# fwd_hazard_unit

### Signal wires by layer, fwd_hazard_unit

Two of the layers only.
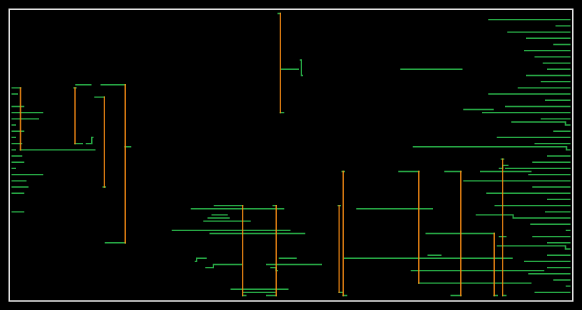

===== src/rtl/fwd_pkg.sv =====
// Shared select codes and tag control layout for the forwarding/hazard unit.
// SEL_X is only produced when FWD_WB_HOLD_EN is defined.
package fwd_pkg;

  localparam int unsigned SEL_WIDTH = 2;

  typedef enum logic [SEL_WIDTH-1:0] {
    SEL_NORM = 2'b00,
    SEL_W    = 2'b01,
    SEL_M    = 2'b10,
    SEL_X    = 2'b11
  } fwd_sel_e;

  // Control part of one in-flight tag; the destination address travels
  // alongside it because its width follows REG_AW.
  typedef struct packed {
    logic rw;
    logic mr;
  } tag_ctl_t;

  localparam tag_ctl_t TAG_BUBBLE = '{rw: 1'b0, mr: 1'b0};

endpackage


===== src/rtl/fwd_cmp.sv =====
// Compares one D-stage source against the in-flight E/M(/W) tags and returns
// the select to register into E. W tag ports exist only with FWD_WB_HOLD_EN.
module fwd_cmp
  import fwd_pkg::*;
#(
  parameter int unsigned REG_AW = 5
) (
  input  logic [REG_AW-1:0] src,
  input  logic              used,
  input  logic [REG_AW-1:0] e_dst,
  input  tag_ctl_t          e_ctl,
  input  logic [REG_AW-1:0] m_dst,
  input  logic              m_rw,
`ifdef FWD_WB_HOLD_EN
  input  logic [REG_AW-1:0] w_dst,
  input  logic              w_rw,
`endif
  output fwd_sel_e          sel
);

  always_comb begin
    sel = SEL_NORM;
    if (src != '0) begin
      // A load in E cannot forward; the stall logic handles that case.
      if (used && e_ctl.rw && !e_ctl.mr && (e_dst == src)) begin
        sel = SEL_M;
      end else if (m_rw && (m_dst == src)) begin
        sel = SEL_W;
      end
`ifdef FWD_WB_HOLD_EN
      else if (w_rw && (w_dst == src)) begin
        sel = SEL_X;
      end
`endif
    end
  end

endmodule


===== src/rtl/fwd_hazard_unit.sv =====
// E-stage operand forwarding with D-stage select precompute and load-use stall.
// Define FWD_WB_HOLD_EN to add the X (W+1) hold stage and SEL_X path.
module fwd_hazard_unit
  import fwd_pkg::*;
#(
  parameter int unsigned DATA_W  = 32,
  parameter int unsigned REG_AW  = 5,
  parameter int unsigned NUM_SRC = 2
) (
  input  logic                        clk,
  input  logic                        rst_n,
  input  logic                        pipe_en,
  input  logic                        flush_e,
  input  logic [NUM_SRC*REG_AW-1:0]   d_src_addr,
  input  logic [NUM_SRC-1:0]          d_src_used,
  input  logic [REG_AW-1:0]           d_dst_addr,
  input  logic                        d_reg_write,
  input  logic                        d_mem_read,
  input  logic [NUM_SRC*DATA_W-1:0]   e_src_data,
  input  logic [DATA_W-1:0]           alu_out_m,
  input  logic [DATA_W-1:0]           result_w,
  output logic [NUM_SRC*DATA_W-1:0]   e_opnd,
  output logic [NUM_SRC*SEL_WIDTH-1:0] e_fwd_sel,
  output logic                        load_use_stall
);

  logic [REG_AW-1:0]         e_dst;
  tag_ctl_t                  e_ctl;
  logic [NUM_SRC*REG_AW-1:0] e_src_addr;
  logic [NUM_SRC-1:0]        e_src_used;
  logic [REG_AW-1:0]         m_dst;
  tag_ctl_t                  m_ctl;
  logic [REG_AW-1:0]         w_dst;
  logic                      w_rw;
`ifdef FWD_WB_HOLD_EN
  logic [REG_AW-1:0]         x_dst;
  logic                      x_rw;
  logic [DATA_W-1:0]         x_data;
`endif

  fwd_sel_e sel_d [NUM_SRC];
  fwd_sel_e sel_q [NUM_SRC];
  logic     use_hit;
  logic     unused_tags;

  for (genvar g = 0; g < NUM_SRC; g++) begin : g_cmp
    fwd_cmp #(.REG_AW(REG_AW)) u_cmp (
      .src   (d_src_addr[g*REG_AW +: REG_AW]),
      .used  (d_src_used[g]),
      .e_dst (e_dst),
      .e_ctl (e_ctl),
      .m_dst (m_dst),
      .m_rw  (m_ctl.rw),
`ifdef FWD_WB_HOLD_EN
      .w_dst (w_dst),
      .w_rw  (w_rw),
`endif
      .sel   (sel_d[g])
    );
  end

  always_comb begin
    use_hit = 1'b0;
    for (int unsigned i = 0; i < NUM_SRC; i++) begin
      if (d_src_used[i] && (d_src_addr[i*REG_AW +: REG_AW] == e_dst)) use_hit = 1'b1;
    end
    load_use_stall = e_ctl.mr && e_ctl.rw && (e_dst != '0) && use_hit;
  end

  always_comb begin
    e_opnd    = '0;
    e_fwd_sel = '0;
    for (int unsigned i = 0; i < NUM_SRC; i++) begin
      e_fwd_sel[i*SEL_WIDTH +: SEL_WIDTH] = sel_q[i];
      case (sel_q[i])
        SEL_W:   e_opnd[i*DATA_W +: DATA_W] = result_w;
        SEL_M:   e_opnd[i*DATA_W +: DATA_W] = alu_out_m;
`ifdef FWD_WB_HOLD_EN
        SEL_X:   e_opnd[i*DATA_W +: DATA_W] = x_data;
`endif
        default: e_opnd[i*DATA_W +: DATA_W] = e_src_data[i*DATA_W +: DATA_W];
      endcase
    end
  end

  always_ff @(posedge clk or negedge rst_n) begin
    if (!rst_n) begin
      e_dst      <= '0;
      e_ctl      <= TAG_BUBBLE;
      e_src_addr <= '0;
      e_src_used <= '0;
      m_dst      <= '0;
      m_ctl      <= TAG_BUBBLE;
      w_dst      <= '0;
      w_rw       <= 1'b0;
`ifdef FWD_WB_HOLD_EN
      x_dst      <= '0;
      x_rw       <= 1'b0;
      x_data     <= '0;
`endif
      for (int unsigned i = 0; i < NUM_SRC; i++) sel_q[i] <= SEL_NORM;
    end else if (pipe_en) begin
      e_dst      <= d_dst_addr;
      e_src_addr <= d_src_addr;
      // Flush and stall collapse into the same single bubble.
      if (flush_e || load_use_stall) begin
        e_ctl      <= TAG_BUBBLE;
        e_src_used <= '0;
        for (int unsigned i = 0; i < NUM_SRC; i++) sel_q[i] <= SEL_NORM;
      end else begin
        e_ctl      <= '{rw: d_reg_write, mr: d_mem_read};
        e_src_used <= d_src_used;
        for (int unsigned i = 0; i < NUM_SRC; i++) sel_q[i] <= sel_d[i];
      end
      m_dst <= e_dst;
      m_ctl <= e_ctl;
      w_dst <= m_dst;
      w_rw  <= m_ctl.rw;
`ifdef FWD_WB_HOLD_EN
      x_dst  <= w_dst;
      x_rw   <= w_rw;
      x_data <= result_w;
`endif
    end
  end

`ifdef FWD_WB_HOLD_EN
  assign unused_tags = ^{e_src_addr, e_src_used, m_ctl.mr, x_dst, x_rw};
`else
  assign unused_tags = ^{e_src_addr, e_src_used, m_ctl.mr, w_dst, w_rw};
`endif

endmodule


===== config.mk =====
export PLATFORM = sky130hd
export DESIGN_NAME = fwd_hazard_unit
export DESIGN_NICKNAME = d
export VERILOG_FILES = /design/src/rtl/fwd_pkg.sv /design/src/rtl/fwd_cmp.sv /design/src/rtl/fwd_hazard_unit.sv
export SDC_FILE = /design/constraint.sdc
export NUM_CORES = 1
export LEC_CHECK = 0
export CORE_ASPECT_RATIO = 0.5
export CORE_MARGIN = 2
export CORE_UTILIZATION = 30
export DETAILED_ROUTE_END_ITERATION = 7
export GPL_TIMING_DRIVEN = 1
export PLACE_DENSITY = 0.83
export SYNTH_ARGS = -nofsm -noshare
export SYNTH_HDL_FRONTEND = slang
export SYNTH_SLANG_ARGS = --single-unit

===== constraint.sdc =====
create_clock -name clk -period 3.6 [get_ports clk]
set_clock_uncertainty 0.05 [all_clocks]
set_input_delay 1.08 -clock clk [delete_from_list [all_inputs] [get_ports clk]]
set_output_delay 1.08 -clock clk [all_outputs]
set_load 0.02 [all_outputs]

# pipelined_right_shifter

[src/rtl/shifter_pkg.sv]
// Shared definitions for the barrel-shifter datapath: shift modes and default width.
package shifter_pkg;

  localparam int DEF_WIDTH = 16;

  typedef logic [1:0] mode_t;

  localparam mode_t MODE_LSR = 2'b00;
  localparam mode_t MODE_ASR = 2'b01;
  localparam mode_t MODE_ROR = 2'b10;

endpackage

[src/rtl/shift_right_stage.sv]
// One pipeline slot of the right shifter: conditional shift by DIST with mode fill,
// followed by a registered slot with bubble-collapsing valid/ready.
module shift_right_stage
  import shifter_pkg::*;
#(
  parameter int WIDTH = DEF_WIDTH,
  parameter int DIST  = 1,
  parameter int SHW   = $clog2(WIDTH)
) (
  input  logic             clk,
  input  logic             rst,
  input  logic             sel_i,
  input  logic             vld_i,
  output logic             rdy_o,
  input  logic [WIDTH-1:0] data_i,
  input  logic [SHW-1:0]   shamt_i,
  input  mode_t            mode_i,
  output logic             vld_o,
  input  logic             rdy_i,
  output logic [WIDTH-1:0] data_o,
  output logic [SHW-1:0]   shamt_o,
  output mode_t            mode_o
);

  logic [DIST-1:0]  fill;
  logic [WIDTH-1:0] shifted;

  // Arithmetic fill copies the stage-input MSB; earlier stages have already
  // replicated the original sign there, so this stays correct down the chain.
  always_comb begin
    fill = '0;
    case (mode_i)
      MODE_ASR: fill = {DIST{data_i[WIDTH-1]}};
      MODE_ROR: fill = data_i[DIST-1:0];
      default:  fill = '0;
    endcase
    shifted = sel_i ? {fill, data_i[WIDTH-1:DIST]} : data_i;
  end

  // Slot may load when empty or when its current word leaves this cycle.
  assign rdy_o = !vld_o || rdy_i;

  always_ff @(posedge clk or posedge rst) begin
    if (rst) begin
      vld_o   <= 1'b0;
      data_o  <= '0;
      shamt_o <= '0;
      mode_o  <= MODE_LSR;
    end else if (rdy_o) begin
      vld_o <= vld_i;
      if (vld_i) begin
        data_o  <= shifted;
        shamt_o <= shamt_i;
        mode_o  <= mode_i;
      end
    end
  end

endmodule

[src/rtl/pipelined_right_shifter.sv]
// Pipelined right barrel shifter: STAGES registered slots shifting by 1, 2, 4, ...
// Logical, arithmetic and rotate modes; valid/ready on both ends.
module pipelined_right_shifter
  import shifter_pkg::*;
#(
  parameter int WIDTH  = DEF_WIDTH,
  parameter int SHW    = $clog2(WIDTH),
  parameter int STAGES = SHW
) (
  input  logic             clk,
  input  logic             rst,
  input  logic             in_valid,
  output logic             in_ready,
  input  logic [WIDTH-1:0] in_data,
  input  logic [SHW-1:0]   in_shamt,
  input  mode_t            in_mode,
  output logic             out_valid,
  input  logic             out_ready,
  output logic [WIDTH-1:0] out_data,
  output logic             busy
);

  if (WIDTH < 2 || (WIDTH & (WIDTH - 1)) != 0) begin : g_bad_width
    $error("pipelined_right_shifter: WIDTH must be a power of 2 and >= 2");
  end

  // Index 0 is the input port; index k+1 is the output register of stage k.
  logic [STAGES:0]            vld_pipe;
  logic [STAGES:0]            rdy_pipe;
  logic [STAGES:0][WIDTH-1:0] data_pipe;
  logic [STAGES:0][SHW-1:0]   shamt_pipe;
  mode_t [STAGES:0]           mode_pipe;

  assign vld_pipe[0]   = in_valid;
  assign data_pipe[0]  = in_data;
  assign shamt_pipe[0] = in_shamt;
  assign mode_pipe[0]  = in_mode;

  assign rdy_pipe[STAGES] = out_ready;

  for (genvar k = 0; k < STAGES; k++) begin : g_stage
    shift_right_stage #(
      .WIDTH (WIDTH),
      .DIST  (1 << k),
      .SHW   (SHW)
    ) u_stage (
      .clk     (clk),
      .rst     (rst),
      .sel_i   (shamt_pipe[k][k]),
      .vld_i   (vld_pipe[k]),
      .rdy_o   (rdy_pipe[k]),
      .data_i  (data_pipe[k]),
      .shamt_i (shamt_pipe[k]),
      .mode_i  (mode_pipe[k]),
      .vld_o   (vld_pipe[k+1]),
      .rdy_i   (rdy_pipe[k+1]),
      .data_o  (data_pipe[k+1]),
      .shamt_o (shamt_pipe[k+1]),
      .mode_o  (mode_pipe[k+1])
    );
  end

  // Ready chain is built only from slot valids and out_ready, never in_valid.
  assign in_ready  = rdy_pipe[0];
  assign out_valid = vld_pipe[STAGES];
  assign out_data  = data_pipe[STAGES];
  assign busy      = |vld_pipe[STAGES:1];

endmodule
[config.mk]
export PLATFORM = sky130hd
export DESIGN_NAME = pipelined_right_shifter
export DESIGN_NICKNAME = d
export VERILOG_FILES = /design/src/rtl/shifter_pkg.sv /design/src/rtl/shift_right_stage.sv /design/src/rtl/pipelined_right_shifter.sv
export SDC_FILE = /design/constraint.sdc
export NUM_CORES = 1
export LEC_CHECK = 0
export CORE_MARGIN = 2
export CORE_UTILIZATION = 49
export CTS_CLUSTER_DIAMETER = 200
export DETAILED_ROUTE_END_ITERATION = 10
export HOLD_SLACK_MARGIN = 0.1
export PLACE_DENSITY = 0.76
export SETUP_SLACK_MARGIN = 0.02
export SYNTH_ARGS = -nofsm -noshare
export SYNTH_HDL_FRONTEND = slang
export SYNTH_SLANG_ARGS = --single-unit
[constraint.sdc]
create_clock -name clk -period 4.5 [get_ports clk]
set_input_delay 0.9 -clock clk [delete_from_list [all_inputs] [get_ports clk]]
set_output_delay 0.9 -clock clk [all_outputs]
set_load 0.01 [all_outputs]
# adc_conditioner

### src/rtl/adc_conditioner.sv
// adc_conditioner: registers raw ADC samples, removes a block-averaged DC offset,
// flags sustained over-range (sticky) and hands samples on through a 2-entry buffer.
// Latency: two clk_adc edges pin-to-output; a push into a full buffer with no pop is dropped and counted.
// Optional build macro ADC_COND_TEST_PATTERN_EN adds tp_en, which substitutes an internal ramp for the pins.
module adc_conditioner #(
  parameter int ADC_W      = 10,
  parameter int OUT_W      = 32,
  parameter int AVG_LOG2   = 16,
  parameter int OVR_THRESH = 3,
  parameter int DROP_W     = 16
) (
  input  logic              clk_adc,
  input  logic              rst_n,
  input  logic [ADC_W-1:0]  adc_data,
  input  logic              adc_valid,
  input  logic              adc_ovr,
  input  logic              dc_enable,
  input  logic              ovr_clear,
`ifdef ADC_COND_TEST_PATTERN_EN
  input  logic              tp_en,
`endif
  output logic [OUT_W-1:0]  out_data,
  output logic              out_valid,
  input  logic              out_ready,
  output logic              overflow_detect,
  output logic              dc_locked,
  output logic [DROP_W-1:0] drop_count
);

  localparam int ACC_W = ADC_W + AVG_LOG2;

  // Source selection ahead of the input register
  logic [ADC_W-1:0] in_data;
  logic             in_valid;
  logic             in_ovr;

`ifdef ADC_COND_TEST_PATTERN_EN
  logic [ADC_W-1:0] ramp;

  // Free-running ramp; natural wrap at 2^ADC_W-1 back to 0
  always_ff @(posedge clk_adc or negedge rst_n) begin
    if (!rst_n) ramp <= '0;
    else        ramp <= ramp + 1'b1;
  end

  // Ramp replaces the pins, always valid and never over-range
  always_comb begin
    in_data  = tp_en ? ramp : adc_data;
    in_valid = tp_en ? 1'b1 : adc_valid;
    in_ovr   = tp_en ? 1'b0 : adc_ovr;
  end
`else
  // Pins feed the input register directly
  always_comb begin
    in_data  = adc_data;
    in_valid = adc_valid;
    in_ovr   = adc_ovr;
  end
`endif

  // Stage S1: single register on the ADC interface
  logic signed [ADC_W-1:0] s1_data;
  logic                    s1_valid;
  logic                    s1_ovr;

  // Capture the selected ADC inputs
  always_ff @(posedge clk_adc or negedge rst_n) begin
    if (!rst_n) begin
      s1_data  <= '0;
      s1_valid <= 1'b0;
      s1_ovr   <= 1'b0;
    end else begin
      s1_data  <= in_data;
      s1_valid <= in_valid;
      s1_ovr   <= in_ovr;
    end
  end

  // DC estimator: block sum of 2^AVG_LOG2 samples, floor-divided by shifting
  logic signed [ACC_W-1:0]  acc;
  logic signed [ACC_W-1:0]  acc_sum;
  logic signed [ACC_W-1:0]  acc_mean;
  logic [AVG_LOG2-1:0]      smp_cnt;
  logic signed [ADC_W-1:0]  offset;
  logic                     blk_end;

  assign acc_sum  = acc + {{AVG_LOG2{s1_data[ADC_W-1]}}, s1_data};
  assign acc_mean = acc_sum >>> AVG_LOG2;
  assign blk_end  = (smp_cnt == '1);

  // Accumulate valid samples; publish the mean and restart on the last sample of a block
  always_ff @(posedge clk_adc or negedge rst_n) begin
    if (!rst_n) begin
      acc       <= '0;
      smp_cnt   <= '0;
      offset    <= '0;
      dc_locked <= 1'b0;
    end else if (s1_valid) begin
      smp_cnt <= smp_cnt + 1'b1;
      if (blk_end) begin
        offset    <= acc_mean[ADC_W-1:0];
        acc       <= '0;
        dc_locked <= 1'b1;
      end else begin
        acc <= acc_sum;
      end
    end
  end

  // Correction: one extra bit of headroom over ADC_W means the difference never overflows
  logic signed [OUT_W-1:0] sample_ext;
  logic signed [OUT_W-1:0] offset_ext;
  logic signed [OUT_W-1:0] corr;

  assign sample_ext = {{(OUT_W-ADC_W){s1_data[ADC_W-1]}}, s1_data};
  assign offset_ext = {{(OUT_W-ADC_W){offset[ADC_W-1]}}, offset};

  // Subtract the estimate only once one exists and correction is requested
  always_comb begin
    corr = sample_ext;
    if (dc_enable && dc_locked) corr = sample_ext - offset_ext;
  end

  // Overflow run-length detector
  logic [3:0] ovr_cnt;
  logic [4:0] ovr_next;
  logic       ovr_hit;

  assign ovr_next = {1'b0, ovr_cnt} + 5'd1;
  assign ovr_hit  = s1_ovr && (ovr_next == 5'(OVR_THRESH));

  // Count consecutive over-range cycles (saturating); the flag is sticky and a set beats a clear
  always_ff @(posedge clk_adc or negedge rst_n) begin
    if (!rst_n) begin
      ovr_cnt         <= '0;
      overflow_detect <= 1'b0;
    end else begin
      if (!s1_ovr)                ovr_cnt <= '0;
      else if (ovr_cnt != 4'hF)   ovr_cnt <= ovr_cnt + 1'b1;
      if (ovr_hit)                overflow_detect <= 1'b1;
      else if (ovr_clear)         overflow_detect <= 1'b0;
    end
  end

  // 2-entry output buffer
  logic [OUT_W-1:0] buf0;
  logic [OUT_W-1:0] buf1;
  logic             wr_ptr;
  logic             rd_ptr;
  logic [1:0]       count;
  logic             full;
  logic             pop;
  logic             push;
  logic             drop;

  assign full      = (count == 2'd2);
  assign out_valid = (count != 2'd0);
  assign out_data  = rd_ptr ? buf1 : buf0;
  assign pop       = out_valid && out_ready;
  assign push      = s1_valid && (!full || pop);
  assign drop      = s1_valid && full && !pop;

  // Buffer storage, pointers and occupancy; a simultaneous pop frees room for the push even when full
  always_ff @(posedge clk_adc or negedge rst_n) begin
    if (!rst_n) begin
      buf0   <= '0;
      buf1   <= '0;
      wr_ptr <= 1'b0;
      rd_ptr <= 1'b0;
      count  <= '0;
    end else begin
      if (push) begin
        if (wr_ptr) buf1 <= corr;
        else        buf0 <= corr;
        wr_ptr <= ~wr_ptr;
      end
      if (pop) rd_ptr <= ~rd_ptr;
      case ({push, pop})
        2'b10:   count <= count + 2'd1;
        2'b01:   count <= count - 2'd1;
        default: count <= count;
      endcase
    end
  end

  // Saturating count of samples lost to a full buffer
  always_ff @(posedge clk_adc or negedge rst_n) begin
    if (!rst_n)                          drop_count <= '0;
    else if (drop && (drop_count != '1)) drop_count <= drop_count + 1'b1;
  end

endmodule

### config.mk
export PLATFORM = sky130hd
export DESIGN_NAME = adc_conditioner
export DESIGN_NICKNAME = d
export VERILOG_FILES = /design/src/rtl/adc_conditioner.sv
export SDC_FILE = /design/constraint.sdc
export NUM_CORES = 1
export LEC_CHECK = 0
export ABC_AREA = 1
export CORE_AREA = 2 2 137 99
export DETAILED_ROUTE_END_ITERATION = 7
export DIE_AREA = 0 0 139 101
export PLACE_DENSITY = 0.8
export SYNTH_ARGS = -nofsm -noshare
export SYNTH_HDL_FRONTEND = slang
export SYNTH_SLANG_ARGS = --single-unit
### constraint.sdc
create_clock -name clk_adc -period 3 [get_ports clk_adc]
set_clock_uncertainty 0.2 [all_clocks]
set_input_delay 0.45 -clock clk_adc [delete_from_list [all_inputs] [get_ports clk_adc]]
set_output_delay 0.45 -clock clk_adc [all_outputs]
set_load 0.01 [all_outputs]
### Signal wires by layer, pipelined_right_shifter

Two of the layers only.
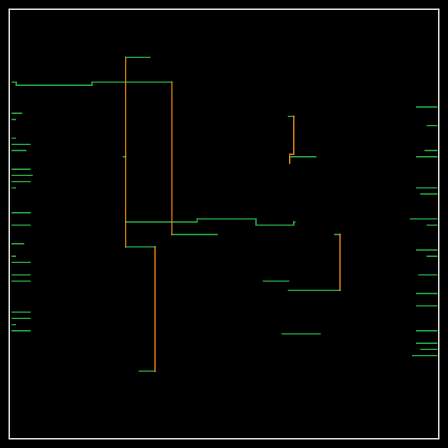
Green shows met3, wire length 260 um. Orange shows met4, wire length 125 um.
gr usage total: 16.5%
DR WL/cell: 12.5 um
via count: 2639
final WL: 6.48 mm

==> ci_impl_report.md, pipelined_right_shifter <==
## Synthesis and layout report

| Metric | Value |
|---|---|
| Status | completed |
| Flop-to-flop setup slack | 2.65 ns |
| Top logic family | multiplexers |
| Bufs w/o clock | 49 |
| Max reg flops | 64 |
| Worst-margin pin slew | 0.945 ns |
| Die y size | 93.7 um |
| Cell count listed in synth_stat.txt | 391 |
| Worst flop-to-flop path startpoint | g_stage[3].u_stage.vld_o |
| Endpoints failing hold | 0 |
| Placed Area | 0.00429 mm2 |
| Data required, critical path | 3.60 ns |
| Total power | 2.19 mW |
| Final clock-cell share | 3.60% |
| Skew-Pair Late Insertion Delay | 0.35 ns |
| Main power group | sequential cells |
| Layout area overhead | 12.9% |
| Seq Cell Count | 80 |
| Switching part of the total power | 32.2% |
| Multiplexer share | 14.4% |
| Internal power | 1.48 mW |
| Synth Flop Type | dfrtp_1 |
| Top cells, area | dfrtp_1 (51%), mux2i_1 (13%), o21ai_0 (9.0%) |
| Clock group total power | 446 uW |
| Root buf cell | clkbuf_8 |
| Max Cap Viol | 0 |
| Fraction of layout cells with a size suffix above 1 | 6.01% |
| Synth Cell Area | 0.00394 mm2 |
| Simple share | 10.4% |
| H-tree level count | 3 |
| Mapped Cells | 391 |
| Final Non-Filler Cells | 518 |
| Met2 Track Usage GR | 28.5% |
| GP Congestion | 0.785 |
| Combinational gate power | 626 uW |
| Tapcells | 102 |
| Die area | 0.00877 mm2 |
| Highest metal used | met4 |
| Final #Nets | 445 |
| Crit path buf inv count | 2 |
| Num CTS Buffers | 9 |
| Worst path slowest cell | clkdlybuf4s50_1 |
| M1 WL | 2.97 mm |
| Hold_sp | g_stage[3].u_stage.data_o[12] |
| Core Rows | 32 |
| Yosys top cell by area | dfrtp_1 |
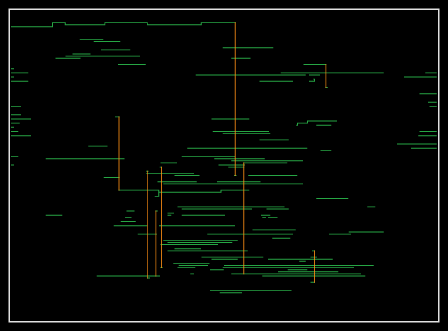
*Signal wires by layer, adc_conditioner*
Two of the layers only.
Green shows met3, wire length 1400 um. Orange shows met4, wire length 216 um.
DR WL/cell: 14.3 um
gr usage total: 26.1%

==> ci_impl_report.md, adc_conditioner <==
## Synthesis and layout report

| Metric | Value |
|---|---|
| Drt pass-1 iters | 5 |
| Hold_sp | buf1[0] |
| Static Leakage | 4.38 nW |
| GRT busiest layer | met1 |
| Non-clock buffers, area share | 8.89% |
| Final Max Tran Viols | 0 |
| Core ar. | 0.0128 mm2 |
| Mapped Cells | 1026 |
| Met2 Track Usage GR | 37.3% |
| Initial DRC count | 578 |
| CTS tree | done |
| Final core occ | 65.4% |
| Crit path depth | 3 |
| Clock-pin slew on the worst setup and hold paths | 0.07 ns |
| Reg area | 0.00280 mm2 |
| WS Path Type | reg -> out |
| Max Cap Viol | 0 |
| Status | completed |
| DRT antenna net count | 0 |
| Port bufs | 67 |
| Comb_multi_in | 738 |
| Gr ovfl total | 0 |
| Simple share | 32.5% |
| Top Layout Cells | nand2_1 (385), inv_1 (137), dfrtp_1 (112), nand3_1 (74), clkdlybuf4s50_1 (66) |
| Fraction of area in multi-input gates | 45.1% |
| R2r worst-path depth | 11 |
### Logic cells by family, fwd_hazard_unit

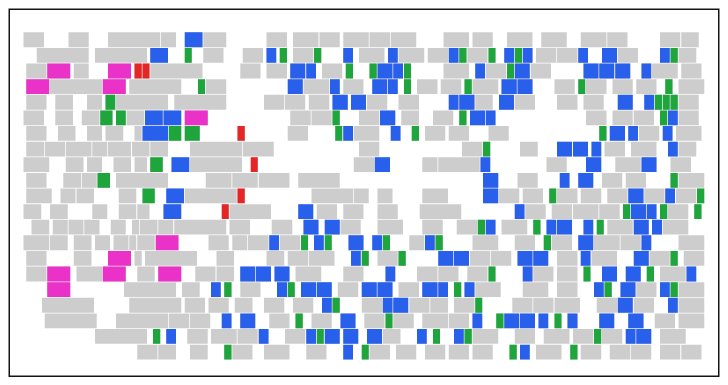
Magenta shows multiplexers, cells 11, most used mux2_2. Blue shows inverting AOI/OAI gates, cells 136. Green shows NAND gates, cells 74, most used nand2_1, where widely spread. Red shows inverters, cells 6, most used inv_1.
Top cell excl fill/tap: clkdlybuf4s50_1
fraction of area in multi-input gates: 33.5%

### Register map, names as in the netlist, fwd_hazard_unit

The bar under the picture is 20 um long. Other sequential cells in the stronger gray, the rest of the logic in the fainter gray.
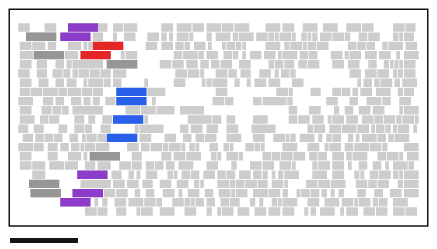
Purple shows m_dst, placed flops 5. Red shows e_ctl, placed flops 2. Blue shows e_fwd_sel, placed flops 4.
reported sequential group power: 233 uW
flop share of the area: 8.91%

Notes on 'Signal wires by layer' of fwd_hazard_unit above:
Green shows met3, wire length 861 um. Orange shows met4, wire length 283 um.
via count: 3243
DR WL/cell: 17.4 um
final WL: 10.7 mm
gr usage total: 25.5%

==> ci_impl_report.md, fwd_hazard_unit <==
## Synthesis and layout report

| Metric | Value |
|---|---|
| Syn_nets | 461 |
| Clock power share | 24.6% |
| Antenna violations before repair | 0 |
| Fraction of layout cells with a size suffix above 1 | 8.76% |
| Failing checks | setup timing |
| Cell family with most CP delay | buffers and inverters |
| First-pass GRT wire length | 16.0 mm |
| Top cells, area | a22oi_1 (22%), dfrtp_1 (20%), o21ai_0 (15%) |
| Synth Flop Type | dfrtp_1 |
| R2R Path End | e_ctl[1] |
| Cell count listed in synth_stat.txt | 306 |
| Port bufs | 219 |
| Final Max Tran Viols | 0 |
| Die y size | 63.7 um |
| Root buf cell | clkbuf_16 |
| GP Congestion | 0.873 |
| Number of enable flip-flop cells | 0 |
| CP Capture Point | e_opnd[50] |
| R2r worst-path depth | 7 |
| Flop pwr share | 26.0% |
| WS Path Type | in -> out |
| Final instance area | 0.00477 mm2 |
| Global Route met3 Usage | 3.26% |
| Cell Type Count | 21 |
| Tool warnings | 29 |
| Core Rows | 21 |
| Top Layout Cells | clkdlybuf4s50_1 (151), nand2_1 (66), a22oi_1 (64), o21ai_0 (64), dlymetal6s2s_1 (48) |
| Tapcells | 92 |
| Largest stage delay on the critical path | 0.67 ns |
| Setup WS post-layout | -0.0672 ns |
| Inverter count | 6 |
| Most frequent cell after synthesis | nand2_1 |
| N_diodes | 0 |
| Status | finished, violations left |
| Met1 usage | 30.8% |
| CTS sink cnt | 17 |
| Final core occ | 70.4% |
| XOR Share, Synth | 8.20% |
| Highest clock rate | 273 MHz |
| Setup Viol. Count Final | 1 |

# uart_tx_arbiter

### Signal wires by layer, uart_tx_arbiter

Two of the layers only.
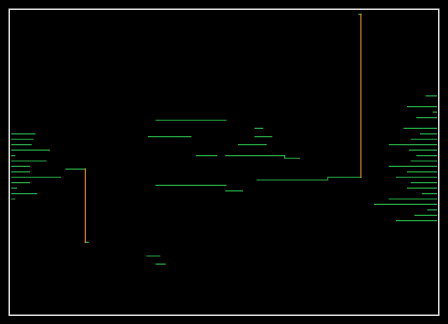

### config.mk
export PLATFORM = sky130hd
export DESIGN_NAME = uart_tx_arbiter
export DESIGN_NICKNAME = d
export VERILOG_FILES = /design/src/rtl/uart_pkg.sv /design/src/rtl/rr_arbiter.sv /design/src/rtl/uart_tx_arbiter.sv
export SDC_FILE = /design/constraint.sdc
export NUM_CORES = 1
export LEC_CHECK = 0
export CAP_MARGIN = 20
export CORE_ASPECT_RATIO = 0.7
export CORE_MARGIN = 2
export CORE_UTILIZATION = 30
export CTS_CLUSTER_SIZE = 30
export DETAILED_ROUTE_END_ITERATION = 10
export GPL_ROUTABILITY_DRIVEN = 0
export SETUP_SLACK_MARGIN = 0.4
export SLEW_MARGIN = 20
export SYNTH_ARGS = -nofsm -noshare
export SYNTH_HDL_FRONTEND = slang
export SYNTH_HIERARCHICAL = 1
export SYNTH_SLANG_ARGS = --single-unit
### constraint.sdc
create_clock -name clk -period 4.29 [get_ports clk]
set_input_delay 0.858 -clock clk [delete_from_list [all_inputs] [get_ports clk]]
set_output_delay 0.858 -clock clk [all_outputs]
set_load 0.02 [all_outputs]
### src/rtl/uart_pkg.sv
// Shared definitions for the UART TX arbitration slice: FSM encoding and launch timeout default.
package uart_pkg;

  typedef enum logic [1:0] {
    StIdle     = 2'd0,
    StLaunch   = 2'd1,
    StWaitDone = 2'd2
  } state_e;

  localparam logic [15:0] TmoDefault = 16'd50000;

endpackage

### src/rtl/rr_arbiter.sv
// Combinational round-robin arbiter: one-hot grant from the highest-priority pending request,
// plus the pointer value to register (one past the winner when advancing).
module rr_arbiter #(
  parameter int unsigned NReq = 4
) (
  input  logic [NReq-1:0] req,
  input  logic [2:0]      ptr,
  input  logic            advance,
  output logic [NReq-1:0] gnt,
  output logic [2:0]      ptr_nxt
);

  logic [7:0] req_ext;
  logic [7:0] gnt_ext;
  logic [2:0] idx;
  logic [2:0] win;
  logic       found;

  assign req_ext = 8'(req);

  always_comb begin
    gnt_ext = '0;
    win     = '0;
    found   = 1'b0;
    idx     = '0;
    // Scan starting at ptr, wrapping modulo NReq; first pending request wins.
    for (int unsigned k = 0; k < NReq; k++) begin
      idx = 3'((32'(ptr) + k) % NReq);
      if (!found && req_ext[idx]) begin
        found        = 1'b1;
        gnt_ext[idx] = 1'b1;
        win          = idx;
      end
    end
    ptr_nxt = ptr;
    if (advance && found) begin
      ptr_nxt = (win == 3'(NReq - 1)) ? 3'd0 : win + 3'd1;
    end
  end

  assign gnt = gnt_ext[NReq-1:0];

endmodule

### src/rtl/uart_tx_arbiter.sv
// Round-robin byte arbiter feeding a UART TX datapath: grants one requester per frame,
// launches it with tx_en and abandons the byte if the datapath never responds.
module uart_tx_arbiter
  import uart_pkg::*;
#(
  parameter int unsigned N_REQ = 4,
  parameter logic [15:0] TMO   = TmoDefault
) (
  input  logic               clk,
  input  logic               arst,
  input  logic [N_REQ-1:0]   req_valid,
  input  logic [8*N_REQ-1:0] req_data,
  output logic [N_REQ-1:0]   req_ready,
  output logic               tx_en,
  output logic [7:0]         tx_data,
  input  logic               tx_busy,
  input  logic               tx_done,
  output logic [2:0]         grant_id,
  output logic               active,
  output logic               err_tmo
);

  state_e      state_q, state_d;
  logic [2:0]  ptr_q, ptr_nxt;
  logic [15:0] cnt_q, cnt_d;
  logic [7:0]  tx_data_q, tx_data_d;
  logic [2:0]  grant_id_q, grant_id_d;
  logic        tx_en_q, tx_en_d;
  logic        err_tmo_q, err_tmo_d;

  logic [N_REQ-1:0] gnt;
  logic [2:0]       win_idx;
  logic [7:0]       win_byte;
  logic             idle;

  assign idle = (state_q == StIdle);

  rr_arbiter #(
    .NReq(N_REQ)
  ) u_rr_arbiter (
    .req     (req_valid),
    .ptr     (ptr_q),
    .advance (idle),
    .gnt     (gnt),
    .ptr_nxt (ptr_nxt)
  );

  always_comb begin
    win_idx  = '0;
    win_byte = '0;
    for (int i = 0; i < N_REQ; i++) begin
      if (gnt[i]) begin
        win_idx  = 3'(i);
        win_byte = req_data[8*i +: 8];
      end
    end
  end

  always_comb begin
    state_d    = state_q;
    cnt_d      = cnt_q;
    tx_data_d  = tx_data_q;
    grant_id_d = grant_id_q;
    err_tmo_d  = 1'b0;
    unique case (state_q)
      StIdle: begin
        if (|gnt) begin
          state_d    = StLaunch;
          cnt_d      = '0;
          tx_data_d  = win_byte;
          grant_id_d = win_idx;
        end
      end
      StLaunch: begin
        cnt_d = cnt_q + 16'd1;
        if (tx_done) begin
          state_d = StIdle;
        end else if (tx_busy) begin
          state_d = StWaitDone;
        end else if (cnt_q == TMO - 16'd1) begin
          state_d   = StIdle;
          err_tmo_d = 1'b1;
        end
      end
      StWaitDone: begin
        // A falling tx_busy alone is not an end-of-frame; only tx_done releases the owner.
        if (tx_done) begin
          state_d = StIdle;
        end
      end
      default: state_d = StIdle;
    endcase
    tx_en_d = (state_d == StLaunch);
  end

  always_ff @(posedge clk or negedge arst) begin
    if (!arst) begin
      state_q    <= StIdle;
      ptr_q      <= '0;
      cnt_q      <= '0;
      tx_data_q  <= '0;
      grant_id_q <= '0;
      tx_en_q    <= 1'b0;
      err_tmo_q  <= 1'b0;
    end else begin
      state_q    <= state_d;
      ptr_q      <= ptr_nxt;
      cnt_q      <= cnt_d;
      tx_data_q  <= tx_data_d;
      grant_id_q <= grant_id_d;
      tx_en_q    <= tx_en_d;
      err_tmo_q  <= err_tmo_d;
    end
  end

  // Gating with arst keeps the strobe low throughout reset, not just after the first edge.
  assign req_ready = (idle && arst) ? gnt : '0;
  assign tx_en     = tx_en_q;
  assign tx_data   = tx_data_q;
  assign grant_id  = grant_id_q;
  assign active    = !idle;
  assign err_tmo   = err_tmo_q;

endmodule

# led_matrix_scan

### src/rtl/led_pkg.sv
// Shared types and constants for the 16x16 bicolour LED board scan path.
package led_pkg;
  localparam int unsigned NUM_ROWS = 16;
  localparam int unsigned NUM_COLS = 16;

  typedef logic [15:0][15:0] pixel_frame_t;
  typedef enum logic {BLANK, DRIVE} scan_state_t;
endpackage

### src/rtl/led_row_timer.sv
// Row/dwell counters with BLANK/DRIVE decode; shared by scan-driven consumers.
module led_row_timer
  import led_pkg::*;
#(
  parameter int unsigned CLKS_PER_ROW = 2064,
  parameter int unsigned BLANK_CLKS   = 16
) (
  input  logic                            CLK,
  input  logic                            RST,
  output logic [$clog2(NUM_ROWS)-1:0]     row,
  output logic [$clog2(CLKS_PER_ROW)-1:0] dwell_off,
  output scan_state_t                     state,
  output logic                            frame_start
);
  localparam int unsigned DW = $clog2(CLKS_PER_ROW);
  localparam int unsigned RW = $clog2(NUM_ROWS);

  logic [DW-1:0] r_dwell;
  logic [RW-1:0] r_row;

  always_ff @(posedge CLK) begin
    if (RST) begin
      r_dwell <= '0;
      r_row   <= '0;
    end else if (r_dwell == DW'(CLKS_PER_ROW - 1)) begin
      r_dwell <= '0;
      r_row   <= r_row + RW'(1);
    end else begin
      r_dwell <= r_dwell + DW'(1);
    end
  end

  // dwell_off wraps during BLANK; consumers only use it while DRIVE.
  always_comb begin
    row         = r_row;
    dwell_off   = r_dwell - DW'(BLANK_CLKS);
    state       = (r_dwell < DW'(BLANK_CLKS)) ? BLANK : DRIVE;
    frame_start = (r_row == '0) && (r_dwell == '0);
  end
endmodule

### src/rtl/led_matrix_scan.sv
// Row-multiplexed scan driver: per-frame shadow latch, blanking gap and
// 16-level PWM brightness, all outputs registered.
module led_matrix_scan
  import led_pkg::*;
#(
  parameter int unsigned CLKS_PER_ROW = 2064,
  parameter int unsigned BLANK_CLKS   = 16
) (
  input  logic                CLK,
  input  logic                RST,
  input  logic [15:0][15:0]   RedPixels,
  input  logic [15:0][15:0]   GrnPixels,
  input  logic [3:0]          Bright,
  output logic [NUM_ROWS-1:0] RowSink,
  output logic [NUM_COLS-1:0] RedCol,
  output logic [NUM_COLS-1:0] GrnCol,
  output logic                FrameStart
);
  localparam int unsigned DW   = $clog2(CLKS_PER_ROW);
  localparam int unsigned CW   = DW + 5;
  localparam int unsigned STEP = (CLKS_PER_ROW - BLANK_CLKS) / 16;

  logic [$clog2(NUM_ROWS)-1:0] w_row;
  logic [DW-1:0]               w_dwell_off;
  scan_state_t                 w_state;
  logic                        w_frame_start;
  logic [CW-1:0]               w_limit;
  logic                        w_lit;

  pixel_frame_t r_shRed;
  pixel_frame_t r_shGrn;
  logic [3:0]   r_shBright;

  led_row_timer #(
    .CLKS_PER_ROW (CLKS_PER_ROW),
    .BLANK_CLKS   (BLANK_CLKS)
  ) u_timer (
    .CLK         (CLK),
    .RST         (RST),
    .row         (w_row),
    .dwell_off   (w_dwell_off),
    .state       (w_state),
    .frame_start (w_frame_start)
  );

  // Compare carried 5 bits wider than dwell so STEP*16 never overflows.
  always_comb begin
    w_limit = CW'(STEP) * (CW'(r_shBright) + CW'(1));
    w_lit   = (w_state == DRIVE) && ({5'b0, w_dwell_off} < w_limit);
  end

  always_ff @(posedge CLK) begin
    if (RST) begin
      r_shRed    <= '0;
      r_shGrn    <= '0;
      r_shBright <= '0;
      RowSink    <= '0;
      RedCol     <= '0;
      GrnCol     <= '0;
      FrameStart <= 1'b0;
    end else begin
      if (w_frame_start) begin
        r_shRed    <= RedPixels;
        r_shGrn    <= GrnPixels;
        r_shBright <= Bright;
      end
      FrameStart <= w_frame_start;
      if (w_lit) begin
        RowSink <= NUM_ROWS'(1) << w_row;
        RedCol  <= r_shRed[w_row];
        GrnCol  <= r_shGrn[w_row];
      end else begin
        RowSink <= '0;
        RedCol  <= '0;
        GrnCol  <= '0;
      end
    end
  end
endmodule

### config.mk
export PLATFORM = sky130hd
export DESIGN_NAME = led_matrix_scan
export DESIGN_NICKNAME = d
export VERILOG_FILES = /design/src/rtl/led_pkg.sv /design/src/rtl/led_row_timer.sv /design/src/rtl/led_matrix_scan.sv
export SDC_FILE = /design/constraint.sdc
export NUM_CORES = 1
export LEC_CHECK = 0
export ABC_AREA = 1
export ABC_CLOCK_PERIOD_IN_PS = 5600
export CORE_MARGIN = 1.5
export CORE_UTILIZATION = 55
export CTS_CLUSTER_SIZE = 12
export DETAILED_ROUTE_END_ITERATION = 12
export HOLD_SLACK_MARGIN = 0.02
export PLACE_DENSITY = 0.86
export SETUP_SLACK_MARGIN = 0.4
export SYNTH_ARGS = -nofsm -noshare
export SYNTH_HDL_FRONTEND = slang
export SYNTH_SLANG_ARGS = --single-unit
### constraint.sdc
create_clock -name CLK -period 5.6 [get_ports CLK]
set_input_delay 1.12 -clock CLK [delete_from_list [all_inputs] [get_ports CLK]]
set_output_delay 1.12 -clock CLK [all_outputs]
set_load 0.01 [all_outputs]
# dcm_reset_sequencer

==> src/rtl/dcm_reset_sequencer.sv <==
// DCM reset sequencer: pulses the DCM reset, waits for a stable lock, then releases SYS_RESET.
// Build option DCM_RETRY_LIMIT_EN: stop in FAULT after MAX_RETRIES failed attempts.
module dcm_reset_sequencer #(
    parameter int RST_PULSE_CYCLES = 8,
    parameter int LOCK_TIMEOUT     = 20000,
    parameter int STABLE_CYCLES    = 1024,
    parameter int MAX_RETRIES      = 4
) (
    input  logic       CLK_IN1,
    input  logic       RESET,
    input  logic       CLK_VALID,
    input  logic       FORCE_RESTART,
    output logic       DCM_RESET,
    output logic       SYS_RESET,
    output logic       READY,
    output logic       FAULT,
    output logic [3:0] RETRY_COUNT
);

    typedef enum logic [2:0] {
        S_PULSE,
        S_WAIT_LOCK,
        S_STABLE,
`ifdef DCM_RETRY_LIMIT_EN
        S_FAULT,
`endif
        S_RUN
    } state_t;

    localparam logic [15:0] PULSE_LAST  = 16'(RST_PULSE_CYCLES - 1);
    localparam logic [15:0] LOCK_LAST   = 16'(LOCK_TIMEOUT - 1);
    localparam logic [15:0] STABLE_LAST = 16'(STABLE_CYCLES - 1);
`ifdef DCM_RETRY_LIMIT_EN
    localparam logic [3:0]  RETRY_MAX   = 4'(MAX_RETRIES);
`endif

    state_t      state;
    state_t      state_n;
    logic [15:0] cnt;
    logic [15:0] cnt_n;
    logic [3:0]  retry_n;
    logic        sync1;
    logic        valid_s;
    logic        fail;

    always_comb begin
        state_n = state;
        cnt_n   = cnt;
        retry_n = RETRY_COUNT;
        fail    = 1'b0;
        unique case (state)
            S_PULSE: begin
                if (cnt == PULSE_LAST) begin
                    state_n = S_WAIT_LOCK;
                    cnt_n   = '0;
                end else begin
                    cnt_n = cnt + 16'd1;
                end
            end
            S_WAIT_LOCK: begin
                if (valid_s) begin
                    state_n = S_STABLE;
                    cnt_n   = '0;
                end else if (cnt == LOCK_LAST) begin
                    fail = 1'b1;
                end else begin
                    cnt_n = cnt + 16'd1;
                end
            end
            S_STABLE: begin
                if (!valid_s) begin
                    fail = 1'b1;
                end else if (cnt == STABLE_LAST) begin
                    state_n = S_RUN;
                    cnt_n   = '0;
                end else begin
                    cnt_n = cnt + 16'd1;
                end
            end
            S_RUN: begin
                if (!valid_s) begin
                    fail = 1'b1;
                end
            end
`ifdef DCM_RETRY_LIMIT_EN
            S_FAULT: state_n = S_FAULT;
`endif
            default: state_n = S_PULSE;
        endcase

        // Every failure path funnels here so one cycle counts at most once
        if (fail) begin
            cnt_n   = '0;
            retry_n = (RETRY_COUNT == 4'hF) ? RETRY_COUNT : RETRY_COUNT + 4'd1;
`ifdef DCM_RETRY_LIMIT_EN
            state_n = (retry_n == RETRY_MAX) ? S_FAULT : S_PULSE;
`else
            state_n = S_PULSE;
`endif
        end

        if (FORCE_RESTART) begin
            state_n = S_PULSE;
            cnt_n   = '0;
            retry_n = '0;
        end
    end

    // Outputs are decoded from the next state so they line up with the state register
    always_ff @(posedge CLK_IN1 or posedge RESET) begin
        if (RESET) begin
            sync1       <= 1'b0;
            valid_s     <= 1'b0;
            state       <= S_PULSE;
            cnt         <= '0;
            RETRY_COUNT <= '0;
            DCM_RESET   <= 1'b1;
            SYS_RESET   <= 1'b1;
            READY       <= 1'b0;
`ifdef DCM_RETRY_LIMIT_EN
            FAULT       <= 1'b0;
`endif
        end else begin
            sync1       <= CLK_VALID;
            valid_s     <= sync1;
            state       <= state_n;
            cnt         <= cnt_n;
            RETRY_COUNT <= retry_n;
            DCM_RESET   <= (state_n == S_PULSE);
            SYS_RESET   <= (state_n != S_RUN);
            READY       <= (state_n == S_RUN);
`ifdef DCM_RETRY_LIMIT_EN
            FAULT       <= (state_n == S_FAULT);
`endif
        end
    end

`ifndef DCM_RETRY_LIMIT_EN
    assign FAULT = 1'b0;
`endif

endmodule

==> config.mk <==
export PLATFORM = sky130hd
export DESIGN_NAME = dcm_reset_sequencer
export DESIGN_NICKNAME = d
export VERILOG_FILES = /design/src/rtl/dcm_reset_sequencer.sv
export SDC_FILE = /design/constraint.sdc
export NUM_CORES = 1
export LEC_CHECK = 0
export CELL_PAD_IN_SITES_DETAIL_PLACEMENT = 0
export CELL_PAD_IN_SITES_GLOBAL_PLACEMENT = 1
export CORE_MARGIN = 2
export CORE_UTILIZATION = 48
export DETAILED_ROUTE_END_ITERATION = 10
export PLACE_DENSITY_LB_ADDON = 0.1
export REMOVE_ABC_BUFFERS = 1
export SLEW_MARGIN = 40
export SYNTH_ARGS = -nofsm -noshare
export SYNTH_HDL_FRONTEND = slang
export SYNTH_SLANG_ARGS = --single-unit
==> constraint.sdc <==
create_clock -name CLK_IN1 -period 3.4 [get_ports CLK_IN1]
set_input_delay 0.51 -clock CLK_IN1 [delete_from_list [all_inputs] [get_ports CLK_IN1]]
set_output_delay 0.51 -clock CLK_IN1 [all_outputs]
set_load 0.02 [all_outputs]
# rps_match_ctrl_flat

`src/rtl/rps_match_ctrl_if.sv`:
```
// Handshake and status bundle for the stone/paper/scissors match controller.
// The slave modport is the controller's view; master is the surrounding tile.
interface rps_match_ctrl_if #(
  parameter int unsigned SCORE_W = 4
) ();
  logic               start;
  logic               abort;
  logic               p1_valid;
  logic [1:0]         p1_move;
  logic               p1_ready;
  logic               p2_valid;
  logic [1:0]         p2_move;
  logic               p2_ready;
  logic               round_done;
  logic [1:0]         round_result;
  logic [SCORE_W-1:0] p1_score;
  logic [SCORE_W-1:0] p2_score;
  logic [SCORE_W-1:0] round_cnt;
  logic               match_done;
  logic [1:0]         match_winner;
  logic               err_invalid;
  logic [2:0]         state_o;

  modport master (
    output start, abort, p1_valid, p1_move, p2_valid, p2_move,
    input  p1_ready, p2_ready, round_done, round_result, p1_score, p2_score, round_cnt,
    input  match_done, match_winner, err_invalid, state_o
  );

  modport slave (
    input  start, abort, p1_valid, p1_move, p2_valid, p2_move,
    output p1_ready, p2_ready, round_done, round_result, p1_score, p2_score, round_cnt,
    output match_done, match_winner, err_invalid, state_o
  );
endinterface

```
`src/rtl/rps_match_ctrl.sv`:
```
// Multi-round stone/paper/scissors match controller: collects one move per player per
// round, judges it, keeps scores and ends the match on a win count or round limit.
module rps_match_ctrl #(
  parameter int unsigned ROUNDS_TO_WIN = 3,
  parameter int unsigned MAX_ROUNDS    = 9,
  parameter int unsigned SCORE_W       = 4,
  parameter int unsigned TIMEOUT_CYC   = 255
) (
  input logic              clk,
  input logic              reset,
  rps_match_ctrl_if.slave  bus
);

  localparam int unsigned TW = (TIMEOUT_CYC > 1) ? $clog2(TIMEOUT_CYC) : 1;

  typedef enum logic [2:0] {
    StIdle    = 3'd0,
    StCollect = 3'd1,
    StJudge   = 3'd2,
    StCheck   = 3'd3,
    StDone    = 3'd4
  } state_e;

  state_e             state_q, state_d;
  logic               start_q;
  logic               p1_have_q, p1_have_d, p2_have_q, p2_have_d;
  logic [1:0]         p1_mv_q, p1_mv_d, p2_mv_q, p2_mv_d;
  logic [TW-1:0]      tmo_q, tmo_d;
  logic [SCORE_W-1:0] p1_score_q, p1_score_d, p2_score_q, p2_score_d;
  logic [SCORE_W-1:0] round_cnt_q, round_cnt_d;
  logic [1:0]         result_q, result_d;
  logic               err_q, err_d;

  logic       start_rise;
  logic       p1_rdy, p2_rdy, p1_cap, p2_cap, p1_bad, p2_bad;
  logic       p1_beats;
  logic [1:0] verdict;

  assign start_rise = bus.start & ~start_q;
  assign p1_rdy     = (state_q == StCollect) & ~p1_have_q;
  assign p2_rdy     = (state_q == StCollect) & ~p2_have_q;
  assign p1_cap     = p1_rdy & bus.p1_valid & (bus.p1_move != 2'b11);
  assign p2_cap     = p2_rdy & bus.p2_valid & (bus.p2_move != 2'b11);
  assign p1_bad     = p1_rdy & bus.p1_valid & (bus.p1_move == 2'b11);
  assign p2_bad     = p2_rdy & bus.p2_valid & (bus.p2_move == 2'b11);

  assign p1_beats = ((p1_mv_q == 2'b00) && (p2_mv_q == 2'b10)) ||
                    ((p1_mv_q == 2'b01) && (p2_mv_q == 2'b00)) ||
                    ((p1_mv_q == 2'b10) && (p2_mv_q == 2'b01));

  // An absent move forfeits; both absent is a tie.
  always_comb begin
    verdict = 2'b00;
    if (p1_have_q && p2_have_q) begin
      if (p1_mv_q != p2_mv_q) verdict = p1_beats ? 2'b01 : 2'b10;
    end else if (p1_have_q) begin
      verdict = 2'b01;
    end else if (p2_have_q) begin
      verdict = 2'b10;
    end
  end

  always_comb begin
    state_d     = state_q;
    p1_have_d   = p1_have_q;
    p2_have_d   = p2_have_q;
    p1_mv_d     = p1_mv_q;
    p2_mv_d     = p2_mv_q;
    tmo_d       = tmo_q;
    p1_score_d  = p1_score_q;
    p2_score_d  = p2_score_q;
    round_cnt_d = round_cnt_q;
    result_d    = result_q;
    err_d       = 1'b0;
    if (bus.abort) begin
      state_d     = StIdle;
      p1_have_d   = 1'b0;
      p2_have_d   = 1'b0;
      p1_mv_d     = 2'b00;
      p2_mv_d     = 2'b00;
      tmo_d       = '0;
      p1_score_d  = '0;
      p2_score_d  = '0;
      round_cnt_d = '0;
      result_d    = 2'b00;
    end else begin
      unique case (state_q)
        StIdle, StDone: begin
          if (start_rise) begin
            state_d     = StCollect;
            p1_have_d   = 1'b0;
            p2_have_d   = 1'b0;
            tmo_d       = '0;
            p1_score_d  = '0;
            p2_score_d  = '0;
            round_cnt_d = '0;
            result_d    = 2'b00;
          end
        end
        StCollect: begin
          if (p1_cap) begin
            p1_have_d = 1'b1;
            p1_mv_d   = bus.p1_move;
          end
          if (p2_cap) begin
            p2_have_d = 1'b1;
            p2_mv_d   = bus.p2_move;
          end
          err_d = p1_bad | p2_bad;
          tmo_d = tmo_q + TW'(1);
          if ((p1_have_d && p2_have_d) || (tmo_q == TW'(TIMEOUT_CYC - 1))) state_d = StJudge;
        end
        StJudge: begin
          result_d    = verdict;
          round_cnt_d = round_cnt_q + SCORE_W'(1);
          if (verdict == 2'b01) p1_score_d = p1_score_q + SCORE_W'(1);
          if (verdict == 2'b10) p2_score_d = p2_score_q + SCORE_W'(1);
          state_d = StCheck;
        end
        StCheck: begin
          if ((p1_score_q == SCORE_W'(ROUNDS_TO_WIN)) || (p2_score_q == SCORE_W'(ROUNDS_TO_WIN)) ||
              (round_cnt_q == SCORE_W'(MAX_ROUNDS))) begin
            state_d = StDone;
          end else begin
            state_d   = StCollect;
            p1_have_d = 1'b0;
            p2_have_d = 1'b0;
            tmo_d     = '0;
          end
        end
        default: state_d = StIdle;
      endcase
    end
  end

  always_ff @(posedge clk or posedge reset) begin
    if (reset) begin
      state_q     <= StIdle;
      start_q     <= 1'b0;
      p1_have_q   <= 1'b0;
      p2_have_q   <= 1'b0;
      p1_mv_q     <= 2'b00;
      p2_mv_q     <= 2'b00;
      tmo_q       <= '0;
      p1_score_q  <= '0;
      p2_score_q  <= '0;
      round_cnt_q <= '0;
      result_q    <= 2'b00;
      err_q       <= 1'b0;
    end else begin
      state_q     <= state_d;
      start_q     <= bus.start;
      p1_have_q   <= p1_have_d;
      p2_have_q   <= p2_have_d;
      p1_mv_q     <= p1_mv_d;
      p2_mv_q     <= p2_mv_d;
      tmo_q       <= tmo_d;
      p1_score_q  <= p1_score_d;
      p2_score_q  <= p2_score_d;
      round_cnt_q <= round_cnt_d;
      result_q    <= result_d;
      err_q       <= err_d;
    end
  end

  always_comb begin
    bus.match_winner = 2'b00;
    if (state_q == StDone) begin
      if (p1_score_q > p2_score_q) bus.match_winner = 2'b01;
      else if (p2_score_q > p1_score_q) bus.match_winner = 2'b10;
    end
  end

  assign bus.p1_ready     = p1_rdy;
  assign bus.p2_ready     = p2_rdy;
  assign bus.round_done   = (state_q == StCheck);
  assign bus.round_result = result_q;
  assign bus.p1_score     = p1_score_q;
  assign bus.p2_score     = p2_score_q;
  assign bus.round_cnt    = round_cnt_q;
  assign bus.match_done   = (state_q == StDone);
  assign bus.err_invalid  = err_q;
  assign bus.state_o      = state_q;

endmodule
```
`src/flat_wrapper.sv`:
```
// flat-port wrapper written by rule: the top's interface ports become plain ports
module rps_match_ctrl_flat 
#(
  parameter int unsigned ROUNDS_TO_WIN = 3,
  parameter int unsigned MAX_ROUNDS    = 9,
  parameter int unsigned SCORE_W       = 4,
  parameter int unsigned TIMEOUT_CYC   = 255
)
  (clk, reset, bus_start, bus_abort, bus_p1_valid, bus_p1_move, bus_p2_valid, bus_p2_move, bus_p1_ready, bus_p2_ready, bus_round_done, bus_round_result, bus_p1_score, bus_p2_score, bus_round_cnt, bus_match_done, bus_match_winner, bus_err_invalid, bus_state_o);
  rps_match_ctrl_if #(.SCORE_W(SCORE_W)) bus_i ();
  input logic clk;
  input logic reset;
  input wire logic [$bits(bus_i.start)-1:0] bus_start;
  input wire logic [$bits(bus_i.abort)-1:0] bus_abort;
  input wire logic [$bits(bus_i.p1_valid)-1:0] bus_p1_valid;
  input wire logic [$bits(bus_i.p1_move)-1:0] bus_p1_move;
  input wire logic [$bits(bus_i.p2_valid)-1:0] bus_p2_valid;
  input wire logic [$bits(bus_i.p2_move)-1:0] bus_p2_move;
  output wire logic [$bits(bus_i.p1_ready)-1:0] bus_p1_ready;
  output wire logic [$bits(bus_i.p2_ready)-1:0] bus_p2_ready;
  output wire logic [$bits(bus_i.round_done)-1:0] bus_round_done;
  output wire logic [$bits(bus_i.round_result)-1:0] bus_round_result;
  output wire logic [$bits(bus_i.p1_score)-1:0] bus_p1_score;
  output wire logic [$bits(bus_i.p2_score)-1:0] bus_p2_score;
  output wire logic [$bits(bus_i.round_cnt)-1:0] bus_round_cnt;
  output wire logic [$bits(bus_i.match_done)-1:0] bus_match_done;
  output wire logic [$bits(bus_i.match_winner)-1:0] bus_match_winner;
  output wire logic [$bits(bus_i.err_invalid)-1:0] bus_err_invalid;
  output wire logic [$bits(bus_i.state_o)-1:0] bus_state_o;
  assign bus_i.start = bus_start;
  assign bus_i.abort = bus_abort;
  assign bus_i.p1_valid = bus_p1_valid;
  assign bus_i.p1_move = bus_p1_move;
  assign bus_i.p2_valid = bus_p2_valid;
  assign bus_i.p2_move = bus_p2_move;
  assign bus_p1_ready = bus_i.p1_ready;
  assign bus_p2_ready = bus_i.p2_ready;
  assign bus_round_done = bus_i.round_done;
  assign bus_round_result = bus_i.round_result;
  assign bus_p1_score = bus_i.p1_score;
  assign bus_p2_score = bus_i.p2_score;
  assign bus_round_cnt = bus_i.round_cnt;
  assign bus_match_done = bus_i.match_done;
  assign bus_match_winner = bus_i.match_winner;
  assign bus_err_invalid = bus_i.err_invalid;
  assign bus_state_o = bus_i.state_o;
  rps_match_ctrl #(.ROUNDS_TO_WIN(ROUNDS_TO_WIN), .MAX_ROUNDS(MAX_ROUNDS), .SCORE_W(SCORE_W), .TIMEOUT_CYC(TIMEOUT_CYC)) u_core (.clk(clk), .reset(reset), .bus(bus_i));
endmodule
```
`config.mk`:
```
export PLATFORM = sky130hd
export DESIGN_NAME = rps_match_ctrl_flat
export DESIGN_NICKNAME = d
export VERILOG_FILES = /design/src/rtl/rps_match_ctrl_if.sv /design/src/rtl/rps_match_ctrl.sv /design/src/flat_wrapper.sv
export SDC_FILE = /design/constraint.sdc
export NUM_CORES = 1
export LEC_CHECK = 0
export ABC_AREA = 1
export CORE_MARGIN = 1.5
export CORE_UTILIZATION = 55
export CTS_BUF_LIST = sky130_fd_sc_hd__clkbuf_8
export DETAILED_ROUTE_END_ITERATION = 10
export GPL_TIMING_DRIVEN = 0
export PLACE_DENSITY = 0.83
export SLEW_MARGIN = 20
export SYNTH_ARGS = -nofsm -noshare
export SYNTH_HDL_FRONTEND = slang
export SYNTH_SLANG_ARGS = --single-unit
```
`constraint.sdc`:
```
create_clock -name clk -period 2.05 [get_ports clk]
set_clock_uncertainty 0.2 [all_clocks]
set_input_delay 0.205 -clock clk [delete_from_list [all_inputs] [get_ports clk]]
set_output_delay 0.205 -clock clk [all_outputs]
set_load 0.01 [all_outputs]
```
### Register map, names as in the netlist, dcm_reset_sequencer

The bar under the picture is 20 um long. Other sequential cells in the stronger gray, the rest of the logic in the fainter gray.
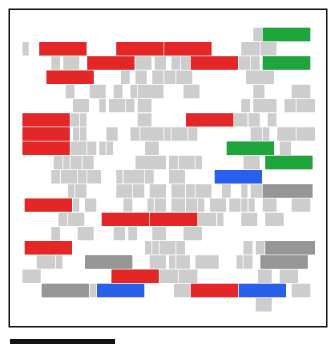
Red shows cnt, placed flops 16. Green shows RETRY_COUNT, placed flops 4. Blue shows state, placed flops 3.
flop share of the area: 41.7%
final core occ: 55.2%

==> ci_impl_report.md, dcm_reset_sequencer <==
## Synthesis and layout report

| Metric | Value |
|---|---|
| Status | completed |
| Area leader share | 42.5% |
| Yosys top cell by area | dfrtp_1 |
| Non-clock buffers, area share | 5.93% |
| Max reg flops | 16 |
| Synth top cells by count | dfrtp_1 (26), nor3_1 (15), nor2_1 (13) |
| Cell count listed in synth_stat.txt | 158 |
| Skew-Pair Late Insertion Delay | 0.33 ns |
| Seq Cell Count | 28 |
| Endpoints failing hold | 0 |
| Largest net degree at the start of global routing | 29 |
| CP Capture Type | flip-flop |
| First-pass GRT wire length | 5.55 mm |
| Final #Nets | 171 |
| Cell family with most CP delay | simple AND/OR/NAND/NOR gates |
| Number of enable flip-flop cells | 0 |
| Mapped Cells | 158 |
| VDD IR-drop max | 130 uV |
| Met1 usage | 28.0% |
| Top Layout Cells | dfrtp_1 (26), nor3_1 (15), nor2_1 (13), nand2_1 (10), clkdlybuf4s50_1 (10) |
| Post-synth seq share | 46.0% |
| Highest clock rate | 389 MHz |
| MI comb area | 785 um2 |
| M1 WL | 1.44 mm |
| Core ar. | 0.00305 mm2 |
| RSZ-0062 raised after global routing | no |
| CTS hold repair buffers | 0 |
| Highest metal used | met4 |
| Fraction of area in multi-input gates | 46.5% |
| Inverter count | 2 |
| Synth Flop Type | dfrtp_1 |
| Fp util | 50.1% |
| Largest regs | cnt: 16 flops, RETRY_COUNT: 4 flops, state: 3 flops |
| Top logic family | simple AND/OR/NAND/NOR gates |
| Setup Viol. Count Final | 0 |
| XOR Share, Synth | 7.44% |
| Die area | 0.00366 mm2 |
| Gr ovfl total | 0 |
| R2r worst-path depth | 5 |
### The metal 4 layer, rps_match_ctrl_flat

The bar under the picture is 20 um long.
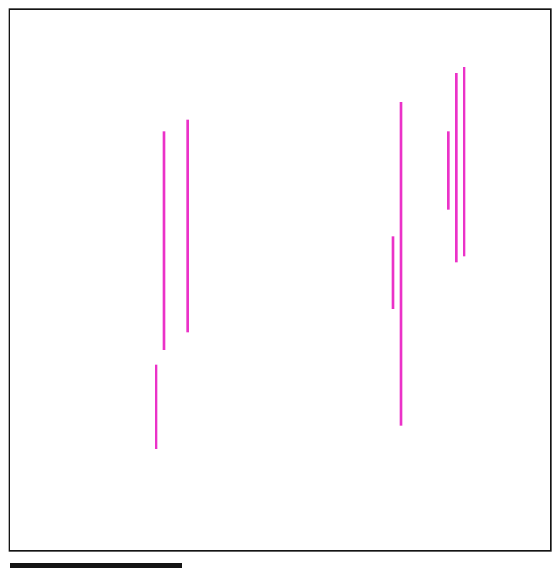
The layer carries 157 um of wire. The layer holds 3.5% of the routed length. The wires run mostly vertical. 8 nets have wire on it. The longest straight run is 37.4 um.
final WL: 4.48 mm
via count: 1867

==> ci_impl_report.md, rps_match_ctrl_flat <==
## Synthesis and layout report

| Metric | Value |
|---|---|
| Largest register by flop count | u_core.tmo_q |
| # IOs | 34 |
| Non-clock buffers, area share | 15.5% |
| Status | completed |
| Fp util | 58.2% |
| Flop share of the area | 32.5% |
| Data required, critical path | 1.64 ns |
| Met2 Track Usage GR | 42.4% |
| Minimum clock period | 2.03 ns |
| Internal power | 1.30 mW |
| Core ar. | 0.00339 mm2 |
| Seq Cell Count | 33 |
| Maximum fanout along the worst path | 5 |
| Cell Type Count | 25 |
| Mapped Cells | 255 |
| N_diodes | 0 |
| Multiplexer share | 0% |
| Port bufs | 33 |
| Setup WS post-layout | 0.0196 ns |
| GRT busiest layer | met2 |
| NetSw | 862 uW |
| Crit path buf inv count | 1 |
| VDD IR-drop max | 700 uV |
| Num CTS Buffers | 5 |
| CTS sink cnt | 33 |
| Critical path launch point type | flip-flop |
| Final Non-Filler Cells | 350 |
| AND-OR/OR-AND Cells, Area Fraction | 9.70% |
| Met2 wire length | 2.16 mm |
| Final #Nets | 324 |
| Number of enable flip-flop cells | 0 |
| R2r worst-path depth | 10 |
| Gr usage total | 25.6% |
| Top cells, area | dfrtp_1 (42%), nand2_1 (10%), inv_1 (6.7%) |
| Post-CTS Resized | 15 |
| Synth Flop Type | dfrtp_1 |
| First-pass GRT wire length | 7.85 mm |
| Comb_multi_in | 180 |
| Largest net degree at the start of global routing | 34 |
| Clock power share | 22.9% |
| Flop-to-flop setup slack | 0.16 ns |
| Highest metal used | met4 |
| Global Route met3 Usage | 7.75% |
| MI comb area | 0.00102 mm2 |
| Yosys Warn Count | 0 |
| Fin crit share | 99.0% |
| Filler cells | 250 |
| Ys flops | 33 |
| Syn avg cell area | 7.74 um2 |
| M1 WL | 1.97 mm |
| Initial DRC count | 107 |
| Skew-Pair Late Insertion Delay | 0.29 ns |
| CP arrival | 1.63 ns |
### The metal 4 layer, led_matrix_scan

The bar under the picture is 50 um long.
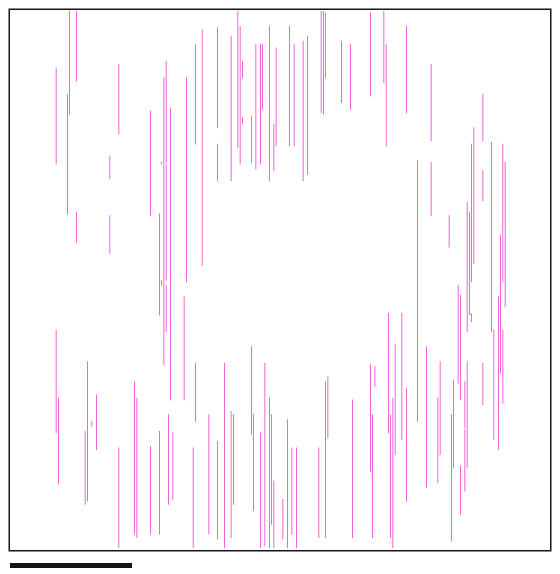
The wires run mostly vertical. The layer carries 5030 um of wire. The longest straight run is 120 um. The layer holds 5.8% of the routed length.
via count: 26306
final WL: 86.9 mm

### Register map, names as in the netlist, led_matrix_scan

The bar under the picture is 50 um long. Other sequential cells in the stronger gray, the rest of the logic in the fainter gray.
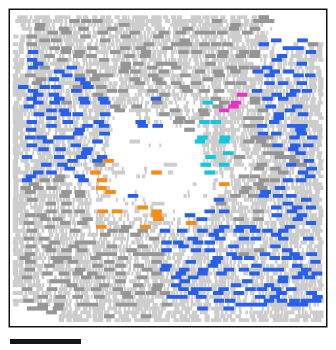
Blue shows r_shRed, placed flops 256, where widely spread. Orange shows GrnCol, placed flops 16. Cyan shows u_timer.r_dwell, placed flops 12. Magenta shows r_shBright, placed flops 4.
Another 293 sequential cells are not colored.
final core occ: 70.8%
reported sequential group power: 4.73 mW
Reg area: 0.0116 mm2

==> ci_impl_report.md, led_matrix_scan <==
## Synthesis and layout report

| Metric | Value |
|---|---|
| Vias per cell | 5.51 |
| # IOs | 567 |
| DR DRC count | 0 |
| Async SR Flop Fraction | 0% |
| Power per standard cell area | 312 mW/mm2 |
| Largest stage delay on the critical path | 0.89 ns |
| R2r worst-path depth | 8 |
| Syn avg cell area | 6.94 um2 |
| WS Path Type | reg -> reg |
| Port bufs | 566 |
| Multiplexer share | 0% |
| GRT busiest layer | met2 |
| Status | completed |
| Setup Viol. Count Final | 0 |
| Routed wl met3 | 7.32 mm |
| Die y size | 221 um |
| M1 WL | 34.5 mm |
| Data required, critical path | 6.14 ns |
| Setup WS post-layout | 1.78 ns |
| Met2 wire length | 40.1 mm |
| Inverter count | 540 |
| Filler cells | 3754 |
| XOR Share, Synth | 0.268% |
| Placed Area | 0.0313 mm2 |
| Final #Nets | 4661 |
| Simple share | 20.6% |
| Bufs w/o clock | 593 |
| Fraction of area in multi-input gates | 32.8% |
| CP Capture Type | flip-flop |
| Critical path launch point type | flip-flop |
| Met1 usage | 43.4% |
| RSZ-0062 raised after global routing | no |
### Drive-strength map, uart_tx_arbiter

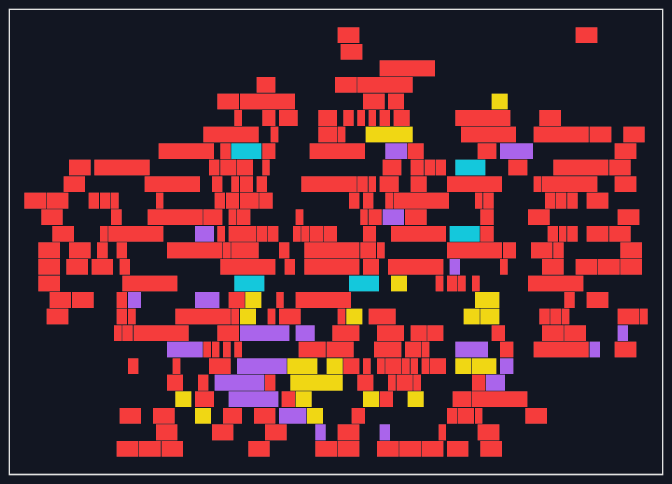
Purple shows drive 2, cells 21, share 7.1%. Red shows drive 1 or less, cells 249, share 84%, most used clkdlybuf4s50_1. Cyan shows drive 6 and up, cells 5, share 1.7%, most used clkbuf_8. Yellow shows drive 3 to 4, cells 20, share 6.8%, most used buf_4.
Setup WS post-layout: 0.541 ns
Layout area overhead: 32.9%
final instance area: 0.00297 mm2

Notes on 'Signal wires by layer' of uart_tx_arbiter above:
Orange shows met4, wire length 59.2 um. Green shows met3, wire length 347 um.
final WL: 6.21 mm
via count: 2094

==> ci_impl_report.md, uart_tx_arbiter <==
## Synthesis and layout report

| Metric | Value |
|---|---|
| Status | completed |
| CTS hold repair buffers | 0 |
| Yosys Warn Count | 6 |
| Largest net degree at the start of global routing | 18 |
| Post-CTS Setup Inserts | 0 |
| Routed wl met3 | 346 um |
| CTS sink cnt | 32 |
| Met2 wire length | 2.62 mm |
| Gr ovfl total | 0 |
| CTS tree | done |
| MI comb area | 0.00130 mm2 |
| Tapcells | 98 |
| Clock Path Buffers | 2 |
| N_diodes | 0 |
| Vias in the first global route | 2036 |
| Data required, critical path | 3.43 ns |
| Rel. slew slack | 37.5% |
| RSZ-0062 raised after global routing | no |
| Hpwl dp | 4.74 mm |
| Non-clock buffers, area share | 21.7% |
| Placed cells | 386 |
| Port bufs | 56 |
| Num CTS Buffers | 5 |
| Core Rows | 26 |
| CLK BUF | 6 |
| Antenna violations before repair | 0 |
| Fin crit share | 87.4% |
| Highest clock rate | 267 MHz |
| VDD IR-drop max | 286 uV |
| Worst path slowest cell | mux4_2 |
| Largest stage delay on the critical path | 0.57 ns |
| Comb_multi_in | 179 |
| Max Cap Viol | 0 |
| First-pass GRT wire length | 10.3 mm |
| Die y size | 76.2 um |
| Switching part of the total power | 47.7% |
| Minimum clock period | 3.75 ns |
| R2R Path End | tx_data[5] |
| Final #Nets | 343 |
| Met2 Track Usage GR | 22.8% |
| Final core occ | 41.0% |
| GRT busiest layer | met1 |
| Endpoints failing hold | 0 |
| Clock Skews | 0.00496 ns |
| Global Route met3 Usage | 2.91% |
| Hold Path Stages | 1 |
| CP arrival | 2.89 ns |
| HP Class | reg -> reg |
| Clock-pin slew on the worst setup and hold paths | 0.06 ns |
| Die area | 0.00817 mm2 |
| Critical path launch point type | input port |
| Die Span X | 107 um |
| Internal power | 1.23 mW |
| Root buf cell | clkbuf_8 |
| Flop-to-flop setup slack | 1.13 ns |
| Largest register by flop count | cnt_q |
| Inverter count | 7 |
| Crit path depth | 7 |
| Mapped Cells | 232 |
| DR DRC count | 0 |
| Min-Delay Endpoint | cnt_q[15] |
| Top cell excl fill/tap | clkdlybuf4s50_1 |
| Main power group | combinational logic |
| Filler cells | 718 |
| H-tree level count | 2 |
| Fin Hold WS | 0.483 ns |
| Fp util | 30.8% |
| Clock power share | 9.3% |

==> notes/layouts.md <==
Pictures saved along the way, in no particular order.

Logic cells by family.
image #1
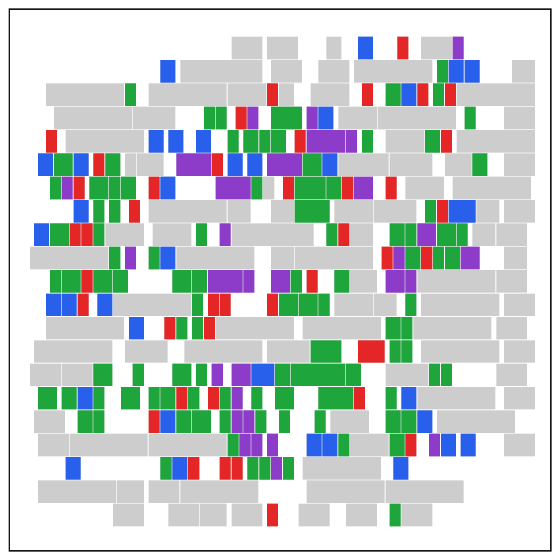
image #2
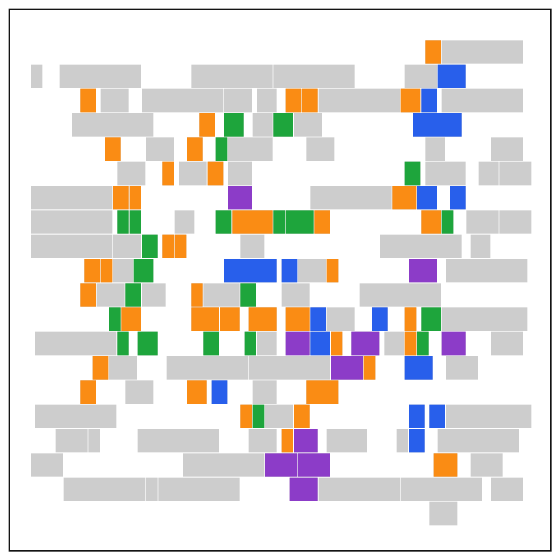
image #3
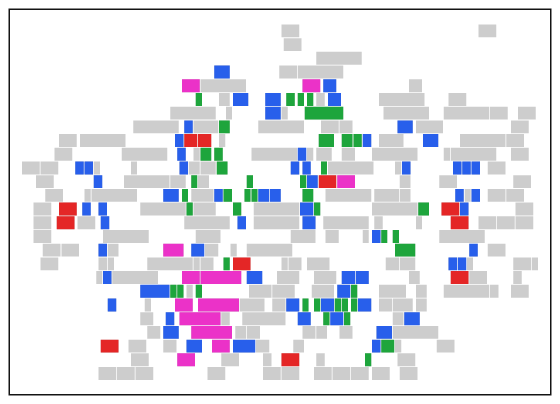
image #4
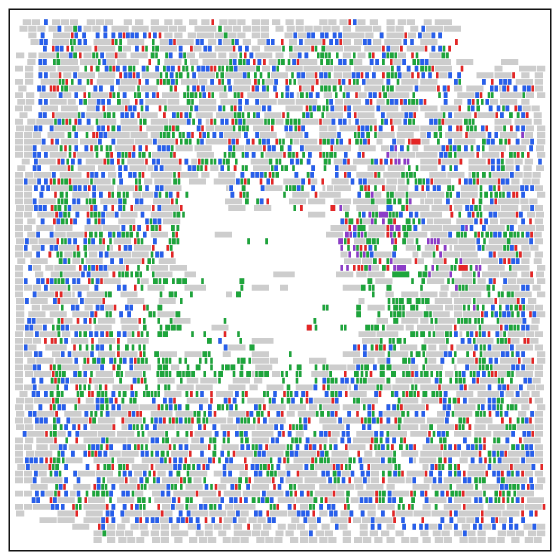
Image #2 comes from dcm_reset_sequencer.
Image #4 comes from led_matrix_scan.
Image #1 comes from rps_match_ctrl_flat.
Image #3 comes from uart_tx_arbiter.
- most cells: image #4
- fewest cells: image #2

Key to image #1:
Purple shows NOR gates, cells 30, most used nor2_1. Blue shows inverting AOI/OAI gates, cells 35, most used o21ai_0, where widely spread. Red shows inverters, cells 41, most used inv_1, where widely spread. Green shows NAND gates, cells 101, most used nand2_1.



==> gallery <==
Congestion heat map.
shot_01.png
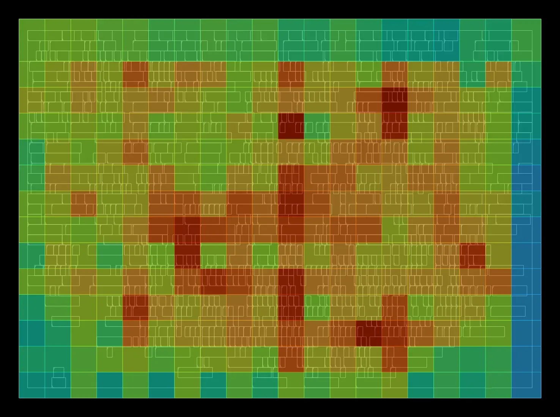
shot_02.png
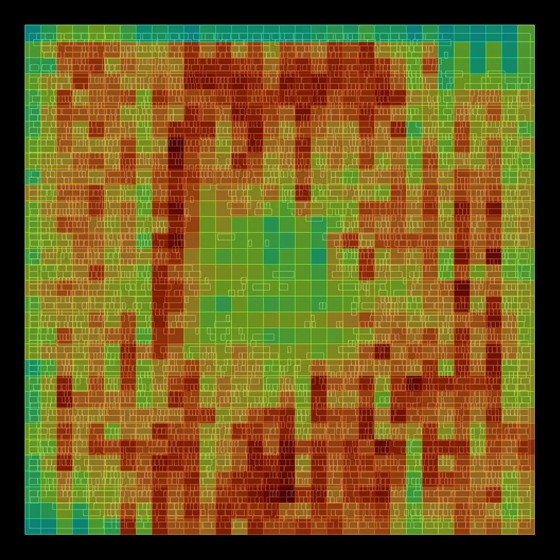
shot_03.png
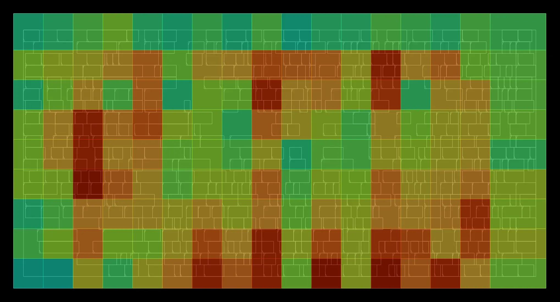
shot_04.png
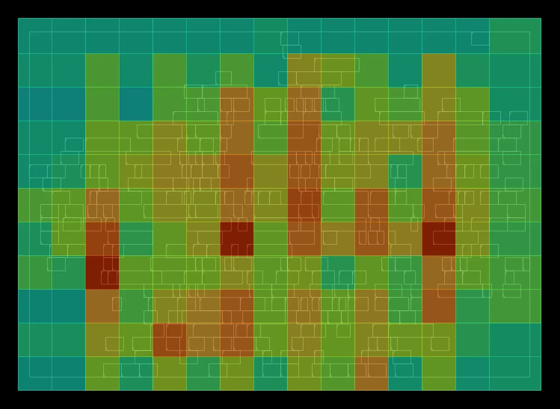
shot_05.png
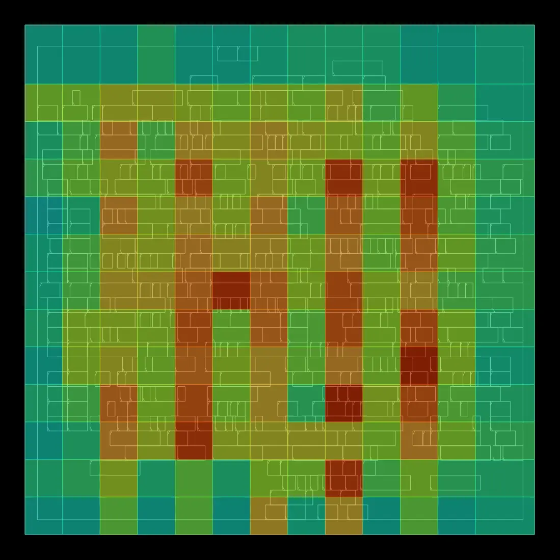
shot_06.png
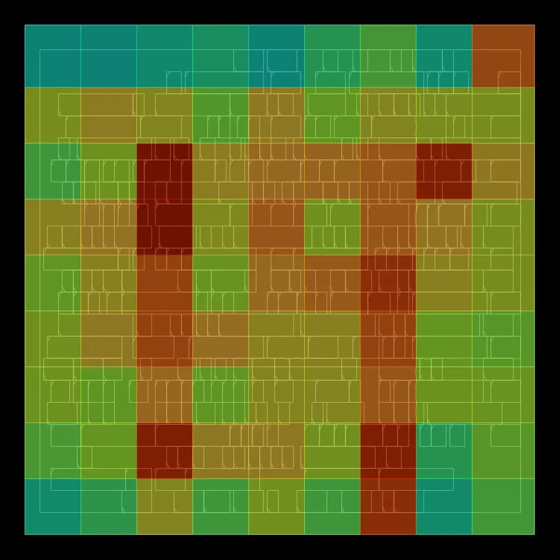
uart_tx_arbiter is shot_04.png.
pipelined_right_shifter is shot_05.png.
fwd_hazard_unit is shot_03.png.
led_matrix_scan is shot_02.png.
rps_match_ctrl_flat is shot_06.png.
adc_conditioner is shot_01.png.
Of these, lowest utilization: shot_04.png
Of these, highest track usage: shot_02.png


==> notes/layouts.md <==
Pictures saved along the way, in no particular order.

Register map, names as in the netlist.
picture 1
The bar under the picture is 20 um long. Other sequential cells in the stronger gray, the rest of the logic in the fainter gray.
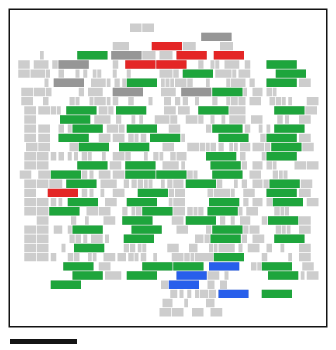
picture 2
The bar under the picture is 20 um long. Other sequential cells in the stronger gray, the rest of the logic in the fainter gray.
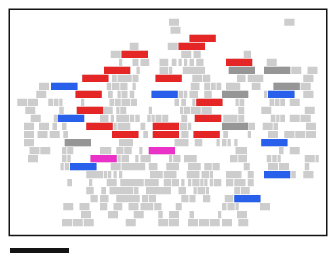
picture 3
The bar under the picture is 20 um long. Other sequential cells in the stronger gray, the rest of the logic in the fainter gray.
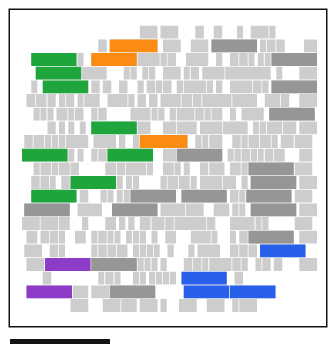
picture 4
The bar under the picture is 50 um long. Other sequential cells in the stronger gray, the rest of the logic in the fainter gray.
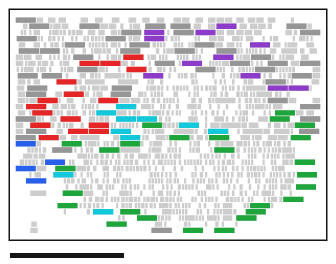
picture 1 -> pipelined_right_shifter
picture 2 -> uart_tx_arbiter
picture 4 -> adc_conditioner
picture 3 -> rps_match_ctrl_flat

Key to picture 3:
Purple shows u_core.p1_mv_q, placed flops 2. Green shows u_core.tmo_q, placed flops 8. Orange shows u_core.bus.state_o, placed flops 3. Blue shows u_core.bus.round_cnt, placed flops 4.
Another 16 sequential cells are not colored.

Power and IR drop assume default switching activity.
